=== design 1 ===
**Design 1: placed standard cells**

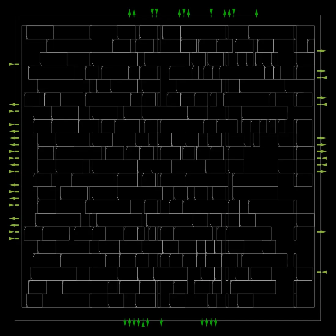

--- src/rtl/ula_pkg.sv ---
// ula_pkg: shared definitions for the ULA dispatch controller.
//   ULA_WIDTH / ULA_SEL_W : default operand and op_sel widths
//   OP_*                  : op_sel codes understood by the ULA (z bits are wildcards)
//   state_t               : controller state encoding (IDLE / EXEC / OUT)
//   is_legal_sel()        : 1 when an op_sel is worth dispatching to the ULA
package ula_pkg;

    localparam int ULA_WIDTH = 4;
    localparam int ULA_SEL_W = 4;

    localparam logic [3:0] OP_OR   = 4'b0100;
    localparam logic [3:0] OP_AND  = 4'b0101;
    localparam logic [3:0] OP_XOR  = 4'b0110;
    localparam logic [3:0] OP_NAND = 4'b0111;
    localparam logic [3:0] OP_ADD  = 4'b10zz;
    localparam logic [3:0] OP_SUB  = 4'b11zz;
    localparam logic [3:0] OP_RSVD = 4'b00zz;

    typedef enum logic [1:0] {
        ST_IDLE = 2'd0,
        ST_EXEC = 2'd1,
        ST_OUT  = 2'd2
    } state_t;

    // The 00xx codes fall into the ULA's default branch and only ever
    // produce 0, so they are answered locally instead of being dispatched.
    function automatic logic is_legal_sel(input logic [3:0] sel);
        logic ok;
        ok = 1'b0;
        casez (sel)
            OP_OR, OP_AND, OP_XOR, OP_NAND, OP_ADD, OP_SUB: ok = 1'b1;
            default:                                        ok = 1'b0;
        endcase
        return ok;
    endfunction

endpackage

--- src/rtl/ula_ctrl_wdog.sv ---
// ula_ctrl_wdog: EXEC-state watchdog for ula_ctrl (used only when
// ULA_CTRL_TIMEOUT_EN is defined).
//   clk, rst_n : clock, asynchronous active-low reset
//   start      : a legal operation is being accepted (EXEC is entered next)
//   exec       : controller is in EXEC
//   ack        : ULA acknowledge
//   expired    : this edge is the TIMEOUT_CYC-th EXEC edge without ack
module ula_ctrl_wdog #(
    parameter int TIMEOUT_CYC = 15
) (
    input  logic clk,
    input  logic rst_n,
    input  logic start,
    input  logic exec,
    input  logic ack,
    output logic expired
);

    localparam int CW = $clog2(TIMEOUT_CYC + 1);

    logic [CW-1:0] cnt;

    // Counts EXEC edges that saw no ack; restarted whenever EXEC is entered.
    always_ff @(posedge clk or negedge rst_n) begin
        if (!rst_n) begin
            cnt <= '0;
        end else if (start) begin
            cnt <= '0;
        end else if (exec && !ack) begin
            cnt <= cnt + 1'b1;
        end
    end

    // Fires on the edge that would bring the count to TIMEOUT_CYC; an ack on
    // that same edge suppresses it so a late completion is never lost.
    assign expired = exec && !ack && (cnt == CW'(TIMEOUT_CYC - 1));

endmodule

--- src/rtl/ula_ctrl.sv ---
// ula_ctrl: dispatch stage in front of the ULA.
// Takes one operation per in_valid/in_ready handshake, drives the ULA until it
// acks, and offers the captured result on an out_valid/out_ready handshake.
// Reserved op_sel codes (00xx) are answered locally with res=0, illegal=1.
//   clk, rst_n                    : clock, asynchronous active-low reset
//   in_valid/in_ready             : upstream handshake
//   in_op_sel, in_op1, in_op2     : requested operation
//   ula_ena, ula_op_sel/op1/op2   : ULA drive (held stable while enabled)
//   ula_res, ula_ack              : ULA response
//   out_valid/out_ready           : downstream handshake
//   out_res, out_op_sel           : captured result and the op_sel behind it
//   out_illegal                   : op_sel was reserved, ULA not used
//   out_err                       : EXEC timed out (optional feature)
//   busy                          : controller not idle
//   op_count                      : completed output handshakes (wraps)
// Optional feature macro: ULA_CTRL_TIMEOUT_EN enables the EXEC watchdog.
module ula_ctrl
    import ula_pkg::*;
#(
    parameter int WIDTH       = ula_pkg::ULA_WIDTH,
    parameter int SEL_W       = ula_pkg::ULA_SEL_W,
    parameter int TIMEOUT_CYC = 15,
    parameter int CNT_W       = 8
) (
    input  logic             clk,
    input  logic             rst_n,
    input  logic             in_valid,
    output logic             in_ready,
    input  logic [SEL_W-1:0] in_op_sel,
    input  logic [WIDTH-1:0] in_op1,
    input  logic [WIDTH-1:0] in_op2,
    output logic             ula_ena,
    output logic [SEL_W-1:0] ula_op_sel,
    output logic [WIDTH-1:0] ula_op1,
    output logic [WIDTH-1:0] ula_op2,
    input  logic [WIDTH-1:0] ula_res,
    input  logic             ula_ack,
    output logic             out_valid,
    input  logic             out_ready,
    output logic [WIDTH-1:0] out_res,
    output logic [SEL_W-1:0] out_op_sel,
    output logic             out_illegal,
    output logic             out_err,
    output logic             busy,
    output logic [CNT_W-1:0] op_count
);

    state_t state;
    state_t state_nx;

    logic accept;
    logic out_hs;
    logic legal_in;
    logic done_ack;
    logic abort;

    // in_ready is gated by rst_n so it reads 0 while reset is held, and it
    // looks through out_ready so a result can be retired and a new
    // operation taken in the same cycle.
    assign in_ready = rst_n && ((state == ST_IDLE) || ((state == ST_OUT) && out_ready));
    assign accept   = in_valid && in_ready;
    assign out_hs   = (state == ST_OUT) && out_ready;
    assign legal_in = is_legal_sel(in_op_sel);
    assign done_ack = (state == ST_EXEC) && ula_ack;

    assign ula_ena   = (state == ST_EXEC);
    assign out_valid = (state == ST_OUT);
    assign busy      = (state != ST_IDLE);

`ifdef ULA_CTRL_TIMEOUT_EN
    logic wdog_expired;

    ula_ctrl_wdog #(
        .TIMEOUT_CYC (TIMEOUT_CYC)
    ) u_wdog (
        .clk     (clk),
        .rst_n   (rst_n),
        .start   (accept && legal_in),
        .exec    (state == ST_EXEC),
        .ack     (ula_ack),
        .expired (wdog_expired)
    );

    assign abort = wdog_expired;

    // The error flag describes the result currently on offer, so it lives
    // until the next operation is taken in.
    always_ff @(posedge clk or negedge rst_n) begin
        if (!rst_n) begin
            out_err <= 1'b0;
        end else if (accept) begin
            out_err <= 1'b0;
        end else if (abort) begin
            out_err <= 1'b1;
        end
    end
`else
    logic unused_timeout;

    assign unused_timeout = (TIMEOUT_CYC == 0);
    assign abort          = 1'b0;
    assign out_err        = 1'b0;
`endif

    // State register.
    always_ff @(posedge clk or negedge rst_n) begin
        if (!rst_n) begin
            state <= ST_IDLE;
        end else begin
            state <= state_nx;
        end
    end

    // Next state: an accept goes to EXEC for real ops and straight to OUT for
    // reserved ones, whether it happens from IDLE or back-to-back from OUT.
    always_comb begin
        state_nx = state;
        case (state)
            ST_IDLE: begin
                if (accept) begin
                    state_nx = legal_in ? ST_EXEC : ST_OUT;
                end
            end
            ST_EXEC: begin
                if (ula_ack || abort) begin
                    state_nx = ST_OUT;
                end
            end
            ST_OUT: begin
                if (out_hs) begin
                    if (accept) begin
                        state_nx = legal_in ? ST_EXEC : ST_OUT;
                    end else begin
                        state_nx = ST_IDLE;
                    end
                end
            end
            default: state_nx = ST_IDLE;
        endcase
    end

    // ULA drive registers are loaded only for operations that really go to
    // the ULA, so a reserved op never disturbs what the ULA last saw.
    // Result registers change only on an accept (which in OUT implies the
    // old result was just taken) or on leaving EXEC, keeping them stable
    // for as long as out_valid is up.
    always_ff @(posedge clk or negedge rst_n) begin
        if (!rst_n) begin
            ula_op_sel  <= '0;
            ula_op1     <= '0;
            ula_op2     <= '0;
            out_res     <= '0;
            out_op_sel  <= '0;
            out_illegal <= 1'b0;
            op_count    <= '0;
        end else begin
            if (accept && legal_in) begin
                ula_op_sel <= in_op_sel;
                ula_op1    <= in_op1;
                ula_op2    <= in_op2;
            end
            if (accept && !legal_in) begin
                out_res     <= '0;
                out_op_sel  <= in_op_sel;
                out_illegal <= 1'b1;
            end else if (done_ack) begin
                out_res     <= ula_res;
                out_op_sel  <= ula_op_sel;
                out_illegal <= 1'b0;
            end else if (abort) begin
                out_res     <= '0;
                out_op_sel  <= ula_op_sel;
                out_illegal <= 1'b0;
            end
            if (out_hs) begin
                op_count <= op_count + 1'b1;
            end
        end
    end

endmodule

--- config.mk ---
export PLATFORM = sky130hd
export DESIGN_NAME = ula_ctrl
export DESIGN_NICKNAME = d
export VERILOG_FILES = /design/src/rtl/ula_pkg.sv /design/src/rtl/ula_ctrl_wdog.sv /design/src/rtl/ula_ctrl.sv
export SDC_FILE = /design/constraint.sdc
export NUM_CORES = 1
export LEC_CHECK = 0
export CAP_MARGIN = 30
export CORE_MARGIN = 1
export CORE_UTILIZATION = 38
export CTS_CLUSTER_DIAMETER = 40
export DETAILED_ROUTE_END_ITERATION = 16
export PLACE_DENSITY_LB_ADDON = 0.15
export SLEW_MARGIN = 20
export SYNTH_ARGS = -nofsm -noshare
export SYNTH_HDL_FRONTEND = slang
export SYNTH_SLANG_ARGS = --single-unit
--- constraint.sdc ---
create_clock -name clk -period 1.7 [get_ports clk]
set_clock_uncertainty 0.1 [all_clocks]
set_input_delay 0.51 -clock clk [delete_from_list [all_inputs] [get_ports clk]]
set_output_delay 0.51 -clock clk [all_outputs]
set_load 0.02 [all_outputs]
=== design 2 ===
==> config.mk <==
export PLATFORM = sky130hd
export DESIGN_NAME = piggy_top
export DESIGN_NICKNAME = d
export VERILOG_FILES = /design/src/rtl/piggy_top.sv
export SDC_FILE = /design/constraint.sdc
export NUM_CORES = 1
export LEC_CHECK = 0
export CORE_MARGIN = 2
export CORE_UTILIZATION = 25
export DETAILED_ROUTE_END_ITERATION = 12
export GPL_TIMING_DRIVEN = 0
export PLACE_DENSITY_LB_ADDON = 0.1
export RECOVER_POWER = 50
export SYNTH_ARGS = -nofsm -noshare
export SYNTH_HDL_FRONTEND = slang
export SYNTH_SLANG_ARGS = --single-unit
==> constraint.sdc <==
create_clock -name clk -period 4.8 [get_ports clk]
set_input_delay 0.48 -clock clk [delete_from_list [all_inputs] [get_ports clk]]
set_output_delay 0.48 -clock clk [all_outputs]
set_load 0.05 [all_outputs]
==> src/rtl/piggy_top.sv <==
// piggy_top: Tiny Tapeout "piggy bank" coin accumulator.
// Coin and smash strobes are synchronised and edge-detected. Accepted coins add
// to a saturating 16-bit balance and bump an 8-bit coin count. Optional macro
// PIGGY_BCD_EN keeps a packed-BCD copy of the balance for the display bytes.
`timescale 1ns/1ps
module piggy_top #(
  parameter int MAX_BALANCE = 9999,
  parameter int DATA_W      = 16
) (
  input  logic       clk,
  input  logic       rst_n,
  input  logic       ena,
  input  logic [7:0] ui_in,
  output logic [7:0] uo_out,
  input  logic [7:0] uio_in,
  output logic [7:0] uio_out,
  output logic [7:0] uio_oe
);

  localparam logic [DATA_W:0]   MAX_EXT  = (DATA_W+1)'(MAX_BALANCE);
  localparam logic [DATA_W-1:0] FULL_THR = DATA_W'(MAX_BALANCE - 25);

  // Binary value of a coin type.
  function automatic logic [4:0] coin_value(input logic [1:0] t);
    logic [4:0] v;
    case (t)
      2'b00:   v = 5'd1;
      2'b01:   v = 5'd5;
      2'b10:   v = 5'd10;
      default: v = 5'd25;
    endcase
    return v;
  endfunction

  // Coin counter holds at 255 instead of wrapping.
  function automatic logic [7:0] sat_inc(input logic [7:0] c);
    return (c == 8'hFF) ? c : c + 8'd1;
  endfunction

`ifdef PIGGY_BCD_EN
  // Packed-BCD value of a coin type.
  function automatic logic [7:0] coin_bcd(input logic [1:0] t);
    logic [7:0] v;
    case (t)
      2'b00:   v = 8'h01;
      2'b01:   v = 8'h05;
      2'b10:   v = 8'h10;
      default: v = 8'h25;
    endcase
    return v;
  endfunction

  // Four-digit BCD add; the accept check keeps the result within 9999.
  function automatic logic [15:0] bcd_add(input logic [15:0] a, input logic [7:0] b);
    logic [15:0] r;
    logic [15:0] b16;
    logic [4:0]  d;
    logic        c;
    r   = '0;
    b16 = {8'h00, b};
    c   = 1'b0;
    for (int i = 0; i < 4; i++) begin
      d = {1'b0, a[4*i +: 4]} + {1'b0, b16[4*i +: 4]} + {4'b0000, c};
      if (d > 5'd9) begin
        d = d + 5'd6;
        c = 1'b1;
      end else begin
        c = 1'b0;
      end
      r[4*i +: 4] = d[3:0];
    end
    return r;
  endfunction
`endif

  logic              coin_p0, coin_p1, coin_p2;
  logic              smash_p0, smash_p1, smash_p2;
  logic              coin_vld_p2, smash_vld_p2;
  logic [DATA_W-1:0] balance;
  logic [7:0]        coin_count;
  logic              reject_sticky;
  logic [DATA_W:0]   sum_ext;
  logic              fits;
  logic              empty, goal_reached, full;
  logic              unused_ok;

  assign unused_ok = &{1'b0, ui_in[7:6], uio_in[7:4]};

  // Stage p0/p1 synchronise the strobes; p2 holds the previous level for edge detect.
  always_ff @(posedge clk or negedge rst_n) begin
    if (!rst_n) begin
      coin_p0  <= 1'b0;
      coin_p1  <= 1'b0;
      coin_p2  <= 1'b0;
      smash_p0 <= 1'b0;
      smash_p1 <= 1'b0;
      smash_p2 <= 1'b0;
    end else begin
      coin_p0  <= ui_in[0];
      coin_p1  <= coin_p0;
      coin_p2  <= coin_p1;
      smash_p0 <= ui_in[3];
      smash_p1 <= smash_p0;
      smash_p2 <= smash_p1;
    end
  end

  assign coin_vld_p2  = coin_p1 & ~coin_p2;
  assign smash_vld_p2 = smash_p1 & ~smash_p2;

  // One bit wider than the balance, so the limit compare can never see a wrap.
  assign sum_ext = {1'b0, balance} + {{(DATA_W-4){1'b0}}, coin_value(ui_in[2:1])};
  assign fits    = (sum_ext <= MAX_EXT);

  // Bank state: smash beats a coin in the same cycle; ena gates all updates.
  always_ff @(posedge clk or negedge rst_n) begin
    if (!rst_n) begin
      balance       <= '0;
      coin_count    <= '0;
      reject_sticky <= 1'b0;
    end else if (ena) begin
      if (smash_vld_p2) begin
        balance       <= '0;
        coin_count    <= '0;
        reject_sticky <= 1'b0;
      end else if (coin_vld_p2) begin
        if (fits) begin
          balance    <= sum_ext[DATA_W-1:0];
          coin_count <= sat_inc(coin_count);
        end else begin
          reject_sticky <= 1'b1;
        end
      end
    end
  end

`ifdef PIGGY_BCD_EN
  logic [15:0] balance_bcd;

  // Decimal shadow of the balance, following the same accept/reject/smash rules.
  always_ff @(posedge clk or negedge rst_n) begin
    if (!rst_n) begin
      balance_bcd <= '0;
    end else if (ena) begin
      if (smash_vld_p2) begin
        balance_bcd <= '0;
      end else if (coin_vld_p2 && fits) begin
        balance_bcd <= bcd_add(balance_bcd, coin_bcd(ui_in[2:1]));
      end
    end
  end

  // Display byte: count, or a pair of BCD digits.
  always_comb begin
    uo_out = 8'h00;
    if (ui_in[5])      uo_out = coin_count;
    else if (!ui_in[4]) uo_out = balance_bcd[7:0];
    else               uo_out = balance_bcd[15:8];
  end
`else
  // Display byte: count, or one byte of the binary balance.
  always_comb begin
    uo_out = 8'h00;
    if (ui_in[5])      uo_out = coin_count;
    else if (!ui_in[4]) uo_out = balance[7:0];
    else               uo_out = balance[15:8];
  end
`endif

  assign empty        = (balance == '0);
  assign goal_reached = (balance >= {{(DATA_W-12){1'b0}}, uio_in[3:0], 8'h00});
  assign full         = (balance > FULL_THR);

  assign uio_out = {reject_sticky, full, goal_reached, empty, 4'h0};
  assign uio_oe  = 8'hF0;

endmodule

=== design 3 ===
## src/rtl/compare_seq_n_if.sv

```systemverilog
// Request/result bundle for the digit-serial magnitude comparator.
// master: issues requests and observes results; slave: the comparator.
interface compare_seq_n_if #(
  parameter int N = 8,
  parameter int K = 2
);
  logic                          start_i;
  logic                          sign_i;
  logic [N-1:0]                  data0_i;
  logic [N-1:0]                  data1_i;
  logic                          ready_o;
  logic                          valid_o;
  logic [1:0]                    sig_o;
  logic [$clog2(N/K+1)-1:0]      cycles_o;

  modport master (
    output start_i, sign_i, data0_i, data1_i,
    input  ready_o, valid_o, sig_o, cycles_o
  );

  modport slave (
    input  start_i, sign_i, data0_i, data1_i,
    output ready_o, valid_o, sig_o, cycles_o
  );
endinterface

```

## src/rtl/compare_seq_n.sv

```systemverilog
// Digit-serial magnitude comparator: compares two N-bit operands K bits per
// cycle, most significant digit first, signed or unsigned per request.
// sig_o: 00 A==B, 01 A<B, 10 A>B.
// Optional feature macro: COMPARE_SEQ_EARLY_EXIT_EN
//   defined   -> stop at the first differing digit (data-dependent latency)
//   undefined -> constant time, all N/K digits always evaluated
module compare_seq_n #(
  parameter int N = 8,
  parameter int K = 2
) (
  input  logic            clk_i,
  input  logic            rst_ni,
  compare_seq_n_if.slave  bus
);
  localparam int D  = N / K;
  localparam int CW = $clog2(D + 1);

  localparam logic [1:0] S_IDLE = 2'd0;
  localparam logic [1:0] S_RUN  = 2'd1;
  localparam logic [1:0] S_DONE = 2'd2;

  // Flipping the sign bit of both operands maps two's-complement order onto
  // unsigned order, so every digit can then be compared unsigned.
  localparam logic [N-1:0] MSB_MASK = {1'b1, {(N-1){1'b0}}};

  if (N % K != 0) begin : g_param_err
    $error("compare_seq_n: N must be a multiple of K");
  end

  logic [1:0]    state_q, state_d;
  logic [N-1:0]  a_q, a_d;
  logic [N-1:0]  b_q, b_d;
  logic [CW-1:0] j_q, j_d;
  logic [1:0]    sig_q, sig_d;
  logic [CW-1:0] cycles_q, cycles_d;
`ifndef COMPARE_SEQ_EARLY_EXIT_EN
  logic          decided_q, decided_d;
  logic [1:0]    dsig_q, dsig_d;
`endif

  logic [K-1:0]  a_dig [D];
  logic [K-1:0]  b_dig [D];
  logic [K-1:0]  cur_a, cur_b;
  logic [1:0]    dig_sig;
  logic          last_dig;

  // Split latched operands into digits; digit 0 is the most significant.
  for (genvar gi = 0; gi < D; gi++) begin : g_digits
    assign a_dig[gi] = a_q[N-1-gi*K -: K];
    assign b_dig[gi] = b_q[N-1-gi*K -: K];
  end

  // Select the digit pair under evaluation and compare it.
  always_comb begin
    cur_a = '0;
    cur_b = '0;
    for (int i = 0; i < D; i++) begin
      if (j_q == CW'(i)) begin
        cur_a = a_dig[i];
        cur_b = b_dig[i];
      end
    end
    if (cur_a > cur_b)      dig_sig = 2'b10;
    else if (cur_a < cur_b) dig_sig = 2'b01;
    else                    dig_sig = 2'b00;
    last_dig = (j_q == CW'(D - 1));
  end

  // Next-state logic for the IDLE -> RUN -> DONE sequence.
  always_comb begin
    state_d  = state_q;
    a_d      = a_q;
    b_d      = b_q;
    j_d      = j_q;
    sig_d    = sig_q;
    cycles_d = cycles_q;
`ifndef COMPARE_SEQ_EARLY_EXIT_EN
    decided_d = decided_q;
    dsig_d    = dsig_q;
`endif
    case (state_q)
      S_IDLE: begin
        if (bus.start_i) begin
          state_d = S_RUN;
          a_d     = bus.data0_i ^ (bus.sign_i ? MSB_MASK : '0);
          b_d     = bus.data1_i ^ (bus.sign_i ? MSB_MASK : '0);
          j_d     = '0;
`ifndef COMPARE_SEQ_EARLY_EXIT_EN
          decided_d = 1'b0;
          dsig_d    = 2'b00;
`endif
        end
      end
      S_RUN: begin
`ifdef COMPARE_SEQ_EARLY_EXIT_EN
        if (dig_sig != 2'b00 || last_dig) begin
          state_d  = S_DONE;
          sig_d    = dig_sig;
          cycles_d = j_q + 1'b1;
        end else begin
          j_d = j_q + 1'b1;
        end
`else
        // The first differing digit is sticky; later digits are still
        // walked so the latency never depends on the data.
        if (!decided_q && dig_sig != 2'b00) begin
          decided_d = 1'b1;
          dsig_d    = dig_sig;
        end
        if (last_dig) begin
          state_d  = S_DONE;
          sig_d    = decided_q ? dsig_q : dig_sig;
          cycles_d = CW'(D);
        end else begin
          j_d = j_q + 1'b1;
        end
`endif
      end
      S_DONE: state_d = S_IDLE;
      default: state_d = S_IDLE;
    endcase
  end

  // State registers; reset aborts any operation in flight.
  always_ff @(posedge clk_i or negedge rst_ni) begin
    if (!rst_ni) begin
      state_q  <= S_IDLE;
      a_q      <= '0;
      b_q      <= '0;
      j_q      <= '0;
      sig_q    <= 2'b00;
      cycles_q <= '0;
`ifndef COMPARE_SEQ_EARLY_EXIT_EN
      decided_q <= 1'b0;
      dsig_q    <= 2'b00;
`endif
    end else begin
      state_q  <= state_d;
      a_q      <= a_d;
      b_q      <= b_d;
      j_q      <= j_d;
      sig_q    <= sig_d;
      cycles_q <= cycles_d;
`ifndef COMPARE_SEQ_EARLY_EXIT_EN
      decided_q <= decided_d;
      dsig_q    <= dsig_d;
`endif
    end
  end

  assign bus.ready_o  = (state_q == S_IDLE);
  assign bus.valid_o  = (state_q == S_DONE);
  assign bus.sig_o    = sig_q;
  assign bus.cycles_o = cycles_q;
endmodule

```

## src/flat_wrapper.sv

```systemverilog
// flat-port wrapper written by rule: the top's interface ports become plain ports
module compare_seq_n_flat 
#(
  parameter int N = 8,
  parameter int K = 2
)
  (clk_i, rst_ni, bus_start_i, bus_sign_i, bus_data0_i, bus_data1_i, bus_ready_o, bus_valid_o, bus_sig_o, bus_cycles_o);
  compare_seq_n_if #(.N(N), .K(K)) bus_i ();
  input  logic clk_i;
  input  logic rst_ni;
  input wire logic [$bits(bus_i.start_i)-1:0] bus_start_i;
  input wire logic [$bits(bus_i.sign_i)-1:0] bus_sign_i;
  input wire logic [$bits(bus_i.data0_i)-1:0] bus_data0_i;
  input wire logic [$bits(bus_i.data1_i)-1:0] bus_data1_i;
  output wire logic [$bits(bus_i.ready_o)-1:0] bus_ready_o;
  output wire logic [$bits(bus_i.valid_o)-1:0] bus_valid_o;
  output wire logic [$bits(bus_i.sig_o)-1:0] bus_sig_o;
  output wire logic [$bits(bus_i.cycles_o)-1:0] bus_cycles_o;
  assign bus_i.start_i = bus_start_i;
  assign bus_i.sign_i = bus_sign_i;
  assign bus_i.data0_i = bus_data0_i;
  assign bus_i.data1_i = bus_data1_i;
  assign bus_ready_o = bus_i.ready_o;
  assign bus_valid_o = bus_i.valid_o;
  assign bus_sig_o = bus_i.sig_o;
  assign bus_cycles_o = bus_i.cycles_o;
  compare_seq_n #(.N(N), .K(K)) u_core (.clk_i(clk_i), .rst_ni(rst_ni), .bus(bus_i));
endmodule
```

## config.mk

```make
export PLATFORM = sky130hd
export DESIGN_NAME = compare_seq_n_flat
export DESIGN_NICKNAME = d
export VERILOG_FILES = /design/src/rtl/compare_seq_n_if.sv /design/src/rtl/compare_seq_n.sv /design/src/flat_wrapper.sv
export SDC_FILE = /design/constraint.sdc
export NUM_CORES = 1
export LEC_CHECK = 0
export ABC_AREA = 1
export CAP_MARGIN = 20
export CORE_UTILIZATION = 52
export DETAILED_ROUTE_END_ITERATION = 10
export PLACE_DENSITY = 0.79
export SLEW_MARGIN = 20
export SYNTH_ARGS = -nofsm -noshare
export SYNTH_HDL_FRONTEND = slang
export SYNTH_SLANG_ARGS = --single-unit
```

## constraint.sdc

```tcl
create_clock -name clk_i -period 2.35 [get_ports clk_i]
set_input_delay 0.47 -clock clk_i [delete_from_list [all_inputs] [get_ports clk_i]]
set_output_delay 0.47 -clock clk_i [all_outputs]
set_load 0.05 [all_outputs]
```

=== design 4 ===
$ cat config.mk
export PLATFORM = sky130hd
export DESIGN_NAME = mcpu_bus_demux
export DESIGN_NICKNAME = d
export VERILOG_FILES = /design/src/rtl/mcpu_bus_demux_pkg.sv /design/src/rtl/mcpu_bus_timeout.sv /design/src/rtl/mcpu_bus_demux.sv
export SDC_FILE = /design/constraint.sdc
export NUM_CORES = 1
export LEC_CHECK = 0
export ABC_CLOCK_PERIOD_IN_PS = 3250
export CAP_MARGIN = 5
export CORE_MARGIN = 2
export CORE_UTILIZATION = 44
export CTS_BUF_LIST = sky130_fd_sc_hd__clkbuf_4 sky130_fd_sc_hd__clkbuf_8
export DETAILED_ROUTE_END_ITERATION = 16
export PLACE_DENSITY = 0.89
export SETUP_SLACK_MARGIN = 0.5
export SLEW_MARGIN = 20
export SYNTH_ARGS = -nofsm -noshare
export SYNTH_HDL_FRONTEND = slang
export SYNTH_SLANG_ARGS = --single-unit
$ cat constraint.sdc
create_clock -name clk -period 3.25 [get_ports clk]
set_input_delay 0.65 -clock clk [delete_from_list [all_inputs] [get_ports clk]]
set_output_delay 0.65 -clock clk [all_outputs]
set_load 0.02 [all_outputs]
$ cat src/rtl/mcpu_bus_demux_pkg.sv
// Shared types and constants for the MCPU memory-port demux and its helpers.
package mcpu_bus_demux_pkg;

    typedef enum logic [1:0] {
        IDLE = 2'd0,
        WAIT = 2'd1,
        DONE = 2'd2
    } state_t;

    localparam logic [31:0] ERR_DATA      = 32'hDEAD_BEEF;
    localparam logic [3:0]  IO_NIBBLE_DEF = 4'hF;
    localparam int unsigned TIMEOUT_DEF   = 16;
    localparam int unsigned CNT_W_DEF     = 5;

endpackage

$ cat src/rtl/mcpu_bus_timeout.sv
// Wait-cycle counter for MCPU bus masters; flags when TIMEOUT-1 has been reached.
module mcpu_bus_timeout #(
    parameter int unsigned TIMEOUT = 16,
    parameter int unsigned CNT_W   = 5
) (
    input  logic clk,
    input  logic rst_n,
    input  logic clr,
    input  logic en,
    output logic expired_c
);

    logic [CNT_W-1:0] cnt_q;

    always_ff @(posedge clk or negedge rst_n) begin
        if (!rst_n) begin
            cnt_q <= '0;
        end else if (clr) begin
            cnt_q <= '0;
        end else if (en) begin
            cnt_q <= cnt_q + CNT_W'(1);
        end
    end

    assign expired_c = (cnt_q == CNT_W'(TIMEOUT - 1));

endmodule

$ cat src/rtl/mcpu_bus_demux.sv
// Routes one CPU memory transaction to the data RAM (slave 0) or MMIO (slave 1),
// registers the returned read data and aborts with an error if no ack arrives.
module mcpu_bus_demux
    import mcpu_bus_demux_pkg::*;
#(
    parameter logic [3:0]  IO_NIBBLE = IO_NIBBLE_DEF,
    parameter int unsigned TIMEOUT   = TIMEOUT_DEF,
    parameter int unsigned CNT_W     = CNT_W_DEF
) (
    input  logic        clk,
    input  logic        rst_n,
    input  logic        cpu_req,
    input  logic        cpu_we,
    input  logic [31:0] cpu_addr,
    input  logic [31:0] cpu_wdata,
    output logic [31:0] cpu_rdata,
    output logic        cpu_ready,
    output logic        cpu_err,
    output logic        s0_req,
    output logic        s1_req,
    output logic        s_we,
    output logic [31:0] s_addr,
    output logic [31:0] s_wdata,
    input  logic [31:0] s0_rdata,
    input  logic [31:0] s1_rdata,
    input  logic        s0_ack,
    input  logic        s1_ack
);

    state_t      state_q, state_d;
    logic        sel_q, sel_d;
    logic [31:0] rdata_d;
    logic        ready_d, err_d;
    logic        s0_req_d, s1_req_d;
    logic        s_we_d;
    logic [31:0] s_addr_d, s_wdata_d;

    logic        sel_ack;
    logic [31:0] sel_rdata;
    logic        expired_c;

    // Only the latched target's ack/data matter; the other slave is ignored.
    assign sel_ack   = sel_q ? s1_ack : s0_ack;
    assign sel_rdata = sel_q ? s1_rdata : s0_rdata;

    mcpu_bus_timeout #(
        .TIMEOUT (TIMEOUT),
        .CNT_W   (CNT_W)
    ) u_timeout (
        .clk       (clk),
        .rst_n     (rst_n),
        .clr       (state_q == IDLE),
        .en        ((state_q == WAIT) && !sel_ack),
        .expired_c (expired_c)
    );

    always_ff @(posedge clk or negedge rst_n) begin
        if (!rst_n) begin
            state_q   <= IDLE;
            sel_q     <= 1'b0;
            cpu_rdata <= '0;
            cpu_ready <= 1'b0;
            cpu_err   <= 1'b0;
            s0_req    <= 1'b0;
            s1_req    <= 1'b0;
            s_we      <= 1'b0;
            s_addr    <= '0;
            s_wdata   <= '0;
        end else begin
            state_q   <= state_d;
            sel_q     <= sel_d;
            cpu_rdata <= rdata_d;
            cpu_ready <= ready_d;
            cpu_err   <= err_d;
            s0_req    <= s0_req_d;
            s1_req    <= s1_req_d;
            s_we      <= s_we_d;
            s_addr    <= s_addr_d;
            s_wdata   <= s_wdata_d;
        end
    end

    // cpu_ready/cpu_err are set on entry to DONE so they are high exactly in DONE.
    always_comb begin
        state_d   = state_q;
        sel_d     = sel_q;
        rdata_d   = cpu_rdata;
        ready_d   = 1'b0;
        err_d     = 1'b0;
        s0_req_d  = s0_req;
        s1_req_d  = s1_req;
        s_we_d    = s_we;
        s_addr_d  = s_addr;
        s_wdata_d = s_wdata;

        unique case (state_q)
            IDLE: begin
                if (cpu_req) begin
                    sel_d     = (cpu_addr[31:28] == IO_NIBBLE);
                    s_we_d    = cpu_we;
                    s_addr_d  = cpu_addr;
                    s_wdata_d = cpu_wdata;
                    s0_req_d  = (cpu_addr[31:28] != IO_NIBBLE);
                    s1_req_d  = (cpu_addr[31:28] == IO_NIBBLE);
                    state_d   = WAIT;
                end
            end
            WAIT: begin
                // An ack in the expiry cycle still counts as a normal completion.
                if (sel_ack) begin
                    s0_req_d = 1'b0;
                    s1_req_d = 1'b0;
                    if (!s_we) begin
                        rdata_d = sel_rdata;
                    end
                    ready_d = 1'b1;
                    state_d = DONE;
                end else if (expired_c) begin
                    s0_req_d = 1'b0;
                    s1_req_d = 1'b0;
                    rdata_d  = ERR_DATA;
                    ready_d  = 1'b1;
                    err_d    = 1'b1;
                    state_d  = DONE;
                end
            end
            DONE: begin
                state_d = IDLE;
            end
            default: begin
                state_d = IDLE;
            end
        endcase
    end

endmodule


==> screenshots <==
Routed clock nets over the placement.
image #1
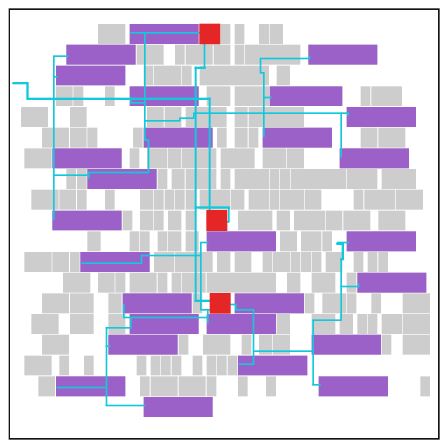
image #2
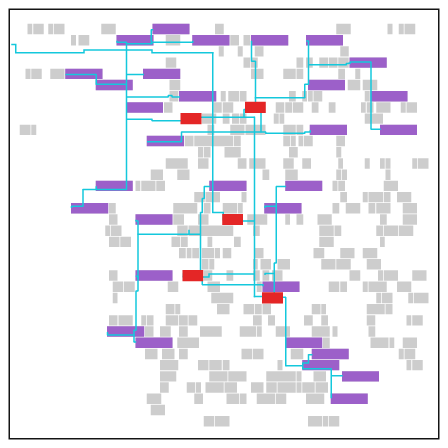
image #3
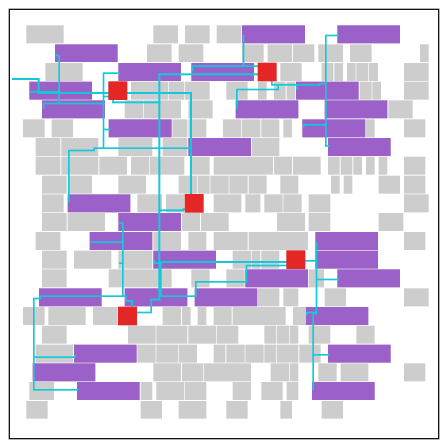
image #4
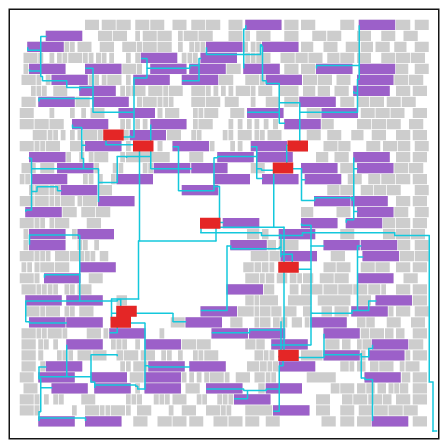
image #4: design 4
image #3: design 1
image #1: design 3
image #2: design 2
Of these, most sequential cells: image #4

Key to image #1:
[flip-flops] purple | count: 27
[clock-net drivers] red | count: 3
[clock wires] cyan | length: 333 um
flops lie: all over the die

**Design 4: zoomed window**

Bar = 10 um. Window x 40 to 65, y 19 to 44 um. Cells in grey, sequential cells in the stronger grey; small squares are vias.
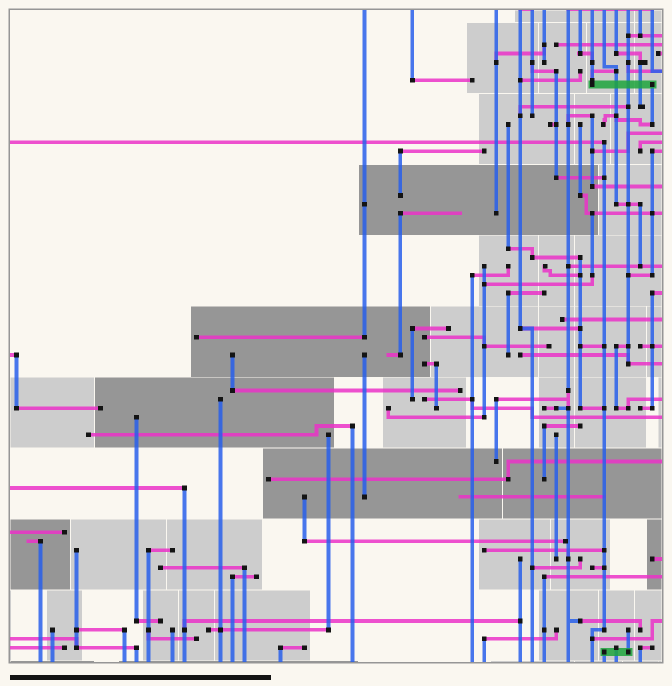
| layer | colour |
|---|---|
| M1 | magenta |
| M2 | blue |
| M3 | green |
netlist names of flops here include: u_timeout.cnt_q (2)
most frequent: nand2_1 (7), dfrtp_1 (5), clkdlybuf4s50_1 (4)
sequential cells in the window: 5
cells with their middle in the window: 34

**Design 4: routed metal per tile**

The die is cut into 21 by 21 equal tiles; black is low, pale yellow is high, scaled to the fullest tile. Values are wire area over tile area, all layers added.
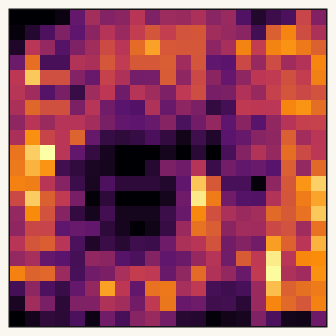
mean over tiles: 0.19
emptiest ninth of the die: centre
nearly empty tiles: 4.3%
fullest tile: 0.47
overall routed net length: 12900 um
total number of vias: 4039
post-detailed-route wirelength per cell: 15.8 um
GR Util All Layers: 23.2%

==> run notes, design 4 <==
The following summarizes the physical implementation.

Clock network
The clock passes through at most 2 buffers. In this run the clock root is driven by a sky130_fd_sc_hd__clkbuf_8. The report lists the number of cells resized after CTS as 0.

Final timing
In the final timing run, aggregate negative setup slack is 0 ns.

Die
After floorplanning, the core was divided into 37 placement rows. 235 I/O pins were placed. Across the placement rows, the number of tap cells is 136. The core utilization before placement is 44.7%.

Global route
The global routing met2 resource utilization is 40.1%. Global routing used 6.99% of the available met3 tracks.

Logic synthesis
By area the synthesized netlist is led by sky130_fd_sc_hd__dfrtp_1 (60%), sky130_fd_sc_hd__nand2_1 (17%), sky130_fd_sc_hd__mux2i_1 (5.3%). Per the Yosys statistics, synthesis produced 450 cells. Yosys reported a register bit count of 109. The sequential-to-total area share from yosys stat is 60.0%. The XOR/XNOR share of the synthesized area is 0%.

Power
The internal power of the cells totals 3930 uW. Summed over the clock group, the power is 820 uW.

Route
The wire length on met3 is 1020 um. The violation tally from detailed-route iteration zero is 231.

Setup path
The critical path goes through clkdlybuf4s50_1. The end of the worst register-to-register path is cpu_rdata[10]. The largest stage delay on the critical path is 0.64 ns.

STA classifies the critical path startpoint as a flip-flop. For reference, the critical path is captured by s_we.

Final layout
The share of final-layout standard cells stronger than drive strength 1 is 4.13%. The post-layout instance count excluding filler cells is 814. The library cells used most frequently in the layout, excluding fill and tap cells, are sky130_fd_sc_hd__clkdlybuf4s50_1 (233), sky130_fd_sc_hd__nand2_1 (202), sky130_fd_sc_hd__dfrtp_1 (109). Summing all flip-flop and latch instances after layout gives 0.00273 mm^2.

Outcome
The flow ran to the end, and the final reports show no timing, DRC or antenna violations.
**Design 1: routed metal per tile**

The die is cut into 12 by 12 equal tiles; black is low, pale yellow is high, scaled to the fullest tile. Values are wire area over tile area, all layers added.
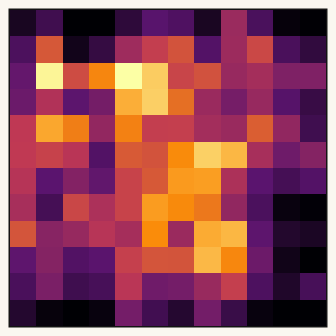
fullest tile: 0.37
mean over tiles: 0.14
nearly empty tiles: 6.9%
densest ninth of the die: centre
tiles over half the peak: 33%
post-detailed-route wirelength per cell: 14.0 um
overall routed net length: 3440 um
GR Util All Layers: 18.9%

About 'placed standard cells' of design 1:
tap cell count: 46
placeable core area: 0.00339 mm^2

==> run notes, design 1 <==
The following summarizes the physical implementation.

Route
The violation tally from detailed-route iteration zero is 38. The post-route met1 wirelength is 1410 um. The wire length on met3 is 214 um.

Outcome
The run finished, with violations left. The checks that failed: setup timing.

Setup path
The kind of cell with the highest combined delay along the critical path is flip-flops. The buffers plus inverters on the worst setup path is 2. The critical path capture point type is an output pin. Per STA, the highest per-stage delay on the worst path measures 0.40 ns.

The kind of start point of the critical path is a flip-flop.

Logic synthesis
The top logic cell family in the synthesized netlist is simple AND/OR/NAND/NOR gates. In this run the biggest area consumer among cell types represents 56.7% of the synthesized area. Among all cell types in the netlist, the one instantiated most often is sky130_fd_sc_hd__dfrtp_1. For this run, the chip area from Yosys synthesis comes to 0.00137 mm^2. For this run, asynchronously set or reset flops after synthesis account for 100%. Synthesis produced a netlist whose cell count is 112.

Clock network
The H-tree level count is 2. After clock tree synthesis, the clock-pin slew on the worst setup and hold paths is 0.09 ns. The worst-skew pair later-pin latency is 0.32 ns. The root cell of the clock tree is sky130_fd_sc_hd__clkbuf_4.

Power
For the sequential group, total power comes out at 1100 uW. Of the total power, combinational logic draws 45.4%.

Final layout
Measured on the finished design, the core utilization comes to 68.7%. The logic share of the area is 27.8%. In the final layout, excluding clock inverters the inverter count is 2. After routing the design area is 0.00233 mm^2.

Place
Buffers placed on the I/O ports in this run total 53. The worst-case setup slack after placement is -0.814 ns.

Final timing
The final-report setup violation count is 8. The final worst-path setup slack is -0.216 ns. The final timing report lists a hold violation count of 0.

Worst hold path
STA reports the tightest min-delay check as being of type in -> async.

Global route
The number of antenna violations at the first check in global routing is 0. The met3 track demand over resource in global routing is 7.04%.
**Design 3: gate-type map**

Bar = 20 um.
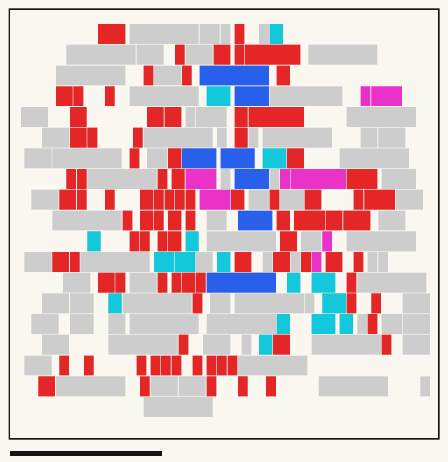
| family | colour | cells |
|---|---|---|
| fa/ha/maj cells | blue | 7 |
| nor cells | magenta | 8 |
| aoi and oai cells | cyan | 16 |
| nand cells | red | 92 |
proportion of cell area occupied by multi-input gates: 42.0%
fin cells: 234
commonest non-fill, non-tap cell in the layout: sky130_fd_sc_hd__nand2_1

==> run notes, design 3 <==
The following summarizes the physical implementation.

Outcome
The flow ran to the end, and the final reports show no timing, DRC or antenna violations.

Route
The via-per-instance ratio is 5.30. The top layer used by detailed routing is met4. The post-route met1 wirelength is 1310 um.

Global route
The global routing met2 resource utilization is 40.3%. Global route summary, busiest routing layer listed as met2. Summed over all routing layers, the global router reports a total usage of 21.2%.

Power
The net load switching power is 1390 uW. The worst supply voltage drop on vdd is 1.30 mV. The clock network consumes a total of 206 uW.

The heaviest power group is combinational cells.

Place
The worst-case setup slack after placement is 0.00609 ns. The wire-length estimate of the detail-placed layout is 2180 um. The count of port buffers added during placement is 24.

Setup path
On the worst path, the slowest cell contributes a delay of 0.47 ns. The report lists the cells along the critical path as inv_2 -> ha_4 -> inv_2 -> nor2_4 -> nand3_1 -> nand2_1 -> nand2_1 -> nand3_1 -> o21ai_1 -> ha_1 -> nand2_2 -> nand2_2 -> nand2_2 -> nand2_2 -> nand2_4 -> nand3_2 -> nand2_1 -> nand2_1. The data required time reported for the critical path is 2.59 ns. The end of the worst register-to-register path is u_core.dsig_q[1]. The signal arrival time at the worst endpoint is 2.50 ns.

Final layout
The fraction of area in registers is 36.0%. The cell type taking the most area is combinational gates. The final core utilization is 67.7%. In the finished design the tool counted flip-flops and latches totalling 27. Compared with the post-synthesis result, the final layout area differs by 23.2%. The layout summary lists the proportion of cells stronger than drive strength 1 as 25.1%. The fill cell total of the finished layout is 221. The top cell types in the final layout, fill and taps aside, are sky130_fd_sc_hd__nand2_1 (55), sky130_fd_sc_hd__dfrtp_1 (26), sky130_fd_sc_hd__clkdlybuf4s50_1 (23). The count of multi-input gates is 128.

Logic synthesis
Among the non-sequential cells, simple AND/OR/NAND/NOR gates take the most area. Per the synthesis report, the dominant area consumer among library cells is sky130_fd_sc_hd__dfrtp_1. The stat command in Yosys gives a chip area of 0.00153 mm^2.

The share of synthesized cell area in and, or, nand and nor gates is 33.7%. For reference, the top cells by count after synthesis are sky130_fd_sc_hd__nand2_1 (60), sky130_fd_sc_hd__dfrtp_1 (27), sky130_fd_sc_hd__nand3_1 (13).

Die
The x dimension of the die is 56.2 um.

Final timing
Hold is met by 0.478 ns. The clock period minus worst slack is 2.26 ns. For the pin with the worst max-slew slack, the measured transition is 0.500 ns.

Clock network
The post-cts sizing count is 1. As reported, the later end of the worst-skew pair has a clock insertion delay of 0.33 ns.

Worst hold path
The origin of the worst min-delay path is u_core.bus.cycles_o[2].
**Design 2: routed metal per tile**

The die is cut into 21 by 21 equal tiles; black is low, pale yellow is high, scaled to the fullest tile. Values are wire area over tile area, all layers added.
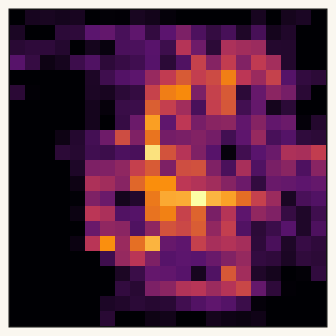
mean over tiles: 0.10
fullest tile: 0.48
emptiest ninth of the die: lower left

==> run notes, design 2 <==
The following summarizes the physical implementation.

Outcome
The run finished, with violations left. The final reports fail on capacitance limit, slew limit.

Power
In this run, the clock network consumes 28.1% of the power. In the power breakdown, the internal column shows 617 uW. The relative contribution of combinational cells to total power is 37.8%. The total chip power is 1000 uW.

Global route
The via count of the first global-routing pass came to 2178. The global-route wire length before repair is 11500 um. The pin count of the biggest net entering global routing is 32. For this run the aggregate overflow at the end of global routing stands at 0.

Final layout
The final net count is 352. The register with the most flip-flops in the layout has 16 of them. The logic share of the area is 49.3%. Per the run report, area growth between synthesis and finish was 21.9%. Leaving out the clock tree, the finished layout contains a buffer count of 56. The fill cell total of the finished layout is 1055. The final-layout clock-cell area share is 3.87%. The largest registers in the layout are balance (16), coin_count (8). The number of antenna cells inserted is 0. The layout has 6 clock buffers. For the completed layout, the total cell area is recorded as 0.00304 mm^2.

The number of flip-flops and latches is 31. The finished layout holds 455 standard cells, fillers aside. The final core utilization is 31.3%. The non-clock buffer area fraction after layout is 14.9%.

Route
After detailed routing, the number of remaining DRC violations is 0. After detailed routing, the average wire length per cell comes to 15.3 um. The final wirelength is 6960 um. The post-detailed-route count of antenna-violating nets is 0. The amount of wire on met2 after detailed routing is 3150 um. The number of detailed-route iterations in the first pass is 4.

Clock network
The post-cts hold buffer count is 0. The clock H-tree reported by CTS has 2 levels. The worst-skew pair later-pin latency is 0.30 ns. After clock tree synthesis, the repair step resized 0 gates. The CTS tree is done.

Logic synthesis
The area reported by Yosys stat is 0.00249 mm^2. The mapped netlist covers 0.00249 mm^2. The distinct cell type count after synthesis is 58. The number of cells produced by synthesis is 281. The synthesis log from Yosys contains 0 warnings.

Place
Timing analysis after detailed placement gives a worst setup slack of 0.351 ns.

Die
The x dimension of the die is 104 um. Once the floorplan was initialized, standard cells occupied 25.6% of the core. The floorplan has 36 rows.

The top-level port count is 43.

Setup path
The slack of the worst reg-to-reg path is 1.09 ns. The end of the worst register-to-register path is balance[13]. The buffers plus inverters on the worst setup path is 2. The data required time reported for the critical path is 5.03 ns. The largest fanout of any net on the critical path is 9.

Final timing
For this run, the final setup violation count is recorded as 0. The fraction of the cycle the final worst path needs is 86.4%. The slew at the pin closest to its max-slew limit is 1.81 ns.

The final timing report gives a worst setup slack of 0.651 ns. For reference, the final report shows the max-slew violation count at 32.

Flow run
Per the run summary, max-cap violations total 1.

=== design 5 ===
**Design 5: placed standard cells**

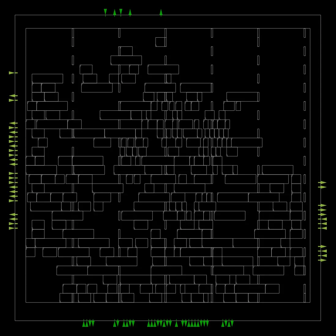

--- config.mk ---
export PLATFORM = sky130hd
export DESIGN_NAME = cdc_req_sender_flat
export DESIGN_NICKNAME = d
export VERILOG_FILES = /design/src/rtl/cdc_req_sender_if.sv /design/src/rtl/cdc_req_sender.sv /design/src/flat_wrapper.sv
export SDC_FILE = /design/constraint.sdc
export NUM_CORES = 1
export LEC_CHECK = 0
export ABC_AREA = 1
export ABC_CLOCK_PERIOD_IN_PS = 1640
export CORE_MARGIN = 3
export CORE_UTILIZATION = 30
export CTS_BUF_LIST = sky130_fd_sc_hd__clkbuf_2 sky130_fd_sc_hd__clkbuf_4 sky130_fd_sc_hd__clkbuf_8
export DETAILED_ROUTE_END_ITERATION = 7
export GPL_ROUTABILITY_DRIVEN = 0
export PLACE_DENSITY = 0.63
export SLEW_MARGIN = 30
export SYNTH_ARGS = -nofsm -noshare
export SYNTH_HDL_FRONTEND = slang
export SYNTH_SLANG_ARGS = --single-unit
--- constraint.sdc ---
create_clock -name clk -period 1.64 [get_ports clk]
set_clock_uncertainty 0.05 [all_clocks]
set_input_delay 0.246 -clock clk [delete_from_list [all_inputs] [get_ports clk]]
set_output_delay 0.246 -clock clk [all_outputs]
set_load 0.05 [all_outputs]
--- src/rtl/cdc_req_sender_if.sv ---
// Local source handshake, far-domain strobe/ack pair and status pulses of cdc_req_sender.
// The master modport is the sender block; the slave modport is its surroundings.
interface cdc_req_sender_if #(
   parameter int DATA_WIDTH = 32
);
   logic                  in_valid;
   logic                  in_ready;
   logic [DATA_WIDTH-1:0] in_data;
   logic                  stb_out;
   logic [DATA_WIDTH-1:0] data_out;
   logic                  ack_in;
   logic                  done;
   logic                  timeout_err;
   logic                  busy;

   modport master (
      input  in_valid, in_data, ack_in,
      output in_ready, stb_out, data_out, done, timeout_err, busy
   );

   modport slave (
      output in_valid, in_data, ack_in,
      input  in_ready, stb_out, data_out, done, timeout_err, busy
   );
endinterface

--- src/rtl/cdc_req_sender.sv ---
// Strobe-side initiator of a 4-phase req/ack crossing: latches one word, raises
// stb_out until the synchronized ack arrives (or a timeout), then waits for ack release.
module cdc_req_sender #(
   parameter int DATA_WIDTH   = 32,
   parameter int SYNC_STAGES  = 2,
   parameter int TIMEOUT      = 1023,
   parameter int TIMEOUT_BITS = 10
) (
   input  logic               clk,
   input  logic               rst,
   cdc_req_sender_if.master   bus
);

   typedef enum logic [1:0] {
      IDLE = 2'd0,
      REQ  = 2'd1,
      REL  = 2'd2
   } state_t;

   localparam logic [TIMEOUT_BITS-1:0] TO_LAST =
      TIMEOUT_BITS'((TIMEOUT == 0) ? 0 : TIMEOUT - 1);
   // With the timeout disabled the counter simply saturates at all-ones.
   localparam logic [TIMEOUT_BITS-1:0] CNT_MAX =
      (TIMEOUT == 0) ? {TIMEOUT_BITS{1'b1}} : TO_LAST;

   state_t                  state, state_nxt;
   logic                    stb, stb_nxt;
   logic [DATA_WIDTH-1:0]   data, data_nxt;
   logic                    done_q, done_nxt;
   logic                    terr_q, terr_nxt;
   logic [TIMEOUT_BITS-1:0] cnt, cnt_nxt;
   logic [SYNC_STAGES-1:0]  ack_sync;
   logic                    ack_s;

   always_ff @(posedge clk or posedge rst) begin
      if (rst) ack_sync <= '0;
      else     ack_sync <= {ack_sync[SYNC_STAGES-2:0], bus.ack_in};
   end

   assign ack_s = ack_sync[SYNC_STAGES-1];

   always_ff @(posedge clk or posedge rst) begin
      if (rst) begin
         state  <= IDLE;
         stb    <= 1'b0;
         data   <= '0;
         done_q <= 1'b0;
         terr_q <= 1'b0;
         cnt    <= '0;
      end else begin
         state  <= state_nxt;
         stb    <= stb_nxt;
         data   <= data_nxt;
         done_q <= done_nxt;
         terr_q <= terr_nxt;
         cnt    <= cnt_nxt;
      end
   end

   always_comb begin
      state_nxt = state;
      stb_nxt   = stb;
      data_nxt  = data;
      done_nxt  = 1'b0;
      terr_nxt  = 1'b0;
      cnt_nxt   = cnt;
      case (state)
         IDLE: begin
            if (bus.in_valid) begin
               data_nxt  = bus.in_data;
               stb_nxt   = 1'b1;
               cnt_nxt   = '0;
               state_nxt = REQ;
            end
         end
         REQ: begin
            // Ack is checked first so a same-edge ack beats the timeout.
            if (ack_s) begin
               stb_nxt   = 1'b0;
               done_nxt  = 1'b1;
               state_nxt = REL;
            end else if ((TIMEOUT != 0) && (cnt == TO_LAST)) begin
               stb_nxt   = 1'b0;
               terr_nxt  = 1'b1;
               state_nxt = REL;
            end else if (cnt != CNT_MAX) begin
               cnt_nxt = cnt + 1'b1;
            end
         end
         REL: begin
            if (!ack_s) state_nxt = IDLE;
         end
         default: begin
            stb_nxt   = 1'b0;
            state_nxt = IDLE;
         end
      endcase
   end

   assign bus.in_ready    = (state == IDLE);
   assign bus.busy        = (state != IDLE);
   assign bus.stb_out     = stb;
   assign bus.data_out    = data;
   assign bus.done        = done_q;
   assign bus.timeout_err = terr_q;

endmodule

--- src/flat_wrapper.sv ---
// flat-port wrapper written by rule: the top's interface ports become plain ports
module cdc_req_sender_flat 
#(
   parameter int DATA_WIDTH   = 32,
   parameter int SYNC_STAGES  = 2,
   parameter int TIMEOUT      = 1023,
   parameter int TIMEOUT_BITS = 10
)
  (clk, rst, bus_in_valid, bus_in_data, bus_ack_in, bus_in_ready, bus_stb_out, bus_data_out, bus_done, bus_timeout_err, bus_busy);
  cdc_req_sender_if #(.DATA_WIDTH(DATA_WIDTH)) bus_i ();
  input  logic clk;
  input  logic rst;
  input wire logic [$bits(bus_i.in_valid)-1:0] bus_in_valid;
  input wire logic [$bits(bus_i.in_data)-1:0] bus_in_data;
  input wire logic [$bits(bus_i.ack_in)-1:0] bus_ack_in;
  output wire logic [$bits(bus_i.in_ready)-1:0] bus_in_ready;
  output wire logic [$bits(bus_i.stb_out)-1:0] bus_stb_out;
  output wire logic [$bits(bus_i.data_out)-1:0] bus_data_out;
  output wire logic [$bits(bus_i.done)-1:0] bus_done;
  output wire logic [$bits(bus_i.timeout_err)-1:0] bus_timeout_err;
  output wire logic [$bits(bus_i.busy)-1:0] bus_busy;
  assign bus_i.in_valid = bus_in_valid;
  assign bus_i.in_data = bus_in_data;
  assign bus_i.ack_in = bus_ack_in;
  assign bus_in_ready = bus_i.in_ready;
  assign bus_stb_out = bus_i.stb_out;
  assign bus_data_out = bus_i.data_out;
  assign bus_done = bus_i.done;
  assign bus_timeout_err = bus_i.timeout_err;
  assign bus_busy = bus_i.busy;
  cdc_req_sender #(.DATA_WIDTH(DATA_WIDTH), .SYNC_STAGES(SYNC_STAGES), .TIMEOUT(TIMEOUT), .TIMEOUT_BITS(TIMEOUT_BITS)) u_core (.clk(clk), .rst(rst), .bus(bus_i));
endmodule
=== design 6 ===
File: src/rtl/fp_mul_byte_io.sv
// Byte-serial front/back end for the combinational FP32 multiplier: loads A/B as
// 8 little-endian bytes, captures the product after CAPTURE_DLY edges, returns 5 bytes.
module fp_mul_byte_io #(
  parameter int unsigned CAPTURE_DLY = 1
) (
  input  logic        clk,
  input  logic        rst,
  input  logic        in_valid,
  output logic        in_ready,
  input  logic [7:0]  in_data,
  output logic        out_valid,
  input  logic        out_ready,
  output logic [7:0]  out_data,
  output logic [31:0] mul_a,
  output logic [31:0] mul_b,
  input  logic [31:0] mul_o,
  input  logic        mul_of,
  output logic        busy
);

  typedef enum logic [1:0] {LOAD, WAIT, SEND} state_t;

  localparam logic [3:0] DLY_LAST = 4'(CAPTURE_DLY - 1);

  state_t      state, state_nx;
  logic [2:0]  in_idx;
  logic [2:0]  out_idx;
  logic [3:0]  dly_cnt;
  logic [31:0] res_reg;
  logic [7:0]  stat_reg;
  logic        in_fire, out_fire;
  logic        o_exp_max, o_man_zero;

  assign in_fire    = in_valid & in_ready;
  assign out_fire   = out_valid & out_ready;
  assign o_exp_max  = (mul_o[30:23] == 8'hFF);
  assign o_man_zero = (mul_o[22:0] == 23'd0);

  always_ff @(posedge clk) begin
    if (rst) state <= LOAD;
    else     state <= state_nx;
  end

  always_comb begin
    state_nx  = state;
    in_ready  = 1'b0;
    out_valid = 1'b0;
    out_data  = '0;
    busy      = 1'b1;
    case (state)
      LOAD: begin
        in_ready = 1'b1;
        busy     = (in_idx != 3'd0);
        if (in_fire && in_idx == 3'd7) state_nx = WAIT;
      end
      WAIT: begin
        if (dly_cnt == DLY_LAST) state_nx = SEND;
      end
      SEND: begin
        out_valid = 1'b1;
        out_data  = (out_idx == 3'd4) ? stat_reg : res_reg[{out_idx[1:0], 3'b000} +: 8];
        if (out_fire && out_idx == 3'd4) state_nx = LOAD;
      end
      default: state_nx = LOAD;
    endcase
  end

  always_ff @(posedge clk) begin
    if (rst) begin
      in_idx   <= '0;
      out_idx  <= '0;
      dly_cnt  <= '0;
      mul_a    <= '0;
      mul_b    <= '0;
      res_reg  <= '0;
      stat_reg <= '0;
    end else begin
      case (state)
        LOAD: begin
          if (in_fire) begin
            // in_idx[2] selects the operand, in_idx[1:0] the byte lane within it
            if (in_idx[2]) mul_b[{in_idx[1:0], 3'b000} +: 8] <= in_data;
            else           mul_a[{in_idx[1:0], 3'b000} +: 8] <= in_data;
            in_idx <= in_idx + 3'd1;
            if (in_idx == 3'd7) dly_cnt <= '0;
          end
        end
        WAIT: begin
          if (dly_cnt == DLY_LAST) begin
            res_reg  <= mul_o;
            stat_reg <= {4'b0000,
                         o_exp_max & ~o_man_zero,
                         o_exp_max & o_man_zero,
                         (mul_o[30:0] == 31'd0),
                         mul_of};
            out_idx  <= '0;
          end else begin
            dly_cnt <= dly_cnt + 4'd1;
          end
        end
        SEND: begin
          if (out_fire) out_idx <= (out_idx == 3'd4) ? 3'd0 : out_idx + 3'd1;
        end
        default: ;
      endcase
    end
  end

endmodule

File: config.mk
export PLATFORM = sky130hd
export DESIGN_NAME = fp_mul_byte_io
export DESIGN_NICKNAME = d
export VERILOG_FILES = /design/src/rtl/fp_mul_byte_io.sv
export SDC_FILE = /design/constraint.sdc
export NUM_CORES = 1
export LEC_CHECK = 0
export CAP_MARGIN = 15
export CORE_MARGIN = 5
export CORE_UTILIZATION = 53
export CTS_BUF_LIST = sky130_fd_sc_hd__clkbuf_8 sky130_fd_sc_hd__clkbuf_16
export CTS_CLUSTER_DIAMETER = 50
export DETAILED_ROUTE_END_ITERATION = 10
export GPL_TIMING_DRIVEN = 0
export PLACE_DENSITY = 0.83
export RECOVER_POWER = 50
export SLEW_MARGIN = 20
export SYNTH_ARGS = -nofsm -noshare
export SYNTH_HDL_FRONTEND = slang
export SYNTH_SLANG_ARGS = --single-unit
File: constraint.sdc
create_clock -name clk -period 5.3 [get_ports clk]
set_clock_uncertainty 0.2 [all_clocks]
set_input_delay 0.795 -clock clk [delete_from_list [all_inputs] [get_ports clk]]
set_output_delay 0.795 -clock clk [all_outputs]
set_load 0.005 [all_outputs]
=== design 7 ===
### config.mk
export PLATFORM = sky130hd
export DESIGN_NAME = fft_sample_framer
export DESIGN_NICKNAME = d
export VERILOG_FILES = /design/src/rtl/fft_sample_framer.sv
export SDC_FILE = /design/constraint.sdc
export NUM_CORES = 1
export LEC_CHECK = 0
export CAP_MARGIN = 20
export CORE_ASPECT_RATIO = 0.6
export CORE_MARGIN = 4
export CORE_UTILIZATION = 43
export DETAILED_ROUTE_END_ITERATION = 7
export PLACE_DENSITY = 0.68
export SLEW_MARGIN = 5
export SYNTH_ARGS = -nofsm -noshare
export SYNTH_HDL_FRONTEND = slang
export SYNTH_SLANG_ARGS = --single-unit
### constraint.sdc
create_clock -name clk -period 18.8 [get_ports clk]
set_clock_uncertainty 0.2 [all_clocks]
set_input_delay 3.76 -clock clk [delete_from_list [all_inputs] [get_ports clk]]
set_output_delay 3.76 -clock clk [all_outputs]
set_load 0.01 [all_outputs]
### src/rtl/fft_sample_framer.sv
// fft_sample_framer: double-buffered 16-sample framer with clamping and FFT handshake.
// Ports: clk, reset (async, active-high); sample_in/sample_valid offer one sample per cycle;
// fft_done reports frame completion; t0..t15 hold the issued frame (t0 oldest);
// new_t strobes frame start; dropped strobes a discarded sample; frame_count counts frames mod 256.
module fft_sample_framer #(
    parameter int SAT_MAX = 511,
    parameter int SAT_MIN = -512
) (
    input  logic        clk,
    input  logic        reset,
    input  logic [15:0] sample_in,
    input  logic        sample_valid,
    input  logic        fft_done,
    output logic [15:0] t0,
    output logic [15:0] t1,
    output logic [15:0] t2,
    output logic [15:0] t3,
    output logic [15:0] t4,
    output logic [15:0] t5,
    output logic [15:0] t6,
    output logic [15:0] t7,
    output logic [15:0] t8,
    output logic [15:0] t9,
    output logic [15:0] t10,
    output logic [15:0] t11,
    output logic [15:0] t12,
    output logic [15:0] t13,
    output logic [15:0] t14,
    output logic [15:0] t15,
    output logic        new_t,
    output logic        dropped,
    output logic [7:0]  frame_count
);
    typedef enum logic [1:0] {IDLE, BUSY, HOLD} state_t;
    state_t      r_state;
    logic [15:0] r_buf [16];
    logic [15:0] r_t [16];
    logic [3:0]  r_wr_idx;
    logic        r_new_t;
    logic        r_dropped;
    logic [7:0]  r_frame_count;
    logic [15:0] w_clamped;
    logic        w_done;
    logic        w_free;
    logic        w_accept;
    logic        w_last;
    assign w_clamped = ($signed(sample_in) > SAT_MAX) ? 16'(SAT_MAX) :
                       ($signed(sample_in) < SAT_MIN) ? 16'(SAT_MIN) : sample_in;
    // A done level seen while new_t is high belongs to the previous frame.
    assign w_done   = fft_done && !r_new_t;
    assign w_free   = (r_state == IDLE) || (r_state == BUSY && w_done);
    assign w_accept = sample_valid && (r_state != HOLD);
    assign w_last   = w_accept && (r_wr_idx == 4'd15);
    always_ff @(posedge clk or posedge reset) begin
        if (reset) begin
            r_state       <= IDLE;
            r_wr_idx      <= '0;
            r_new_t       <= 1'b0;
            r_dropped     <= 1'b0;
            r_frame_count <= '0;
            for (int i = 0; i < 16; i++) begin
                r_buf[i] <= '0;
                r_t[i]   <= '0;
            end
        end else begin
            r_new_t   <= 1'b0;
            r_dropped <= 1'b0;
            if (r_state == HOLD) begin
                if (w_done) begin
                    for (int i = 0; i < 16; i++) r_t[i] <= r_buf[i];
                    r_new_t       <= 1'b1;
                    r_frame_count <= r_frame_count + 8'd1;
                    r_state       <= BUSY;
                    // The buffer is free again, so a sample offered now starts the next frame.
                    if (sample_valid) begin
                        r_buf[0] <= w_clamped;
                        r_wr_idx <= 4'd1;
                    end else begin
                        r_wr_idx <= 4'd0;
                    end
                end else begin
                    r_dropped <= sample_valid;
                end
            end else begin
                if (w_accept) begin
                    r_buf[r_wr_idx] <= w_clamped;
                    r_wr_idx        <= r_wr_idx + 4'd1;
                end
                if (w_last && w_free) begin
                    // Bypass the 16th sample straight into the output frame.
                    for (int i = 0; i < 15; i++) r_t[i] <= r_buf[i];
                    r_t[15]       <= w_clamped;
                    r_new_t       <= 1'b1;
                    r_frame_count <= r_frame_count + 8'd1;
                    r_state       <= BUSY;
                end else if (w_last) begin
                    r_state <= HOLD;
                end else if (r_state == BUSY && w_done) begin
                    r_state <= IDLE;
                end
            end
        end
    end
    assign t0          = r_t[0];
    assign t1          = r_t[1];
    assign t2          = r_t[2];
    assign t3          = r_t[3];
    assign t4          = r_t[4];
    assign t5          = r_t[5];
    assign t6          = r_t[6];
    assign t7          = r_t[7];
    assign t8          = r_t[8];
    assign t9          = r_t[9];
    assign t10         = r_t[10];
    assign t11         = r_t[11];
    assign t12         = r_t[12];
    assign t13         = r_t[13];
    assign t14         = r_t[14];
    assign t15         = r_t[15];
    assign new_t       = r_new_t;
    assign dropped     = r_dropped;
    assign frame_count = r_frame_count;
endmodule

=== design 8 ===
File: src/rtl/imem_fetch_ctrl.sv
// Instruction-fetch controller: sequences a synchronous-read instruction memory,
// presents a valid/stall-qualified instruction to decode, absorbs back-pressure
// with a one-word hold buffer and handles redirects with a one-cycle refill.
module imem_fetch_ctrl #(
    parameter logic [31:0] RESET_PC = 32'h0000_0000
) (
    input  logic        clk,
    input  logic        resetn,
    input  logic        fetch_en,
    input  logic        stall,
    input  logic        redirect_valid,
    input  logic [31:0] redirect_target,
    output logic [31:0] imem_addr,
    input  logic [31:0] imem_rdata,
    output logic        if_valid,
    output logic [31:0] if_instr,
    output logic [31:0] if_pc,
    output logic        fetch_err
);

    localparam int unsigned XLEN = 32;

    typedef enum logic [1:0] {
        IDLE = 2'd0,
        FILL = 2'd1,
        RUN  = 2'd2,
        ERR  = 2'd3
    } state_t;

    state_t            r_state;
    logic [XLEN-1:0]   r_pc_req;
    logic [XLEN-1:0]   r_pc_resp;
    logic [XLEN-1:0]   r_hold_instr;
    logic              r_held;
    logic              r_resp_valid;
    logic              r_fetch_err;

    state_t            w_state;
    logic [XLEN-1:0]   w_pc_req;
    logic [XLEN-1:0]   w_pc_resp;
    logic [XLEN-1:0]   w_hold_instr;
    logic              w_held;
    logic              w_resp_valid;
    logic              w_fetch_err;
    logic              w_if_valid;
    logic              w_consume;
    logic [XLEN-1:0]   w_pc_inc;

    // Next-state and datapath update; redirect beats halt beats stall beats advance.
    always_comb begin
        w_state      = r_state;
        w_pc_req     = r_pc_req;
        w_pc_resp    = r_pc_resp;
        w_hold_instr = r_hold_instr;
        w_held       = r_held;
        w_resp_valid = r_resp_valid;
        w_fetch_err  = r_fetch_err;
        w_if_valid   = (r_state == RUN) && r_resp_valid;
        w_consume    = w_if_valid && !stall;
        w_pc_inc     = r_pc_req + XLEN'(4);

        if ((r_state != ERR) && redirect_valid) begin
            w_resp_valid = 1'b0;
            w_held       = 1'b0;
            if (redirect_target[1:0] != 2'b00) begin
                // Misaligned target: lock up with pc_req frozen until reset.
                w_state     = ERR;
                w_fetch_err = 1'b1;
            end else begin
                // Pending memory response belongs to the old stream and is dropped.
                w_pc_req = redirect_target;
                w_state  = fetch_en ? FILL : IDLE;
            end
        end else begin
            unique case (r_state)
                IDLE, FILL: begin
                    if (fetch_en) begin
                        w_state      = RUN;
                        w_pc_resp    = r_pc_req;
                        w_pc_req     = w_pc_inc;
                        w_resp_valid = 1'b1;
                    end else begin
                        w_state = IDLE;
                    end
                end
                RUN: begin
                    if (!fetch_en) begin
                        w_state      = IDLE;
                        w_resp_valid = 1'b0;
                        w_held       = 1'b0;
                        // Rewind so the unconsumed word is refetched on restart.
                        if (!w_consume) begin
                            w_pc_req = r_pc_resp;
                        end
                    end else if (w_if_valid && stall) begin
                        // Memory keeps re-reading pc_req, so its word is ready on release.
                        if (!r_held) begin
                            w_hold_instr = imem_rdata;
                            w_held       = 1'b1;
                        end
                    end else begin
                        w_pc_resp    = r_pc_req;
                        w_pc_req     = w_pc_inc;
                        w_resp_valid = 1'b1;
                        w_held       = 1'b0;
                    end
                end
                default: begin
                    w_state = ERR;
                end
            endcase
        end
    end

    // State and datapath registers.
    always_ff @(posedge clk or negedge resetn) begin
        if (!resetn) begin
            r_state      <= IDLE;
            r_pc_req     <= RESET_PC;
            r_pc_resp    <= '0;
            r_hold_instr <= '0;
            r_held       <= 1'b0;
            r_resp_valid <= 1'b0;
            r_fetch_err  <= 1'b0;
        end else begin
            r_state      <= w_state;
            r_pc_req     <= w_pc_req;
            r_pc_resp    <= w_pc_resp;
            r_hold_instr <= w_hold_instr;
            r_held       <= w_held;
            r_resp_valid <= w_resp_valid;
            r_fetch_err  <= w_fetch_err;
        end
    end

    assign imem_addr = r_pc_req;
    assign if_valid  = w_if_valid;
    assign if_instr  = r_held ? r_hold_instr : imem_rdata;
    assign if_pc     = r_pc_resp;
    assign fetch_err = r_fetch_err;

endmodule

File: config.mk
export PLATFORM = sky130hd
export DESIGN_NAME = imem_fetch_ctrl
export DESIGN_NICKNAME = d
export VERILOG_FILES = /design/src/rtl/imem_fetch_ctrl.sv
export SDC_FILE = /design/constraint.sdc
export NUM_CORES = 1
export LEC_CHECK = 0
export CAP_MARGIN = 25
export CORE_MARGIN = 4
export CORE_UTILIZATION = 43
export DETAILED_ROUTE_END_ITERATION = 16
export PLACE_DENSITY_LB_ADDON = 0.1
export SLEW_MARGIN = 15
export SYNTH_ARGS = -nofsm -noshare
export SYNTH_HDL_FRONTEND = slang
export SYNTH_SLANG_ARGS = --single-unit
File: constraint.sdc
create_clock -name clk -period 1.99 [get_ports clk]
set_clock_uncertainty 0.15 [all_clocks]
set_input_delay 0.2985 -clock clk [delete_from_list [all_inputs] [get_ports clk]]
set_output_delay 0.2985 -clock clk [all_outputs]
set_load 0.05 [all_outputs]
**Design 8: zoomed window**

Bar = 10 um. Window x 48 to 73, y 24 to 49 um. Cells in grey, sequential cells in the stronger grey; small squares are vias.
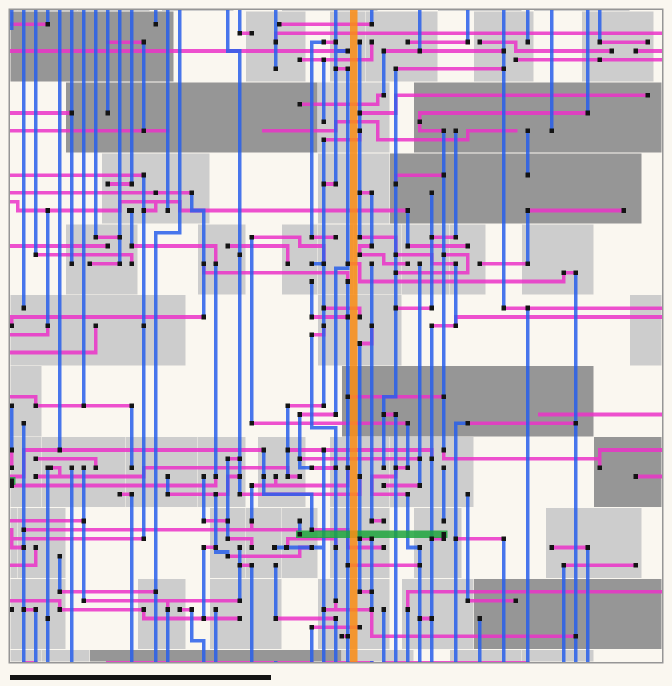
| layer | colour |
|---|---|
| M1 | magenta |
| M2 | blue |
| M3 | green |
| M4 | orange |
most frequent: nand2_1 (7), buf_4 (7)
cells with their middle in the window: 44
sequential cells in the window: 6
netlist names of flops here include: imem_addr (4), r_state (2)

==> run notes, design 8 <==
The following summarizes the physical implementation.

Outcome
The flow ran to the end, and the final reports show no timing, DRC or antenna violations.

Setup path
On the critical path, the stage with the largest delay is an instance of sky130_fd_sc_hd__or3b_4. The longest incremental delay of any stage on the critical path is reported as 0.42 ns. For the worst setup path, the data arrival time is 2.11 ns.

The critical path capture point type is a flip-flop. In this run the register-to-register setup slack is 0.03 ns. The kind of start point of the critical path is a flip-flop.

The data required time reported for the critical path is 2.13 ns. STA lists the endpoint of the worst register-to-register path as imem_addr[16].

Logic synthesis
In this run, synthesis produced a sequential element count of 101. The netlist area before placement is 0.00547 mm^2. After synthesis, the netlist uses 67 different library cells. The synth_stat.txt file lists the number of cells as 490. The sequential-to-total area share from yosys stat is 46.2%. The share of synthesized cell area in and, or, nand and nor gates is 11.6%. Synthesis produced 490 cells. The post-synth tally of flip-flops with integrated enable is 0.

For reference, the top cells by area after synthesis are sky130_fd_sc_hd__dfrtp_1 (46%), sky130_fd_sc_hd__mux2_2 (13%), sky130_fd_sc_hd__mux2_1 (6.6%). The flip-flop cell with the highest count after synthesis is sky130_fd_sc_hd__dfrtp_1. The commonest cells after synthesis are sky130_fd_sc_hd__dfrtp_1 (101), sky130_fd_sc_hd__mux2_2 (64), sky130_fd_sc_hd__mux2_1 (32).

Clock network
Per the skew report, the later register of the worst-skew pair sees a clock latency of 0.35 ns. In the CTS report, the clock slew at the register clock pins of the worst setup and hold paths is listed as 0.07 ns. Per the CTS log, the buffer count on the longest clock path is 2. Post-CTS repair changed the size of 28 cells. The clock tree has to reach 101 sinks. After clock tree synthesis, the setup repair step added 2 buffers.

Place
The congestion estimate from routability-driven global placement came to 0.847. The half-perimeter wire length after detailed placement is 11600 um. The placed cell area is 0.00772 mm^2.

Final layout
The final-layout clock-cell area share is 3.82%. The most common logic cells in the final layout are sky130_fd_sc_hd__buf_4 (120), sky130_fd_sc_hd__dfrtp_1 (79), sky130_fd_sc_hd__clkdlybuf4s50_1 (65). The number of flip-flops and latches is 101. Among all cell classes, the greatest summed area belongs to combinational gates. After layout the signal buffers, clock cells excluded, come to 29.4% of cell area. For the completed layout, the total cell area is recorded as 0.00854 mm^2. The share of final-layout standard cells stronger than drive strength 1 is 45.7%.

Die
The number of standard-cell rows in the floorplan is 40. The placeable core region is 0.0122 mm^2.

Final timing
The final-report setup violation count is 0. The slew at the pin closest to its max-slew limit is 0.556 ns. The total count of max-transition violations in the final report is 0. The worst pin sits at a relative slew slack of 63.0%. The final worst-path setup slack is 0.0262 ns.

Global route
The via count of the first global-routing pass is 4963. The leftover overflow at the end of global routing is 0. The number of antenna violations at the first check in global routing is 0.

Route
The post-detailed-route count of antenna-violating nets is 0.

Power
Summed over all combinational cells, the power is 805 uW. Sequential power for this build is 2140 uW. The clock share of power is 39.8%. The part of the total power dissipated in sequential elements is 43.8%. Combinational cells account for 16.5% of the total power.

Flow run
The number of max-cap violations is 0.
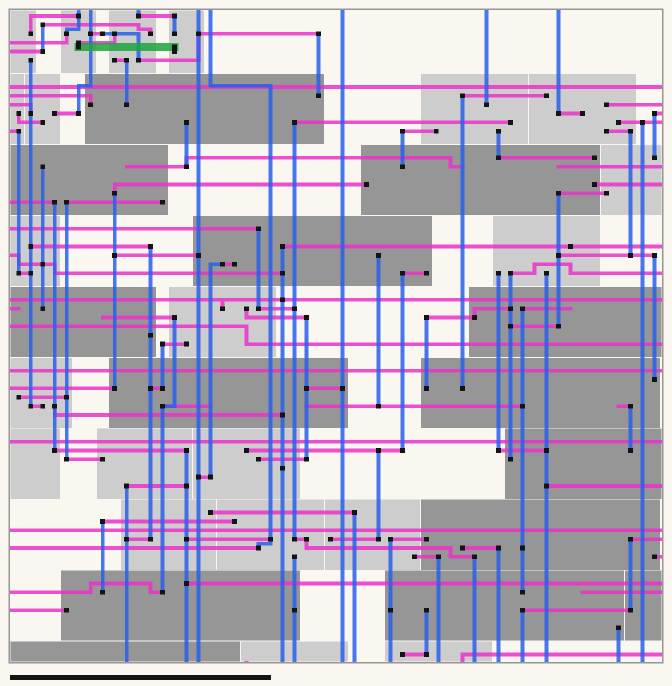
**Above:** design 7 (zoomed window).
Bar = 10 um. Window x 131 to 156, y 40 to 65 um. Cells in grey, sequential cells in the stronger grey; small squares are vias.
| layer | colour |
|---|---|
| M2 | blue |
| M3 | green |
| M1 | magenta |
sequential cells in the window: 12
most frequent: dfrtp_1 (12), mux2_2 (5)
cells with their middle in the window: 27
netlist names of flops here include: r_buf (7), t15 (2), t7 (2)

==> run notes, design 7 <==
The following summarizes the physical implementation.

Route
Wires add up to 50600 um. In the detailed route, the total length drawn on met2 is 23600 um. The wire length on met3 is 2650 um.

Logic synthesis
The post-synth tally of flip-flops with integrated enable is 0. The proportion of synthesized flip-flops having asynchronous set or reset is 100%. After synthesis the cells add up to 0.0202 mm^2.

The number of warnings reported in the yosys synthesis log is 0. After synthesis, the netlist uses 42 different library cells. The synthesized net count is 1377.

The synthesis run shows the most used standard cells to be sky130_fd_sc_hd__dfrtp_1 (528), sky130_fd_sc_hd__mux2_2 (241), sky130_fd_sc_hd__mux2_1 (202).

Final layout
The number of flip-flops and latches is 528. Per the final layout report, the fraction of cells sized above drive strength 1 comes to 22.2%. Per the layout area report, the register area comes to 0.0132 mm^2.

The number of antenna cells inserted is 8. The library cells used most frequently in the layout, excluding fill and tap cells, are sky130_fd_sc_hd__dfrtp_1 (528), sky130_fd_sc_hd__clkdlybuf4s50_1 (285), sky130_fd_sc_hd__mux2_2 (241). More flip-flops sit in one register than any other, and that register is r_buf.

The register with the most flip-flops in the layout has 256 of them.

Power
The dominant power group in this design is sequential cells. The power drawn by the clock network is 995 uW. The internal portion of the total power is 2890 uW. Summed over all sequential cells, the power is 1890 uW.

Clock network
Looking at the clock tree report, the root buffer type is sky130_fd_sc_hd__clkbuf_16. The total clock sinks is 528. The CTS tree is done.

Setup path
The largest single stage delay on the critical path is 0.92 ns. The launch point of the critical path was reported as sample_valid. The cell depth of the worst setup path is 7.

Worst hold path
The origin of the worst min-delay path is r_buf[96].

Flow run
The logs give a warning total of 32.

Global route
The number of antenna violations at the first check in global routing was 10. The met1 track demand over resource is 28.5%. Global routing consumed, on the met3 layer, 4.14% of the routing resources.

Final timing
The most critical hold endpoint after final layout shows a slack of 0.276 ns. In the post-route analysis, the smallest setup slack over all paths is 11.29 ns. The clock period minus worst slack is 7.51 ns.

The slew at the pin closest to its max-slew limit is 1.09 ns.

Place
The placed cell area is 0.0237 mm^2.

Die
286 I/O pins were placed.

Outcome
The flow ran to the end, and the final reports show no timing, DRC or antenna violations.
**Design 5: zoomed window**

Bar = 10 um. Window x 33 to 58, y 15 to 40 um. Cells in grey, sequential cells in the stronger grey; small squares are vias.
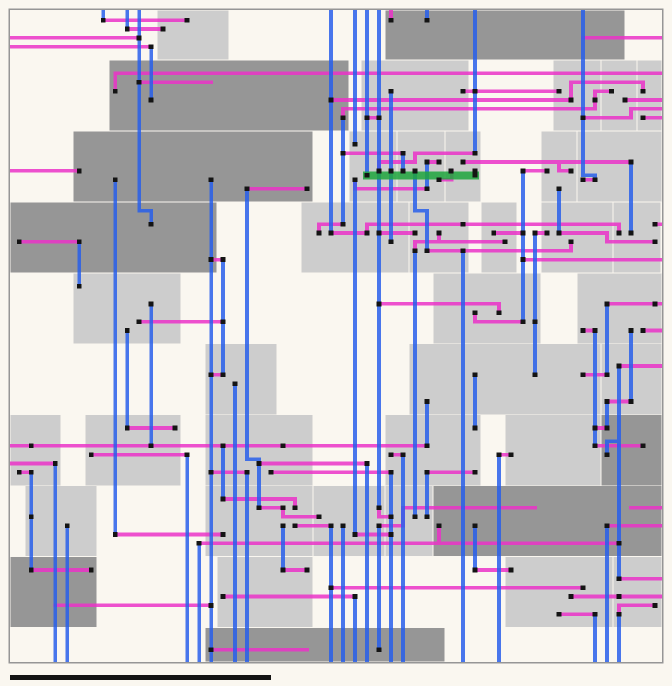
| layer | colour |
|---|---|
| M1 | magenta |
| M2 | blue |
| M3 | green |
sequential cells in the window: 5
netlist names of flops here include: u_core.bus.data_out (3)
cells with their middle in the window: 37
most frequent: buf_4 (6), dfrtp_1 (5)

## Picture notes: 'placed standard cells' of design 5
number of standard-cell rows in the floorplan: 30
final core utilization: 43.9%
fin cells: 356
count of fill cells added during filler insertion: 685

==> run notes, design 5 <==
The following summarizes the physical implementation.

Outcome
The flow ran to the end, and the final reports show no timing, DRC or antenna violations.

Clock network
The worst-skew pair later-pin latency is 0.29 ns. In the CTS report, the clock slew at the register clock pins of the worst setup and hold paths is listed as 0.09 ns. TritonCTS built the clock tree.

In this run the clock root is driven by a sky130_fd_sc_hd__clkbuf_8. The H-tree level count is 2.

Final layout
Leaving out the clock tree, the finished layout contains a buffer count of 76. In the final layout, the share of cells above drive strength 1 is 30.0%. In the layout the commonest cells are sky130_fd_sc_hd__dfrtp_1 (48), sky130_fd_sc_hd__buf_4 (39), sky130_fd_sc_hd__clkdlybuf4s50_1 (35). The final net count is 297.

From synthesis to final layout, the design area changed by 39.7%. The non-clock buffer area fraction after layout is 22.6%. The number of antenna diodes in the final layout is 0. The total area of sequential cells is 0.00123 mm^2.

The register with the most flip-flops in the layout has 32 of them. By area, the class that comes first in the final layout consists of registers.

Logic synthesis
The flip-flop cell with the highest count after synthesis is sky130_fd_sc_hd__dfrtp_1. The cell type that accounts for the most area after synthesis is sky130_fd_sc_hd__dfrtp_1. The share of synthesized cell area in and, or, nand and nor gates is 15.9%. The compound-gate portion of the synthesized area is 5.14%.

The most instantiated library cell after synthesis is sky130_fd_sc_hd__dfrtp_1. Per the synthesis report, the number of distinct cell types is 24. The post-synth tally of flip-flops with integrated enable is 0. At floorplan, the net count of the design was reported as 219.

The area recorded from the Yosys report for this design is 0.00217 mm^2. Warnings reported by Yosys during synthesis add up to 0. After synthesis the cells add up to 0.00217 mm^2.

Die
After floorplanning, the die was sized to cover 0.00828 mm^2. The floorplan report gives the top-level pin count as 73.

Place
The detailed placer reported the number of placed instances as 348. The half-perimeter wire length after detailed placement is 3320 um.

Power
The clock share of power is 11.0%. The flow reports power dissipated in the clock network as 725 uW. The switching component of the power was reported as 3250 uW.

The worst supply voltage drop on vdd is 1.24 mV. The power report puts the leakage power at 0.00136 uW. The power density of the placed cells is 2180 mW/mm^2. The total internal power is 3360 uW.

Global route
Global routing finished with a remaining overflow of 0. In the global route stage, met2 resource usage came out at 19.7%. On met3, the global router reports a usage of 3.40%. Entering global routing, the biggest net connects 37 pins. The global-route layer with the greatest usage is met2. The number of antenna violations at the first check in global routing is 0.

Setup path
The largest fanout of any net on the critical path is 3. For reference, the most critical setup path is categorized as reg -> out. Setup slack on the worst reg-to-reg path comes out at 0.14 ns.

The buffers plus inverters on the worst setup path is 3. The critical path starts at u_core.state[1]. STA classifies the critical path endpoint as an output pin. The arrival time of data at the worst endpoint is listed as 1.30 ns. The cell family with the largest share of critical-path delay is flip-flops.

Final timing
The final-report setup violation count is 0. The worst slew slack as a fraction of its limit is 78.3%. The maximum operating frequency is 0.628 GHz.

Route
The via-per-instance ratio is 4.34. The amount of wire on met2 after detailed routing is 2210 um. The top layer used by detailed routing is met4.

Flow run
The number of max-cap violations is 0.
**Design 6: gate-type map**

Bar = 20 um.
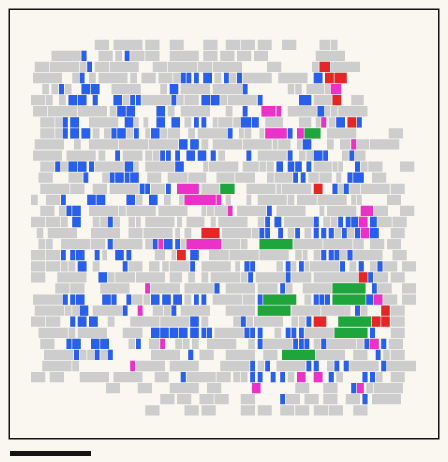
| family | colour | cells |
|---|---|---|
| mux cells | green | 10 |
| nand cells | blue | 226 |
| and/or cells | red | 13 |
| nor cells | magenta | 26 |

==> run notes, design 6 <==
The following summarizes the physical implementation.

Final layout
The class occupying the most area after layout is reported as combinational gates. For the completed layout, the total cell area is recorded as 0.00625 mm^2. The design has 112 sequential cells. The post-layout instance count excluding filler cells is 812. The area overhead of the layout relative to synthesis is 30.4%. Of all the cell area in the finished design, non-clock buffers hold 21.3%. The final core utilization is 71.3%.

Die
Once the floorplan was initialized, standard cells occupied 54.7% of the core. The floorplan step set the die height to 105 um. The core region is 0.00876 mm^2.

Flow run
The number of max-cap violations is 0. The number of warning messages in the logs is 32.

Global route
The via count of the first global-routing pass is 4818. The leftover overflow at the end of global routing is 0. The met3 track demand over resource in global routing is 6.97%.

The met1 track demand over resource is 31.2%. The global routing stage identified its most utilized layer as met2. The number of antenna violations at the first check in global routing was 0.

Power
After layout, the design draws a total of 1540 uW. The power of the sequential group is 851 uW. The combinational power reported by the tool is 151 uW.

In the power breakdown, the internal column shows 1140 uW. The heaviest power group is sequential cells. The power report attributes to the clock group a share of 35.1%.

Setup path
The cell depth of the worst setup path is 7. The kind of start point of the critical path is a flip-flop. The slack of the worst reg-to-reg path is 2.76 ns.

Final timing
Counting pins that exceed their max-slew limit in the final report gives 0. The final timing report gives a worst setup slack of 1.74 ns. The worst slew slack as a fraction of its limit is 55.4%. The final hold violation count is 0.

Route
The post-detailed-route count of antenna-violating nets is 0. The final wirelength is 14400 um. Using the TritonRoute via totals, the vias-per-cell ratio works out to 5.98.

Logic synthesis
The distinct cell type count after synthesis is 45. The number of warnings reported in the yosys synthesis log is 0.

Place
Once placement completed, the tool counted placed cells totaling 796.

Outcome
The run finished with clean final reports.

Clock network
The clock passes through at most 2 buffers.

Worst hold path
Counting instances, the worst hold path has a depth of 2. Note that the worst hold path type here is reg -> reg.

## Gallery

Routed metal per tile.
shot_01.png
The die is cut into 18 by 18 equal tiles; black is low, pale yellow is high, scaled to the fullest tile. Values are wire area over tile area, all layers added.
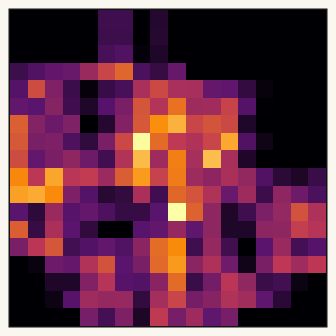
shot_02.png
The die is cut into 24 by 24 equal tiles; black is low, pale yellow is high, scaled to the fullest tile. Values are wire area over tile area, all layers added.
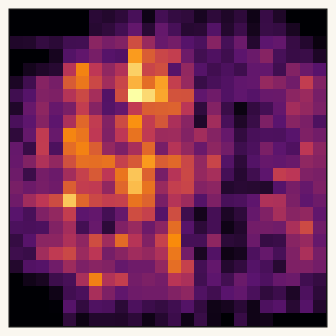
shot_03.png
The die is cut into 29 by 18 equal tiles; black is low, pale yellow is high, scaled to the fullest tile. Values are wire area over tile area, all layers added.
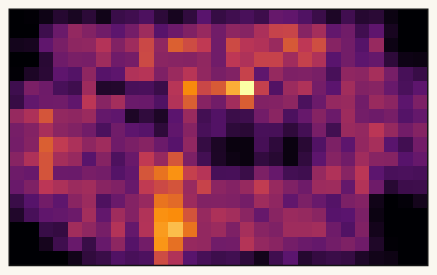
shot_04.png
The die is cut into 21 by 21 equal tiles; black is low, pale yellow is high, scaled to the fullest tile. Values are wire area over tile area, all layers added.
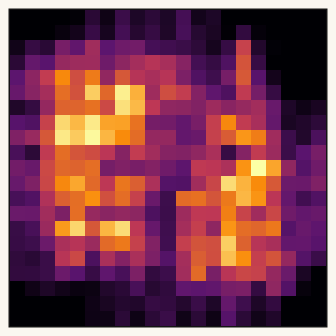
design 6 -> shot_04.png
design 7 -> shot_03.png
design 5 -> shot_01.png
design 8 -> shot_02.png

Key to shot_02.png:
tiles over half the peak: 18%
fullest tile: 0.63
densest ninth of the die: centre
mean over tiles: 0.19
nearly empty tiles: 6.6%


=== design 9 ===
$ cat src/rtl/ssbr_pkg.sv
// ---------------------------------------------------------------------------
// ssbr_pkg
// Shared definitions for the parametrised serial/parallel shift register.
//   ssbr_mode_e : per-cycle operation select driven by the upstream controller
//                 HOLD=00, SHR=01 (stage i -> i+1), SHL=10 (stage i+1 -> i),
//                 LOAD=11 (parallel load)
// ---------------------------------------------------------------------------
package ssbr_pkg;

  typedef enum logic [1:0] {
    SSBR_HOLD = 2'b00,
    SSBR_SHR  = 2'b01,
    SSBR_SHL  = 2'b10,
    SSBR_LOAD = 2'b11
  } ssbr_mode_e;

endpackage

$ cat src/rtl/ssbr_param_if.sv
// ---------------------------------------------------------------------------
// ssbr_param_if
// Control/data bundle of ssbr_param.
//   master : controller side, drives mode/clr/serial and parallel inputs,
//            observes end outputs, parallel outputs and occupancy flags
//   slave  : shift register side
// Parameters WIDTH/DEPTH must match the ssbr_param instance.
// ---------------------------------------------------------------------------
interface ssbr_param_if
  import ssbr_pkg::*;
#(
  parameter int WIDTH = 8,
  parameter int DEPTH = 4
) ();

  localparam int CW = $clog2(DEPTH + 1);

  ssbr_mode_e               mode;
  logic                     clr;
  logic [WIDTH-1:0]         sin_l;
  logic                     sin_l_vld;
  logic [WIDTH-1:0]         sin_r;
  logic                     sin_r_vld;
  logic [DEPTH*WIDTH-1:0]   pin;
  logic [DEPTH-1:0]         pin_vld;
  logic [WIDTH-1:0]         sout_l;
  logic                     sout_l_vld;
  logic [WIDTH-1:0]         sout_r;
  logic                     sout_r_vld;
  logic [DEPTH*WIDTH-1:0]   pout;
  logic [CW-1:0]            count;
  logic                     empty;
  logic                     full;

  modport master (
    output mode, clr, sin_l, sin_l_vld, sin_r, sin_r_vld, pin, pin_vld,
    input  sout_l, sout_l_vld, sout_r, sout_r_vld, pout, count, empty, full
  );

  modport slave (
    input  mode, clr, sin_l, sin_l_vld, sin_r, sin_r_vld, pin, pin_vld,
    output sout_l, sout_l_vld, sout_r, sout_r_vld, pout, count, empty, full
  );

endinterface

$ cat src/rtl/ssbr_stage.sv
// ---------------------------------------------------------------------------
// ssbr_stage
// One storage stage: {vld, data} held in a WIDTH+1-bit register.
//   clk, rst   : clock, asynchronous active-high reset
//   clr        : synchronous clear, overrides mode
//   mode       : HOLD / SHR (take from_left) / SHL (take from_right) / LOAD
//   from_left  : {vld,data} of stage i-1 (or left serial input for stage 0)
//   from_right : {vld,data} of stage i+1 (or right serial input for last stage)
//   load_val   : {vld,data} parallel load value
//   q          : registered {vld,data}
// ---------------------------------------------------------------------------
module ssbr_stage
  import ssbr_pkg::*;
#(
  parameter int WIDTH = 8
) (
  input  logic       clk,
  input  logic       rst,
  input  logic       clr,
  input  ssbr_mode_e mode,
  input  logic [WIDTH:0] from_left,
  input  logic [WIDTH:0] from_right,
  input  logic [WIDTH:0] load_val,
  output logic [WIDTH:0] q
);

  logic [WIDTH:0] q_reg;
  logic [WIDTH:0] q_next;

  always_comb begin
    q_next = q_reg;
    if (clr) begin
      q_next = '0;
    end else begin
      case (mode)
        SSBR_SHR:  q_next = from_left;
        SSBR_SHL:  q_next = from_right;
        SSBR_LOAD: q_next = load_val;
        default:   q_next = q_reg;
      endcase
    end
  end

  always_ff @(posedge clk or posedge rst) begin
    if (rst) begin
      q_reg <= '0;
    end else begin
      q_reg <= q_next;
    end
  end

  assign q = q_reg;

endmodule

$ cat src/rtl/ssbr_param.sv
// ---------------------------------------------------------------------------
// ssbr_param
// Parametrised bidirectional serial/parallel shift register with a valid bit
// per stage and a registered occupancy count.
//   clk : clock, all state updates on rising edge
//   rst : asynchronous active-high reset
//   bus : ssbr_param_if.slave (mode/clr, serial ends, parallel in/out,
//         count/empty/full)
// All outputs come straight from registers.
// ---------------------------------------------------------------------------
module ssbr_param
  import ssbr_pkg::*;
#(
  parameter int WIDTH = 8,
  parameter int DEPTH = 4
) (
  input  logic clk,
  input  logic rst,
  ssbr_param_if.slave bus
);

  localparam int CW = $clog2(DEPTH + 1);

  logic [WIDTH:0]         stage_q [DEPTH];
  logic [DEPTH-1:0]       vld;
  logic [DEPTH*WIDTH-1:0] pout_w;

  genvar gi;
  generate
    for (gi = 0; gi < DEPTH; gi++) begin : g_stage
      logic [WIDTH:0] from_left;
      logic [WIDTH:0] from_right;

      if (gi == 0) begin : g_left_end
        assign from_left = {bus.sin_l_vld, bus.sin_l};
      end else begin : g_left_mid
        assign from_left = stage_q[gi-1];
      end

      if (gi == DEPTH - 1) begin : g_right_end
        assign from_right = {bus.sin_r_vld, bus.sin_r};
      end else begin : g_right_mid
        assign from_right = stage_q[gi+1];
      end

      ssbr_stage #(.WIDTH(WIDTH)) u_stage (
        .clk        (clk),
        .rst        (rst),
        .clr        (bus.clr),
        .mode       (bus.mode),
        .from_left  (from_left),
        .from_right (from_right),
        .load_val   ({bus.pin_vld[gi], bus.pin[gi*WIDTH +: WIDTH]}),
        .q          (stage_q[gi])
      );

      assign vld[gi]                    = stage_q[gi][WIDTH];
      assign pout_w[gi*WIDTH +: WIDTH]  = stage_q[gi][WIDTH-1:0];
    end
  endgenerate

  // Occupancy tracking. Shifts adjust the count by the entering and exiting
  // valid bits only; the popcount is needed solely for parallel load.
  logic [CW-1:0] count_reg;
  logic [CW-1:0] count_next;
  logic          empty_reg;
  logic          empty_next;
  logic          full_reg;
  logic          full_next;
  logic [CW-1:0] load_cnt;
  logic          in_bit;
  logic          out_bit;

  always_comb begin
    load_cnt = '0;
    for (int i = 0; i < DEPTH; i++) begin
      load_cnt = load_cnt + CW'(bus.pin_vld[i]);
    end
  end

  always_comb begin
    in_bit     = 1'b0;
    out_bit    = 1'b0;
    count_next = count_reg;
    if (bus.clr) begin
      count_next = '0;
    end else begin
      case (bus.mode)
        SSBR_SHR: begin
          in_bit     = bus.sin_l_vld;
          out_bit    = vld[DEPTH-1];
          count_next = count_reg + CW'(in_bit) - CW'(out_bit);
        end
        SSBR_SHL: begin
          in_bit     = bus.sin_r_vld;
          out_bit    = vld[0];
          count_next = count_reg + CW'(in_bit) - CW'(out_bit);
        end
        SSBR_LOAD: count_next = load_cnt;
        default:   count_next = count_reg;
      endcase
    end
    // Flags are registered alongside the count so they describe the same edge.
    empty_next = (count_next == '0);
    full_next  = (count_next == CW'(DEPTH));
  end

  always_ff @(posedge clk or posedge rst) begin
    if (rst) begin
      count_reg <= '0;
      empty_reg <= 1'b1;
      full_reg  <= 1'b0;
    end else begin
      count_reg <= count_next;
      empty_reg <= empty_next;
      full_reg  <= full_next;
    end
  end

  assign bus.sout_l     = stage_q[0][WIDTH-1:0];
  assign bus.sout_l_vld = vld[0];
  assign bus.sout_r     = stage_q[DEPTH-1][WIDTH-1:0];
  assign bus.sout_r_vld = vld[DEPTH-1];
  assign bus.pout       = pout_w;
  assign bus.count      = count_reg;
  assign bus.empty      = empty_reg;
  assign bus.full       = full_reg;

endmodule

$ cat src/flat_wrapper.sv
// flat-port wrapper written by rule: the top's interface ports become plain ports
module ssbr_param_flat import ssbr_pkg::*;
#(
  parameter int WIDTH = 8,
  parameter int DEPTH = 4
)
  (clk, rst, bus_mode, bus_clr, bus_sin_l, bus_sin_l_vld, bus_sin_r, bus_sin_r_vld, bus_pin, bus_pin_vld, bus_sout_l, bus_sout_l_vld, bus_sout_r, bus_sout_r_vld, bus_pout, bus_count, bus_empty, bus_full);
  ssbr_param_if #(.WIDTH(WIDTH), .DEPTH(DEPTH)) bus_i ();
  input  logic clk;
  input  logic rst;
  input wire logic [$bits(bus_i.mode)-1:0] bus_mode;
  input wire logic [$bits(bus_i.clr)-1:0] bus_clr;
  input wire logic [$bits(bus_i.sin_l)-1:0] bus_sin_l;
  input wire logic [$bits(bus_i.sin_l_vld)-1:0] bus_sin_l_vld;
  input wire logic [$bits(bus_i.sin_r)-1:0] bus_sin_r;
  input wire logic [$bits(bus_i.sin_r_vld)-1:0] bus_sin_r_vld;
  input wire logic [$bits(bus_i.pin)-1:0] bus_pin;
  input wire logic [$bits(bus_i.pin_vld)-1:0] bus_pin_vld;
  output wire logic [$bits(bus_i.sout_l)-1:0] bus_sout_l;
  output wire logic [$bits(bus_i.sout_l_vld)-1:0] bus_sout_l_vld;
  output wire logic [$bits(bus_i.sout_r)-1:0] bus_sout_r;
  output wire logic [$bits(bus_i.sout_r_vld)-1:0] bus_sout_r_vld;
  output wire logic [$bits(bus_i.pout)-1:0] bus_pout;
  output wire logic [$bits(bus_i.count)-1:0] bus_count;
  output wire logic [$bits(bus_i.empty)-1:0] bus_empty;
  output wire logic [$bits(bus_i.full)-1:0] bus_full;
  assign bus_i.mode = bus_mode;
  assign bus_i.clr = bus_clr;
  assign bus_i.sin_l = bus_sin_l;
  assign bus_i.sin_l_vld = bus_sin_l_vld;
  assign bus_i.sin_r = bus_sin_r;
  assign bus_i.sin_r_vld = bus_sin_r_vld;
  assign bus_i.pin = bus_pin;
  assign bus_i.pin_vld = bus_pin_vld;
  assign bus_sout_l = bus_i.sout_l;
  assign bus_sout_l_vld = bus_i.sout_l_vld;
  assign bus_sout_r = bus_i.sout_r;
  assign bus_sout_r_vld = bus_i.sout_r_vld;
  assign bus_pout = bus_i.pout;
  assign bus_count = bus_i.count;
  assign bus_empty = bus_i.empty;
  assign bus_full = bus_i.full;
  ssbr_param #(.WIDTH(WIDTH), .DEPTH(DEPTH)) u_core (.clk(clk), .rst(rst), .bus(bus_i));
endmodule
$ cat config.mk
export PLATFORM = sky130hd
export DESIGN_NAME = ssbr_param_flat
export DESIGN_NICKNAME = d
export VERILOG_FILES = /design/src/rtl/ssbr_pkg.sv /design/src/rtl/ssbr_param_if.sv /design/src/rtl/ssbr_stage.sv /design/src/rtl/ssbr_param.sv /design/src/flat_wrapper.sv
export SDC_FILE = /design/constraint.sdc
export NUM_CORES = 1
export LEC_CHECK = 0
export ABC_AREA = 1
export CORE_MARGIN = 4
export CORE_UTILIZATION = 45
export CTS_BUF_LIST = sky130_fd_sc_hd__clkbuf_8
export DETAILED_ROUTE_END_ITERATION = 7
export PLACE_DENSITY = 0.91
export SYNTH_ARGS = -nofsm -noshare
export SYNTH_HDL_FRONTEND = slang
export SYNTH_HIERARCHICAL = 1
export SYNTH_SLANG_ARGS = --single-unit
$ cat constraint.sdc
create_clock -name clk -period 2.13 [get_ports clk]
set_input_delay 0.3195 -clock clk [delete_from_list [all_inputs] [get_ports clk]]
set_output_delay 0.3195 -clock clk [all_outputs]
set_load 0.01 [all_outputs]
=== design 10 ===
`config.mk`:
```
export PLATFORM = sky130hd
export DESIGN_NAME = l1_l2_req_arbiter
export DESIGN_NICKNAME = d
export VERILOG_FILES = /design/src/rtl/l1_l2_req_arbiter_pkg.sv /design/src/rtl/l1_l2_req_arbiter_rr_grant.sv /design/src/rtl/l1_l2_req_arbiter.sv
export SDC_FILE = /design/constraint.sdc
export NUM_CORES = 1
export LEC_CHECK = 0
export CELL_PAD_IN_SITES_DETAIL_PLACEMENT = 0
export CELL_PAD_IN_SITES_GLOBAL_PLACEMENT = 2
export CORE_UTILIZATION = 24
export DETAILED_ROUTE_END_ITERATION = 10
export PLACE_DENSITY_LB_ADDON = 0.2
export SLEW_MARGIN = 20
export SYNTH_ARGS = -nofsm -noshare
export SYNTH_HDL_FRONTEND = slang
export SYNTH_SLANG_ARGS = --single-unit
```
`constraint.sdc`:
```
create_clock -name clk -period 1.9 [get_ports clk]
set_input_delay 0.285 -clock clk [delete_from_list [all_inputs] [get_ports clk]]
set_output_delay 0.285 -clock clk [all_outputs]
set_load 0.02 [all_outputs]
```
`src/rtl/l1_l2_req_arbiter_pkg.sv`:
```
// Shared types for the L1->L2 request arbiter: L2 opcodes, FSM states, source ids.
package l1_l2_req_arbiter_pkg;

  typedef enum logic [1:0] {
    L2_READ  = 2'd0,
    L2_RFO   = 2'd1,
    L2_WRITE = 2'd2
  } l2_op_e;

  typedef enum logic [1:0] {
    IDLE     = 2'd0,
    ISSUE    = 2'd1,
    WAIT_RSP = 2'd2
  } arb_state_e;

  localparam logic SRC_DC = 1'b0;
  localparam logic SRC_IC = 1'b1;

  function automatic logic is_writeback(input logic [1:0] op);
    return l2_op_e'(op) == L2_WRITE;
  endfunction

endpackage

```
`src/rtl/l1_l2_req_arbiter_rr_grant.sv`:
```
// 2-way round-robin grant between D-cache and I-cache; a D-cache writeback always wins.
// Purely combinational; no grant at all while i_en is low.
module l1_rr_grant
  import l1_l2_req_arbiter_pkg::*;
(
  input  logic i_en,
  input  logic i_dc_vld,
  input  logic i_dc_wr,
  input  logic i_ic_vld,
  input  logic i_last_grant,
  output logic o_gnt_dc,
  output logic o_gnt_ic
);

  always_comb begin
    o_gnt_dc = 1'b0;
    o_gnt_ic = 1'b0;
    if (i_en) begin
      if (i_dc_vld && i_dc_wr) begin
        o_gnt_dc = 1'b1;
      end else if (i_dc_vld && i_ic_vld) begin
        // Contention: favour whichever side did not win last time.
        if (i_last_grant == SRC_DC) o_gnt_ic = 1'b1;
        else                        o_gnt_dc = 1'b1;
      end else if (i_dc_vld) begin
        o_gnt_dc = 1'b1;
      end else if (i_ic_vld) begin
        o_gnt_ic = 1'b1;
      end
    end
  end

endmodule

```
`src/rtl/l1_l2_req_arbiter.sv`:
```
// Shares the L1->L2 request channel between D-cache and I-cache, one transaction in flight.
// Optional grant statistics counters are enabled with the L1_ARB_STATS_EN macro.
module l1_l2_req_arbiter
  import l1_l2_req_arbiter_pkg::*;
#(
  parameter int ADDR_W = 32
`ifdef L1_ARB_STATS_EN
  ,parameter int CNT_W = 32
`endif
) (
  input  logic              clk,
  input  logic              rst_n,
  input  logic              dc_req_valid,
  input  logic [1:0]        dc_req_op,
  input  logic [ADDR_W-1:0] dc_req_addr,
  output logic              dc_req_ready,
  output logic              dc_rsp_valid,
  input  logic              ic_req_valid,
  input  logic [ADDR_W-1:0] ic_req_addr,
  output logic              ic_req_ready,
  output logic              ic_rsp_valid,
  input  logic              l2_snoop_active,
  output logic              l2_req_valid,
  output logic [1:0]        l2_req_op,
  output logic [ADDR_W-1:0] l2_req_addr,
  output logic              l2_req_src,
  input  logic              l2_req_ready,
  input  logic              l2_rsp_valid,
  output logic              proto_err
`ifdef L1_ARB_STATS_EN
  ,output logic [CNT_W-1:0] dc_grant_cnt
  ,output logic [CNT_W-1:0] ic_grant_cnt
  ,output logic [CNT_W-1:0] wb_grant_cnt
`endif
);

  arb_state_e        r_state;
  arb_state_e        w_state_nxt;
  logic              r_last_grant;
  l2_op_e            r_op;
  logic [ADDR_W-1:0] r_addr;
  logic              r_src;
  logic              r_dc_rsp;
  logic              r_ic_rsp;
  logic              r_proto_err;

  logic w_grant_en;
  logic w_dc_wr;
  logic w_gnt_dc;
  logic w_gnt_ic;
  logic w_accept;
  logic w_rsp_done;

  assign w_grant_en = (r_state == IDLE) && !l2_snoop_active;
  assign w_dc_wr    = is_writeback(dc_req_op);
  assign w_accept   = w_gnt_dc | w_gnt_ic;
  assign w_rsp_done = (r_state == WAIT_RSP) && l2_rsp_valid;

  l1_rr_grant u_rr_grant (
    .i_en         (w_grant_en),
    .i_dc_vld     (dc_req_valid),
    .i_dc_wr      (w_dc_wr),
    .i_ic_vld     (ic_req_valid),
    .i_last_grant (r_last_grant),
    .o_gnt_dc     (w_gnt_dc),
    .o_gnt_ic     (w_gnt_ic)
  );

  always_ff @(posedge clk or negedge rst_n) begin
    if (!rst_n) r_state <= IDLE;
    else        r_state <= w_state_nxt;
  end

  always_comb begin
    w_state_nxt = r_state;
    unique case (r_state)
      IDLE:     if (w_accept)     w_state_nxt = ISSUE;
      ISSUE:    if (l2_req_ready) w_state_nxt = WAIT_RSP;
      WAIT_RSP: if (l2_rsp_valid) w_state_nxt = IDLE;
      default:                    w_state_nxt = IDLE;
    endcase
  end

  // Captured request is held until the next grant so op/addr stay stable through ISSUE.
  always_ff @(posedge clk or negedge rst_n) begin
    if (!rst_n) begin
      r_last_grant <= SRC_IC;
      r_op         <= L2_READ;
      r_addr       <= '0;
      r_src        <= SRC_DC;
    end else if (w_gnt_dc) begin
      r_last_grant <= SRC_DC;
      r_op         <= l2_op_e'(dc_req_op);
      r_addr       <= dc_req_addr;
      r_src        <= SRC_DC;
    end else if (w_gnt_ic) begin
      r_last_grant <= SRC_IC;
      r_op         <= L2_READ;
      r_addr       <= ic_req_addr;
      r_src        <= SRC_IC;
    end
  end

  always_ff @(posedge clk or negedge rst_n) begin
    if (!rst_n) begin
      r_dc_rsp    <= 1'b0;
      r_ic_rsp    <= 1'b0;
      r_proto_err <= 1'b0;
    end else begin
      r_dc_rsp    <= w_rsp_done && (r_src == SRC_DC);
      r_ic_rsp    <= w_rsp_done && (r_src == SRC_IC);
      // A completion with nothing outstanding means L2 and L1 have lost sync.
      r_proto_err <= r_proto_err | (l2_rsp_valid && (r_state != WAIT_RSP));
    end
  end

  assign dc_req_ready = w_gnt_dc;
  assign ic_req_ready = w_gnt_ic;
  assign dc_rsp_valid = r_dc_rsp;
  assign ic_rsp_valid = r_ic_rsp;
  assign l2_req_valid = (r_state == ISSUE);
  assign l2_req_op    = r_op;
  assign l2_req_addr  = r_addr;
  assign l2_req_src   = r_src;
  assign proto_err    = r_proto_err;

`ifdef L1_ARB_STATS_EN
  logic [CNT_W-1:0] r_dc_cnt;
  logic [CNT_W-1:0] r_ic_cnt;
  logic [CNT_W-1:0] r_wb_cnt;

  always_ff @(posedge clk or negedge rst_n) begin
    if (!rst_n) begin
      r_dc_cnt <= '0;
      r_ic_cnt <= '0;
      r_wb_cnt <= '0;
    end else begin
      if (w_gnt_dc && (r_dc_cnt != '1))            r_dc_cnt <= r_dc_cnt + CNT_W'(1);
      if (w_gnt_ic && (r_ic_cnt != '1))            r_ic_cnt <= r_ic_cnt + CNT_W'(1);
      if (w_gnt_dc && w_dc_wr && (r_wb_cnt != '1)) r_wb_cnt <= r_wb_cnt + CNT_W'(1);
    end
  end

  assign dc_grant_cnt = r_dc_cnt;
  assign ic_grant_cnt = r_ic_cnt;
  assign wb_grant_cnt = r_wb_cnt;
`endif

endmodule
```

==> layout pictures side by side <==
Gate-type map.
Bar = 20 um.
panel A
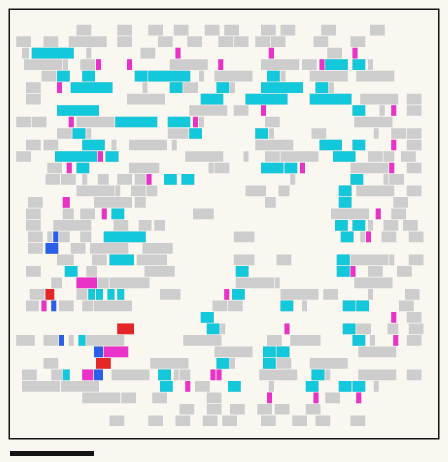
panel B
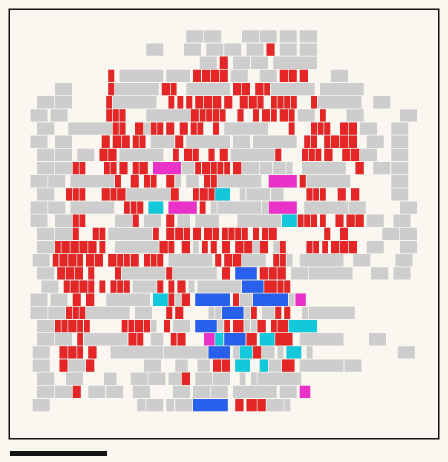
For design 10, see panel A.
For design 9, see panel B.
The one with the most cells is panel B.
The one with the largest die is panel A.

**Design 9: routed clock nets over the placement**

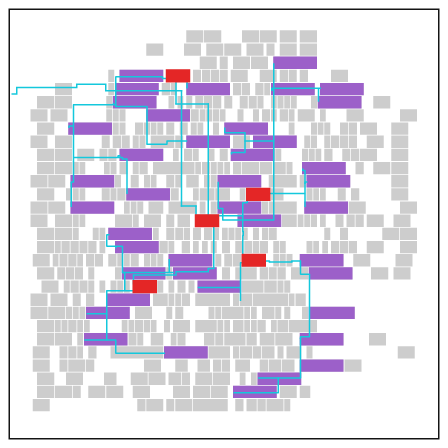
[flip-flops] purple | count: 41
[clock wires] cyan | length: 508 um
[clock-net drivers] red | count: 5
routed clock nets: 6

**Design 9: routed metal per tile**

The die is cut into 18 by 18 equal tiles; black is low, pale yellow is high, scaled to the fullest tile. Values are wire area over tile area, all layers added.
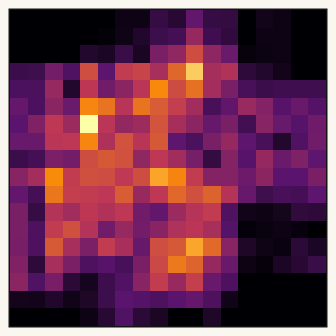
tiles over half the peak: 17%
nearly empty tiles: 16%
fullest tile: 0.73
total number of vias: 3222
GR Util All Layers: 24.5%
post-detailed-route wirelength per cell: 15.8 um

==> run notes, design 9 <==
The following summarizes the physical implementation.

Final timing
The fraction of the cycle the final worst path needs is 97.3%. Derived from the worst setup path, the maximum achievable clock frequency is 0.483 GHz. On the final layout, the worst clock skew is 0.00554 ns. The final timing report counts setup violations totalling 0. The worst slew slack as a fraction of its limit is 60.4%.

Global route
The via count of the first global-routing pass came to 3207. Global routing finished with a remaining overflow of 0. The pin count of the biggest net entering global routing is 30.

Final layout
Leaving out fill and tap cells, the most frequent cells in the layout are sky130_fd_sc_hd__nand2_1 (152), sky130_fd_sc_hd__nand3_1 (116), sky130_fd_sc_hd__clkdlybuf4s50_1 (111). The fill cell total of the finished layout is 545. The non-clock buffer area fraction after layout is 30.0%. From synthesis to final layout, the design area changed by 40.4%. The share of final-layout standard cells stronger than drive strength 1 is 11.5%. The final-layout clock-cell area share is 2.94%.

For this run, combinational gates with multiple inputs come to 302. The final core utilization is 64.7%. The final instance area is 0.00409 mm^2.

Setup path
Traced cell by cell, the critical path runs through inv_2 -> buf_4 -> ha_1 -> inv_1 -> ha_1 -> inv_1 -> fa_1 -> nand3b_1 -> nand3_1 -> nand3_2 -> nand2_2 -> inv_1. The capture point of the worst path is u_core/bus.count[2]. The cell depth of the worst setup path is 12. The kind of start point of the critical path is a flip-flop. The class of the most critical setup path is reg -> reg. The number of buffers and inverters on the critical path is 5. The number of cells traversed by the worst register-to-register path is 12.

The signal arrival time at the worst endpoint is 2.27 ns. The largest fanout of any net on the critical path is 3.

Flow run
OpenROAD emitted warnings numbering 26.

Power
In this run the power spent charging and discharging nets is 663 uW. Per report_power, the Combinational row totals 651 uW. The group that draws the most power in this run is sequential cells.

Logic synthesis
Post-synthesis, Yosys gives the total cell area as 0.00291 mm^2. For reference, the top cells by count after synthesis are sky130_fd_sc_hd__nand2_1 (152), sky130_fd_sc_hd__nand3_1 (116), sky130_fd_sc_hd__dfrtp_1 (40). The synthesized flop and latch total is 41. Synthesis produced 399 cells.

Of all flip-flops after synthesis, the portion carrying an async set or reset was 100%. Per the synth stats, the flop cell with the highest instance count is sky130_fd_sc_hd__dfrtp_1.

Outcome
The flow ran to the end, and the final reports show no timing, DRC or antenna violations.

Route
The script parses the final routing iteration and logs DRC violations as 0. Signal routing reaches up to met4.

Place
The last weighted congestion value of the routability-driven placer is 0.894.

Die
The x dimension of the die is 88.4 um. The tap cell instance count is 77. The number of standard-cell rows in the floorplan is 29.

Clock network
The clock-pin slew on the worst setup and hold paths is 0.08 ns. The tree is rooted in a sky130_fd_sc_hd__clkbuf_8.
**Design 10: zoomed window**

Bar = 10 um. Window x 38 to 63, y 18 to 43 um. Cells in grey, sequential cells in the stronger grey; small squares are vias.
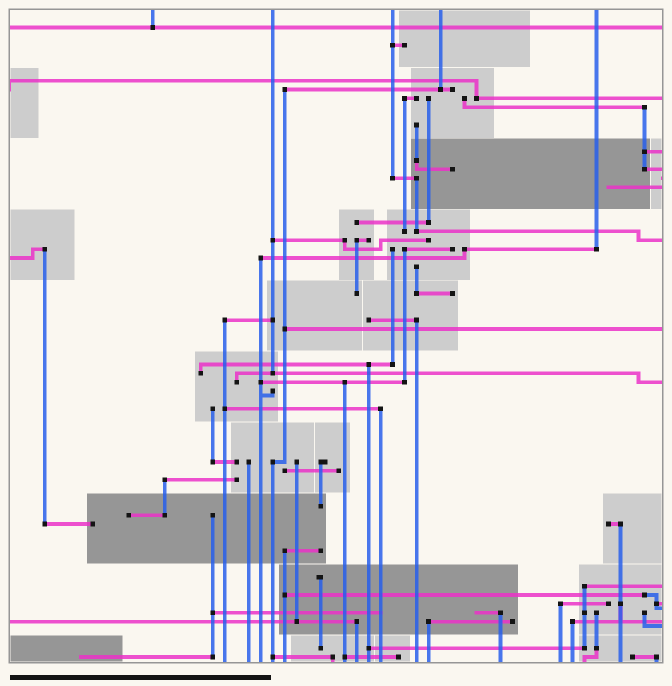
| layer | colour |
|---|---|
| M2 | blue |
| M1 | magenta |
netlist names of flops here include: l2_req_addr (3)
most frequent: a2111oi_0 (3), clkdlybuf4s50_1 (3), dfrtp_1 (3)
cells with their middle in the window: 14
sequential cells in the window: 3

==> run notes, design 10 <==
The following summarizes the physical implementation.

Outcome
The run finished with clean final reports.

Logic synthesis
The synthesized flop and latch total is 41. The number of warnings reported in the yosys synthesis log is 0. The fraction of synthesized area in multiplexers is 0%. Counting every net in the synthesized netlist gives 293. After synthesis, the most frequently instantiated cells are sky130_fd_sc_hd__dfrtp_1 (40), sky130_fd_sc_hd__inv_1 (33), sky130_fd_sc_hd__nor2_1 (33).

The top logic cell family in the synthesized netlist is AND-OR/OR-AND gates. The cell-mix breakdown from Yosys lists the adder-cell area share as 0%. The cell type that accounts for the most area after synthesis is sky130_fd_sc_hd__dfrtp_1.

Setup path
The report lists the cells along the critical path as clkdlybuf4s50_1 -> nand2b_2 -> a21oi_2 -> and2_1 -> clkdlybuf4s15_1. The startpoint of the worst setup timing path is dc_req_op[0]. The end of the worst register-to-register path is l2_req_addr[14]. The cell family with the largest share of critical-path delay is buffers and inverters.

Final layout
The clock buffer count in the final layout is 8. The fraction of area in registers is 26.4%. After the last flow step, the layout net total stands at 414. Non-clock buffers make up 35.4% of the layout cell area. The number of antenna cells inserted is 0. The clock network takes up 2.32% of total cell area after layout. 122 cells are multi-input combinational gates.

The most common logic cells in the final layout are sky130_fd_sc_hd__clkdlybuf4s50_1 (109), sky130_fd_sc_hd__dfrtp_1 (40), sky130_fd_sc_hd__inv_1 (33), sky130_fd_sc_hd__nor2_1 (33), sky130_fd_sc_hd__a221oi_1 (32).

Worst hold path
The endpoint with the worst hold slack is proto_err. The path class of the lowest-slack min-delay path is reg -> reg.

Clock network
In this run, post-CTS repair resized a total of 3 instances. The post-CTS hold buffer count recorded in the log is 1. The number of clock buffers inserted by TritonCTS is 5. The clock-pin slew on the worst setup and hold paths is 0.08 ns.

Final timing
Setup repair after global routing left no endpoint under its margin. Across all hold checks on the routed design, the worst slack comes to 0.467 ns. For this run, the final setup violation count is recorded as 0. The fraction of the cycle the final worst path needs is 94.2%. The critical path in the final layout is reported with a setup slack of 0.110 ns.

The clock period minus worst slack is 1.79 ns. The total negative slack is 0 ns.

Route
The violation tally from detailed-route iteration zero is 49. The top layer used by detailed routing is met4. The number of design rule violations left after detail routing is 0. The amount of wire on met2 after detailed routing is 3500 um.

Place
STA on the placed design reports a worst setup slack of -0.244 ns. The half-perimeter wire length after detailed placement is 5160 um. The placed instances occupy a cell area of 0.00378 mm^2.

Die
The vertical die dimension reported for this design is 101 um. The top-level port count is 114. The tap cell instance count is 129. The number of standard-cell rows in the floorplan is 35.

The x dimension of the die is 101 um.

Power
The heaviest power group is combinational cells. Sequential cells burn 30.8% of the power. Looking at the VDD voltage map, the peak drop is 0.437 mV.

Global route
After global routing the overflow that remains totals 0. The number of antenna violations at the first check in global routing was 0. The met1 track demand over resource is 19.5%.

=== design 11 ===
## config.mk

```make
export PLATFORM = sky130hd
export DESIGN_NAME = bytecode_fetch
export DESIGN_NICKNAME = d
export VERILOG_FILES = /design/src/rtl/bytecode_fetch.sv
export SDC_FILE = /design/constraint.sdc
export NUM_CORES = 1
export LEC_CHECK = 0
export ABC_AREA = 0
export CAP_MARGIN = 30
export CORE_ASPECT_RATIO = 1.75
export CORE_MARGIN = 5
export CORE_UTILIZATION = 45
export DETAILED_ROUTE_END_ITERATION = 7
export HOLD_SLACK_MARGIN = 0.12
export PLACE_DENSITY = 0.84
export SLEW_MARGIN = 25
export SYNTH_ARGS = -nofsm -noshare
export SYNTH_HDL_FRONTEND = slang
export SYNTH_SLANG_ARGS = --single-unit
```

## constraint.sdc

```tcl
create_clock -name clk -period 3.4 [get_ports clk]
set_clock_uncertainty 0.1 [all_clocks]
set_input_delay 0.68 -clock clk [delete_from_list [all_inputs] [get_ports clk]]
set_output_delay 0.68 -clock clk [all_outputs]
set_load 0.05 [all_outputs]
```

## src/rtl/bytecode_fetch.sv

```systemverilog
`default_nettype none
// ============================================================================
//  Module      : bytecode_fetch
//  Description : Bytecode prefetcher. Streams bytes from a synchronous program
//                memory into a 2-entry FIFO, stops at the terminator byte,
//                and supports fetch redirects, abort and address wrap.
//  Revision    : 1.0 - initial release
// ============================================================================
module bytecode_fetch #(
  parameter int         ADDR_W    = 10,
  parameter logic [7:0] HALT_BYTE = 8'hFF
) (
  input  logic              clk,
  input  logic              rst,
  input  logic              enable,
  output logic              mem_re,
  output logic [ADDR_W-1:0] mem_addr,
  input  logic [7:0]        mem_rdata,
  input  logic              jump_en,
  input  logic [ADDR_W-1:0] jump_addr,
  output logic              instr_valid,
  output logic [7:0]        instr_byte,
  input  logic              instr_ready,
  output logic [ADDR_W-1:0] instr_pc,
  output logic              busy,
  output logic              halted,
  output logic              wrapped
);

  typedef enum logic [1:0] {
    S_IDLE  = 2'd0,
    S_FETCH = 2'd1,
    S_HALT  = 2'd2
  } state_t;

  localparam logic [ADDR_W-1:0] c_last_addr = {ADDR_W{1'b1}};
  localparam logic [ADDR_W-1:0] c_addr_one  = ADDR_W'(1);

  state_t            r_state;
  state_t            w_next;
  logic [ADDR_W-1:0] r_faddr;      // next address to issue
  logic [ADDR_W-1:0] r_ret_addr;   // address of the read returning this cycle
  logic              r_inflight;   // a read was issued last cycle
  logic              r_halt_seen;
  logic              r_wrapped;
  logic [1:0]        r_count;
  logic [7:0]        r_byte0;
  logic [7:0]        r_byte1;
  logic [ADDR_W-1:0] r_pc0;
  logic [ADDR_W-1:0] r_pc1;

  logic              w_in_fetch;
  logic              w_jump;
  logic              w_pop;
  logic              w_halt_hit;
  logic              w_push;
  logic [2:0]        w_occ;

  // Datapath control: handshake, terminator detection and FIFO occupancy
  always_comb begin
    w_in_fetch = (r_state == S_FETCH);
    w_jump     = w_in_fetch && enable && jump_en;
    w_pop      = w_in_fetch && (r_count != 2'd0) && instr_ready;
    w_halt_hit = r_inflight && !r_halt_seen && (mem_rdata == HALT_BYTE);
    w_push     = r_inflight && !r_halt_seen && !w_halt_hit && !w_jump && enable;
    // A same-cycle pop frees its slot, which keeps one issue per cycle alive
    w_occ      = 3'(r_count) - 3'(w_pop) + 3'(r_inflight);
  end

  // FSM next state and state-derived outputs
  always_comb begin
    w_next      = r_state;
    mem_re      = 1'b0;
    busy        = 1'b0;
    halted      = 1'b0;
    instr_valid = 1'b0;
    case (r_state)
      S_IDLE: begin
        if (enable) w_next = S_FETCH;
      end
      S_FETCH: begin
        busy        = 1'b1;
        instr_valid = (r_count != 2'd0);
        mem_re      = enable && !jump_en && !r_halt_seen && !w_halt_hit && (w_occ < 3'd2);
        if (!enable)
          w_next = S_IDLE;
        else if (!jump_en && r_halt_seen && (r_count == 2'd0))
          w_next = S_HALT;
      end
      S_HALT: begin
        halted = 1'b1;
        if (!enable) w_next = S_IDLE;
      end
      default: w_next = S_IDLE;
    endcase
  end

  // State register
  always_ff @(posedge clk or posedge rst) begin
    if (rst) r_state <= S_IDLE;
    else     r_state <= w_next;
  end

  // Fetch address, in-flight tracking and 2-entry FIFO; jump and idle flush last
  always_ff @(posedge clk or posedge rst) begin
    if (rst) begin
      r_faddr     <= '0;
      r_ret_addr  <= '0;
      r_inflight  <= 1'b0;
      r_halt_seen <= 1'b0;
      r_wrapped   <= 1'b0;
      r_count     <= 2'd0;
      r_byte0     <= 8'd0;
      r_byte1     <= 8'd0;
      r_pc0       <= '0;
      r_pc1       <= '0;
    end else begin
      r_inflight <= mem_re;
      if (mem_re) begin
        r_faddr    <= r_faddr + c_addr_one;
        r_ret_addr <= r_faddr;
        if (r_faddr == c_last_addr) r_wrapped <= 1'b1;
      end
      if (w_halt_hit) r_halt_seen <= 1'b1;

      case ({w_push, w_pop})
        2'b10: begin
          if (r_count == 2'd0) begin
            r_byte0 <= mem_rdata;
            r_pc0   <= r_ret_addr;
          end else begin
            r_byte1 <= mem_rdata;
            r_pc1   <= r_ret_addr;
          end
          r_count <= r_count + 2'd1;
        end
        2'b01: begin
          r_byte0 <= r_byte1;
          r_pc0   <= r_pc1;
          r_count <= r_count - 2'd1;
        end
        2'b11: begin
          if (r_count == 2'd2) begin
            r_byte0 <= r_byte1;
            r_pc0   <= r_pc1;
            r_byte1 <= mem_rdata;
            r_pc1   <= r_ret_addr;
          end else begin
            r_byte0 <= mem_rdata;
            r_pc0   <= r_ret_addr;
          end
        end
        default: ;
      endcase

      // Redirect discards everything buffered or returning and restarts issue
      if (w_jump) begin
        r_faddr     <= jump_addr;
        r_inflight  <= 1'b0;
        r_count     <= 2'd0;
        r_halt_seen <= 1'b0;
      end

      // Entering or staying in IDLE rewinds the fetcher to address 0
      if (w_next == S_IDLE) begin
        r_faddr     <= '0;
        r_inflight  <= 1'b0;
        r_count     <= 2'd0;
        r_halt_seen <= 1'b0;
        r_wrapped   <= 1'b0;
      end
    end
  end

  assign mem_addr   = r_faddr;
  assign instr_byte = r_byte0;
  assign instr_pc   = r_pc0;
  assign wrapped    = r_wrapped;

endmodule
`default_nettype wire

```

**Design 11: gate-type map**

Bar = 20 um.
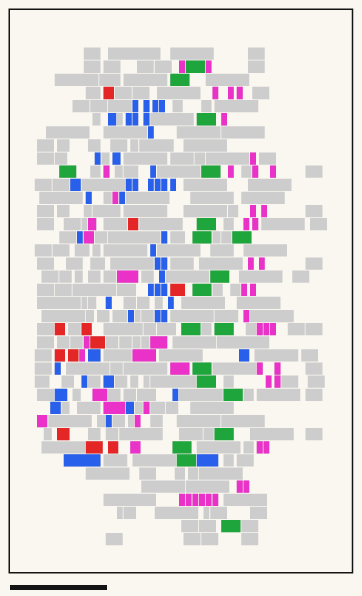
| family | colour | cells |
|---|---|---|
| nor cells | magenta | 52 |
| and/or cells | red | 11 |
| nand cells | blue | 47 |
| mux cells | green | 19 |

**Design 11: routed clock nets over the placement**

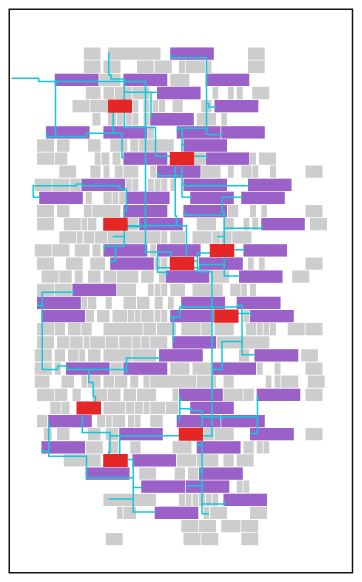
[clock wires] cyan | length: 735 um
[clock-net drivers] red | count: 9
[flip-flops] purple | count: 63
routed clock nets: 10
clock group power: 843 uW
clock latency on the worst-skew pair: 0.33 ns
part of the total power dissipated in the clock network: 36.8%

**Design 11: zoomed window**

Bar = 10 um. Window x 23 to 48, y 22 to 47 um. Cells in grey, sequential cells in the stronger grey; small squares are vias.
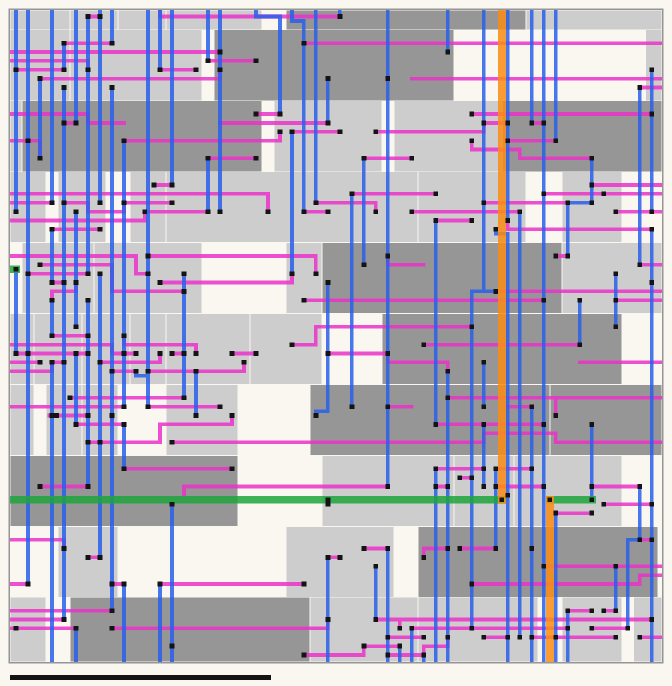
| layer | colour |
|---|---|
| M2 | blue |
| M3 | green |
| M1 | magenta |
| M4 | orange |
sequential cells in the window: 9
netlist names of flops here include: r_byte1 (6)
cells with their middle in the window: 38
most frequent: dfrtp_1 (9), mux2_2 (6), o22ai_1 (3)

==> run notes <==
The following summarizes the physical implementation.

Flow run
The number of max-cap violations is 0.

Setup path
In this run the worst setup path terminates at mem_re. The critical path data required time is 2.62 ns. The cell family with the largest share of critical-path delay is simple AND/OR/NAND/NOR gates. The critical path runs through a total of 11 cells. The kind of start point of the critical path is an input pin. In this run the critical register-to-register path is captured at mem_addr[8]. The startpoint of the worst setup timing path is instr_ready. The class of the most critical setup path is in -> out.

The signal arrival time at the worst endpoint is 2.72 ns.

Power
Of the total power, registers draw 38.8%. The leakage power is 0.00183 uW. The script computed the net switching share of total power as 30.5%.

Power comes to 2290 uW.

Logic synthesis
The synthesized netlist devotes 15.5% of its cell area to compound gates. The synthesis run shows the most used standard cells to be sky130_fd_sc_hd__dfrtp_1 (63), sky130_fd_sc_hd__nor2_1 (42), sky130_fd_sc_hd__nand2_1 (37). The distinct cell type count after synthesis is 54. The synth_stat.txt file lists the number of cells as 277. In the post-synthesis netlist, the biggest area contributors are sky130_fd_sc_hd__dfrtp_1 (54%), sky130_fd_sc_hd__mux2_2 (7.0%), sky130_fd_sc_hd__nor2_1 (5.4%). For this run, asynchronously set or reset flops after synthesis account for 100%. In the synthesized netlist, mux cells make up 7.30% of the area.

The synthesized net count is 302.

Final layout
The post-layout instance count excluding filler cells is 438. Counting only logic cells after layout, the most numerous master is sky130_fd_sc_hd__dfrtp_1. Per the area breakdown, the dominant cell category is registers. The clock buffer count in the final layout is 10. The final core utilization is 63.2%.

Final timing
The worst slew slack as a fraction of its limit is 46.6%. The total negative slack is -0.101 ns. Across all setup checks in the final design, the least slack found is -0.101 ns.

The total count of max-transition violations in the final report is 0. The last timing report of the flow puts the setup violation total at 1. The final hold violation count recorded for this run is 0.

Global route
In this run the most used layer during global routing was met2.

Worst hold path
The path class of the lowest-slack min-delay path is reg -> reg.

Outcome
The checks that failed: setup timing. The flow ran to the end, but the final reports show violations.

Route
For this sky-water flow run, the detailed-routed wirelength per cell is reported as 16.0 um. The via-per-instance ratio is 5.45. The amount of wire on met2 after detailed routing is 3680 um.

Clock network
The timing report gives the clock slew at the launch and capture registers of the worst setup and hold paths as 0.06 ns. CTS reports a maximum clock tree buffer depth of 2. The CTS tree is done.

Die
The top-level port count is 56.


## Gallery

Zoomed window.
(a)
Bar = 10 um. Window x 39 to 64, y 19 to 44 um. Cells in grey, sequential cells in the stronger grey; small squares are vias.
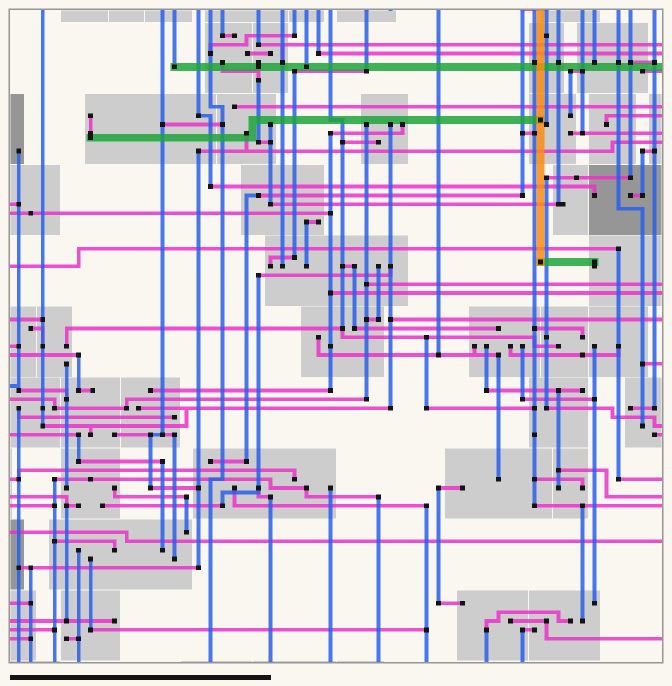
(b)
Bar = 10 um. Window x 19 to 44, y 6 to 31 um. Cells in grey, sequential cells in the stronger grey; small squares are vias.
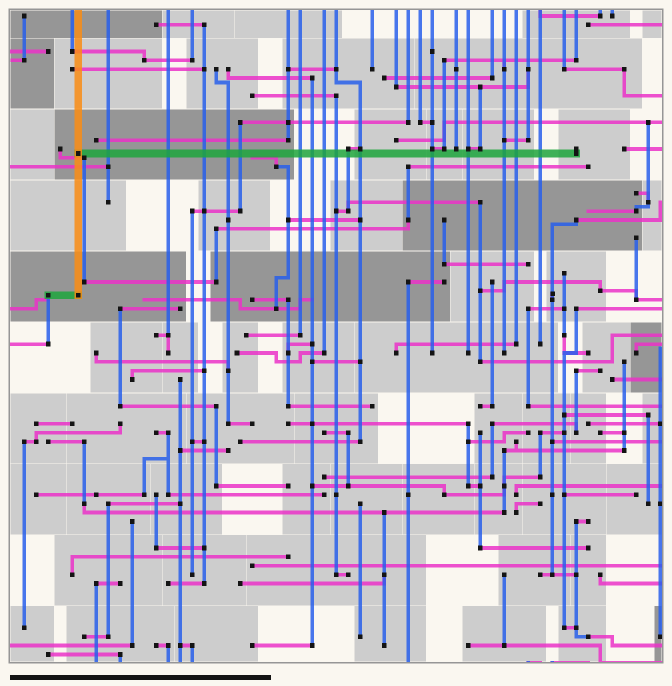
(c)
Bar = 10 um. Window x 32 to 57, y 14 to 39 um. Cells in grey, sequential cells in the stronger grey; small squares are vias.
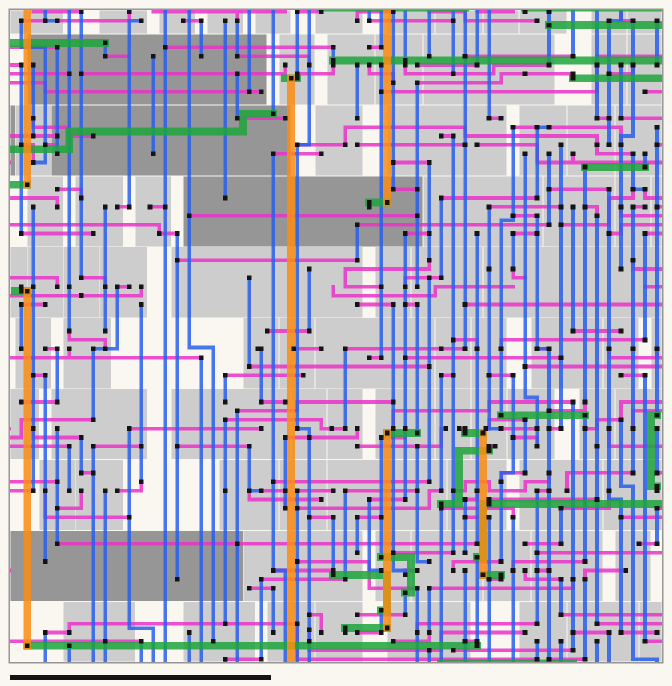
(d)
Bar = 10 um. Window x 40 to 65, y 19 to 44 um. Cells in grey, sequential cells in the stronger grey; small squares are vias.
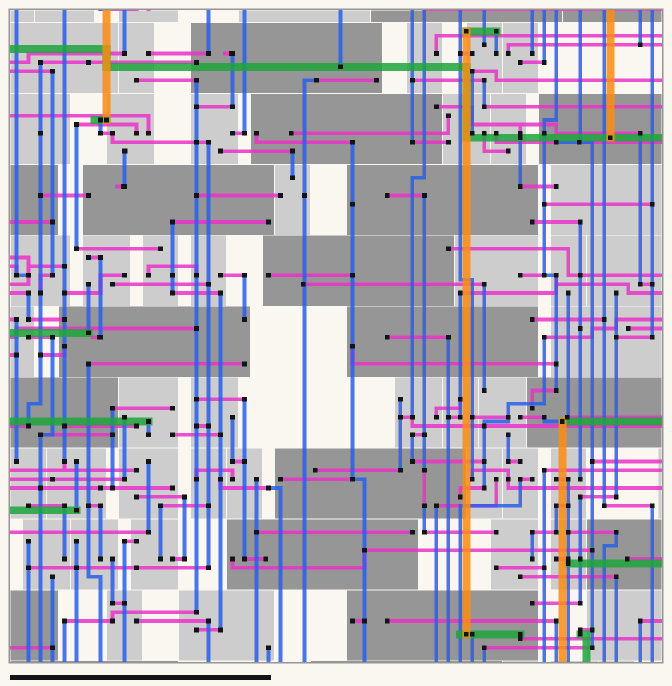
(e)
Bar = 10 um. Window x 16 to 41, y 4 to 29 um. Cells in grey, sequential cells in the stronger grey; small squares are vias.
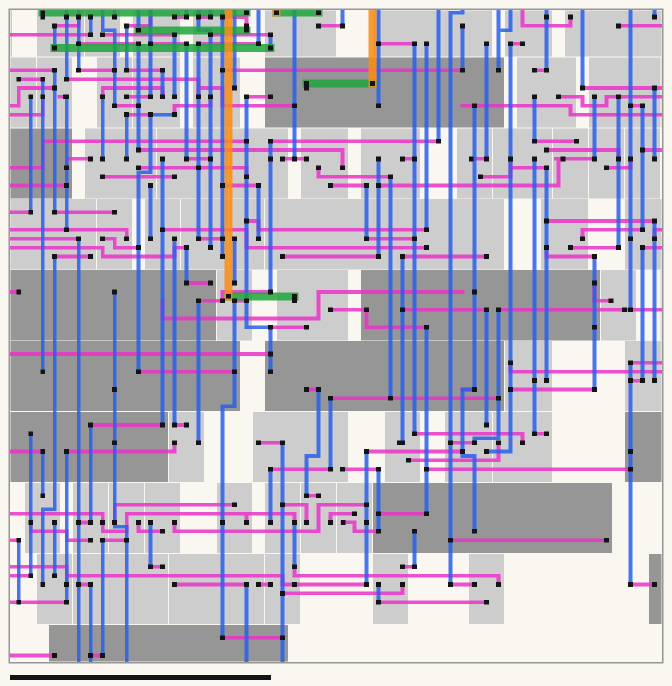
design 1: (b)
design 6: (d)
design 2: (a)
design 9: (c)
design 3: (e)
The one with the smallest die is (e).

Key to (c):
| layer | colour |
|---|---|
| M4 | orange |
| M2 | blue |
| M3 | green |
| M1 | magenta |
netlist names of flops here include: u_core/g_stage.u_stage/q (4)
sequential cells in the window: 4
most frequent: nand2_1 (15), nand3_1 (14)
cells with their middle in the window: 70


==> layout pictures side by side <==
Routed metal per tile.
Plate I
The die is cut into 20 by 20 equal tiles; black is low, pale yellow is high, scaled to the fullest tile. Values are wire area over tile area, all layers added.
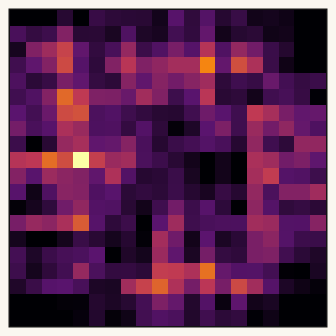
Plate II
The die is cut into 11 by 11 equal tiles; black is low, pale yellow is high, scaled to the fullest tile. Values are wire area over tile area, all layers added.
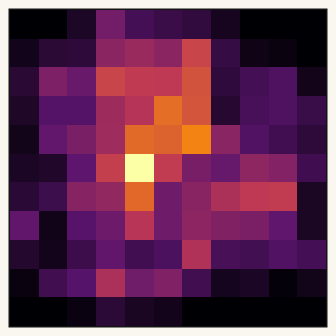
Plate I comes from design 10.
Plate II comes from design 3.

Power figures rest on the tool's default switching activity, not on a simulated workload.
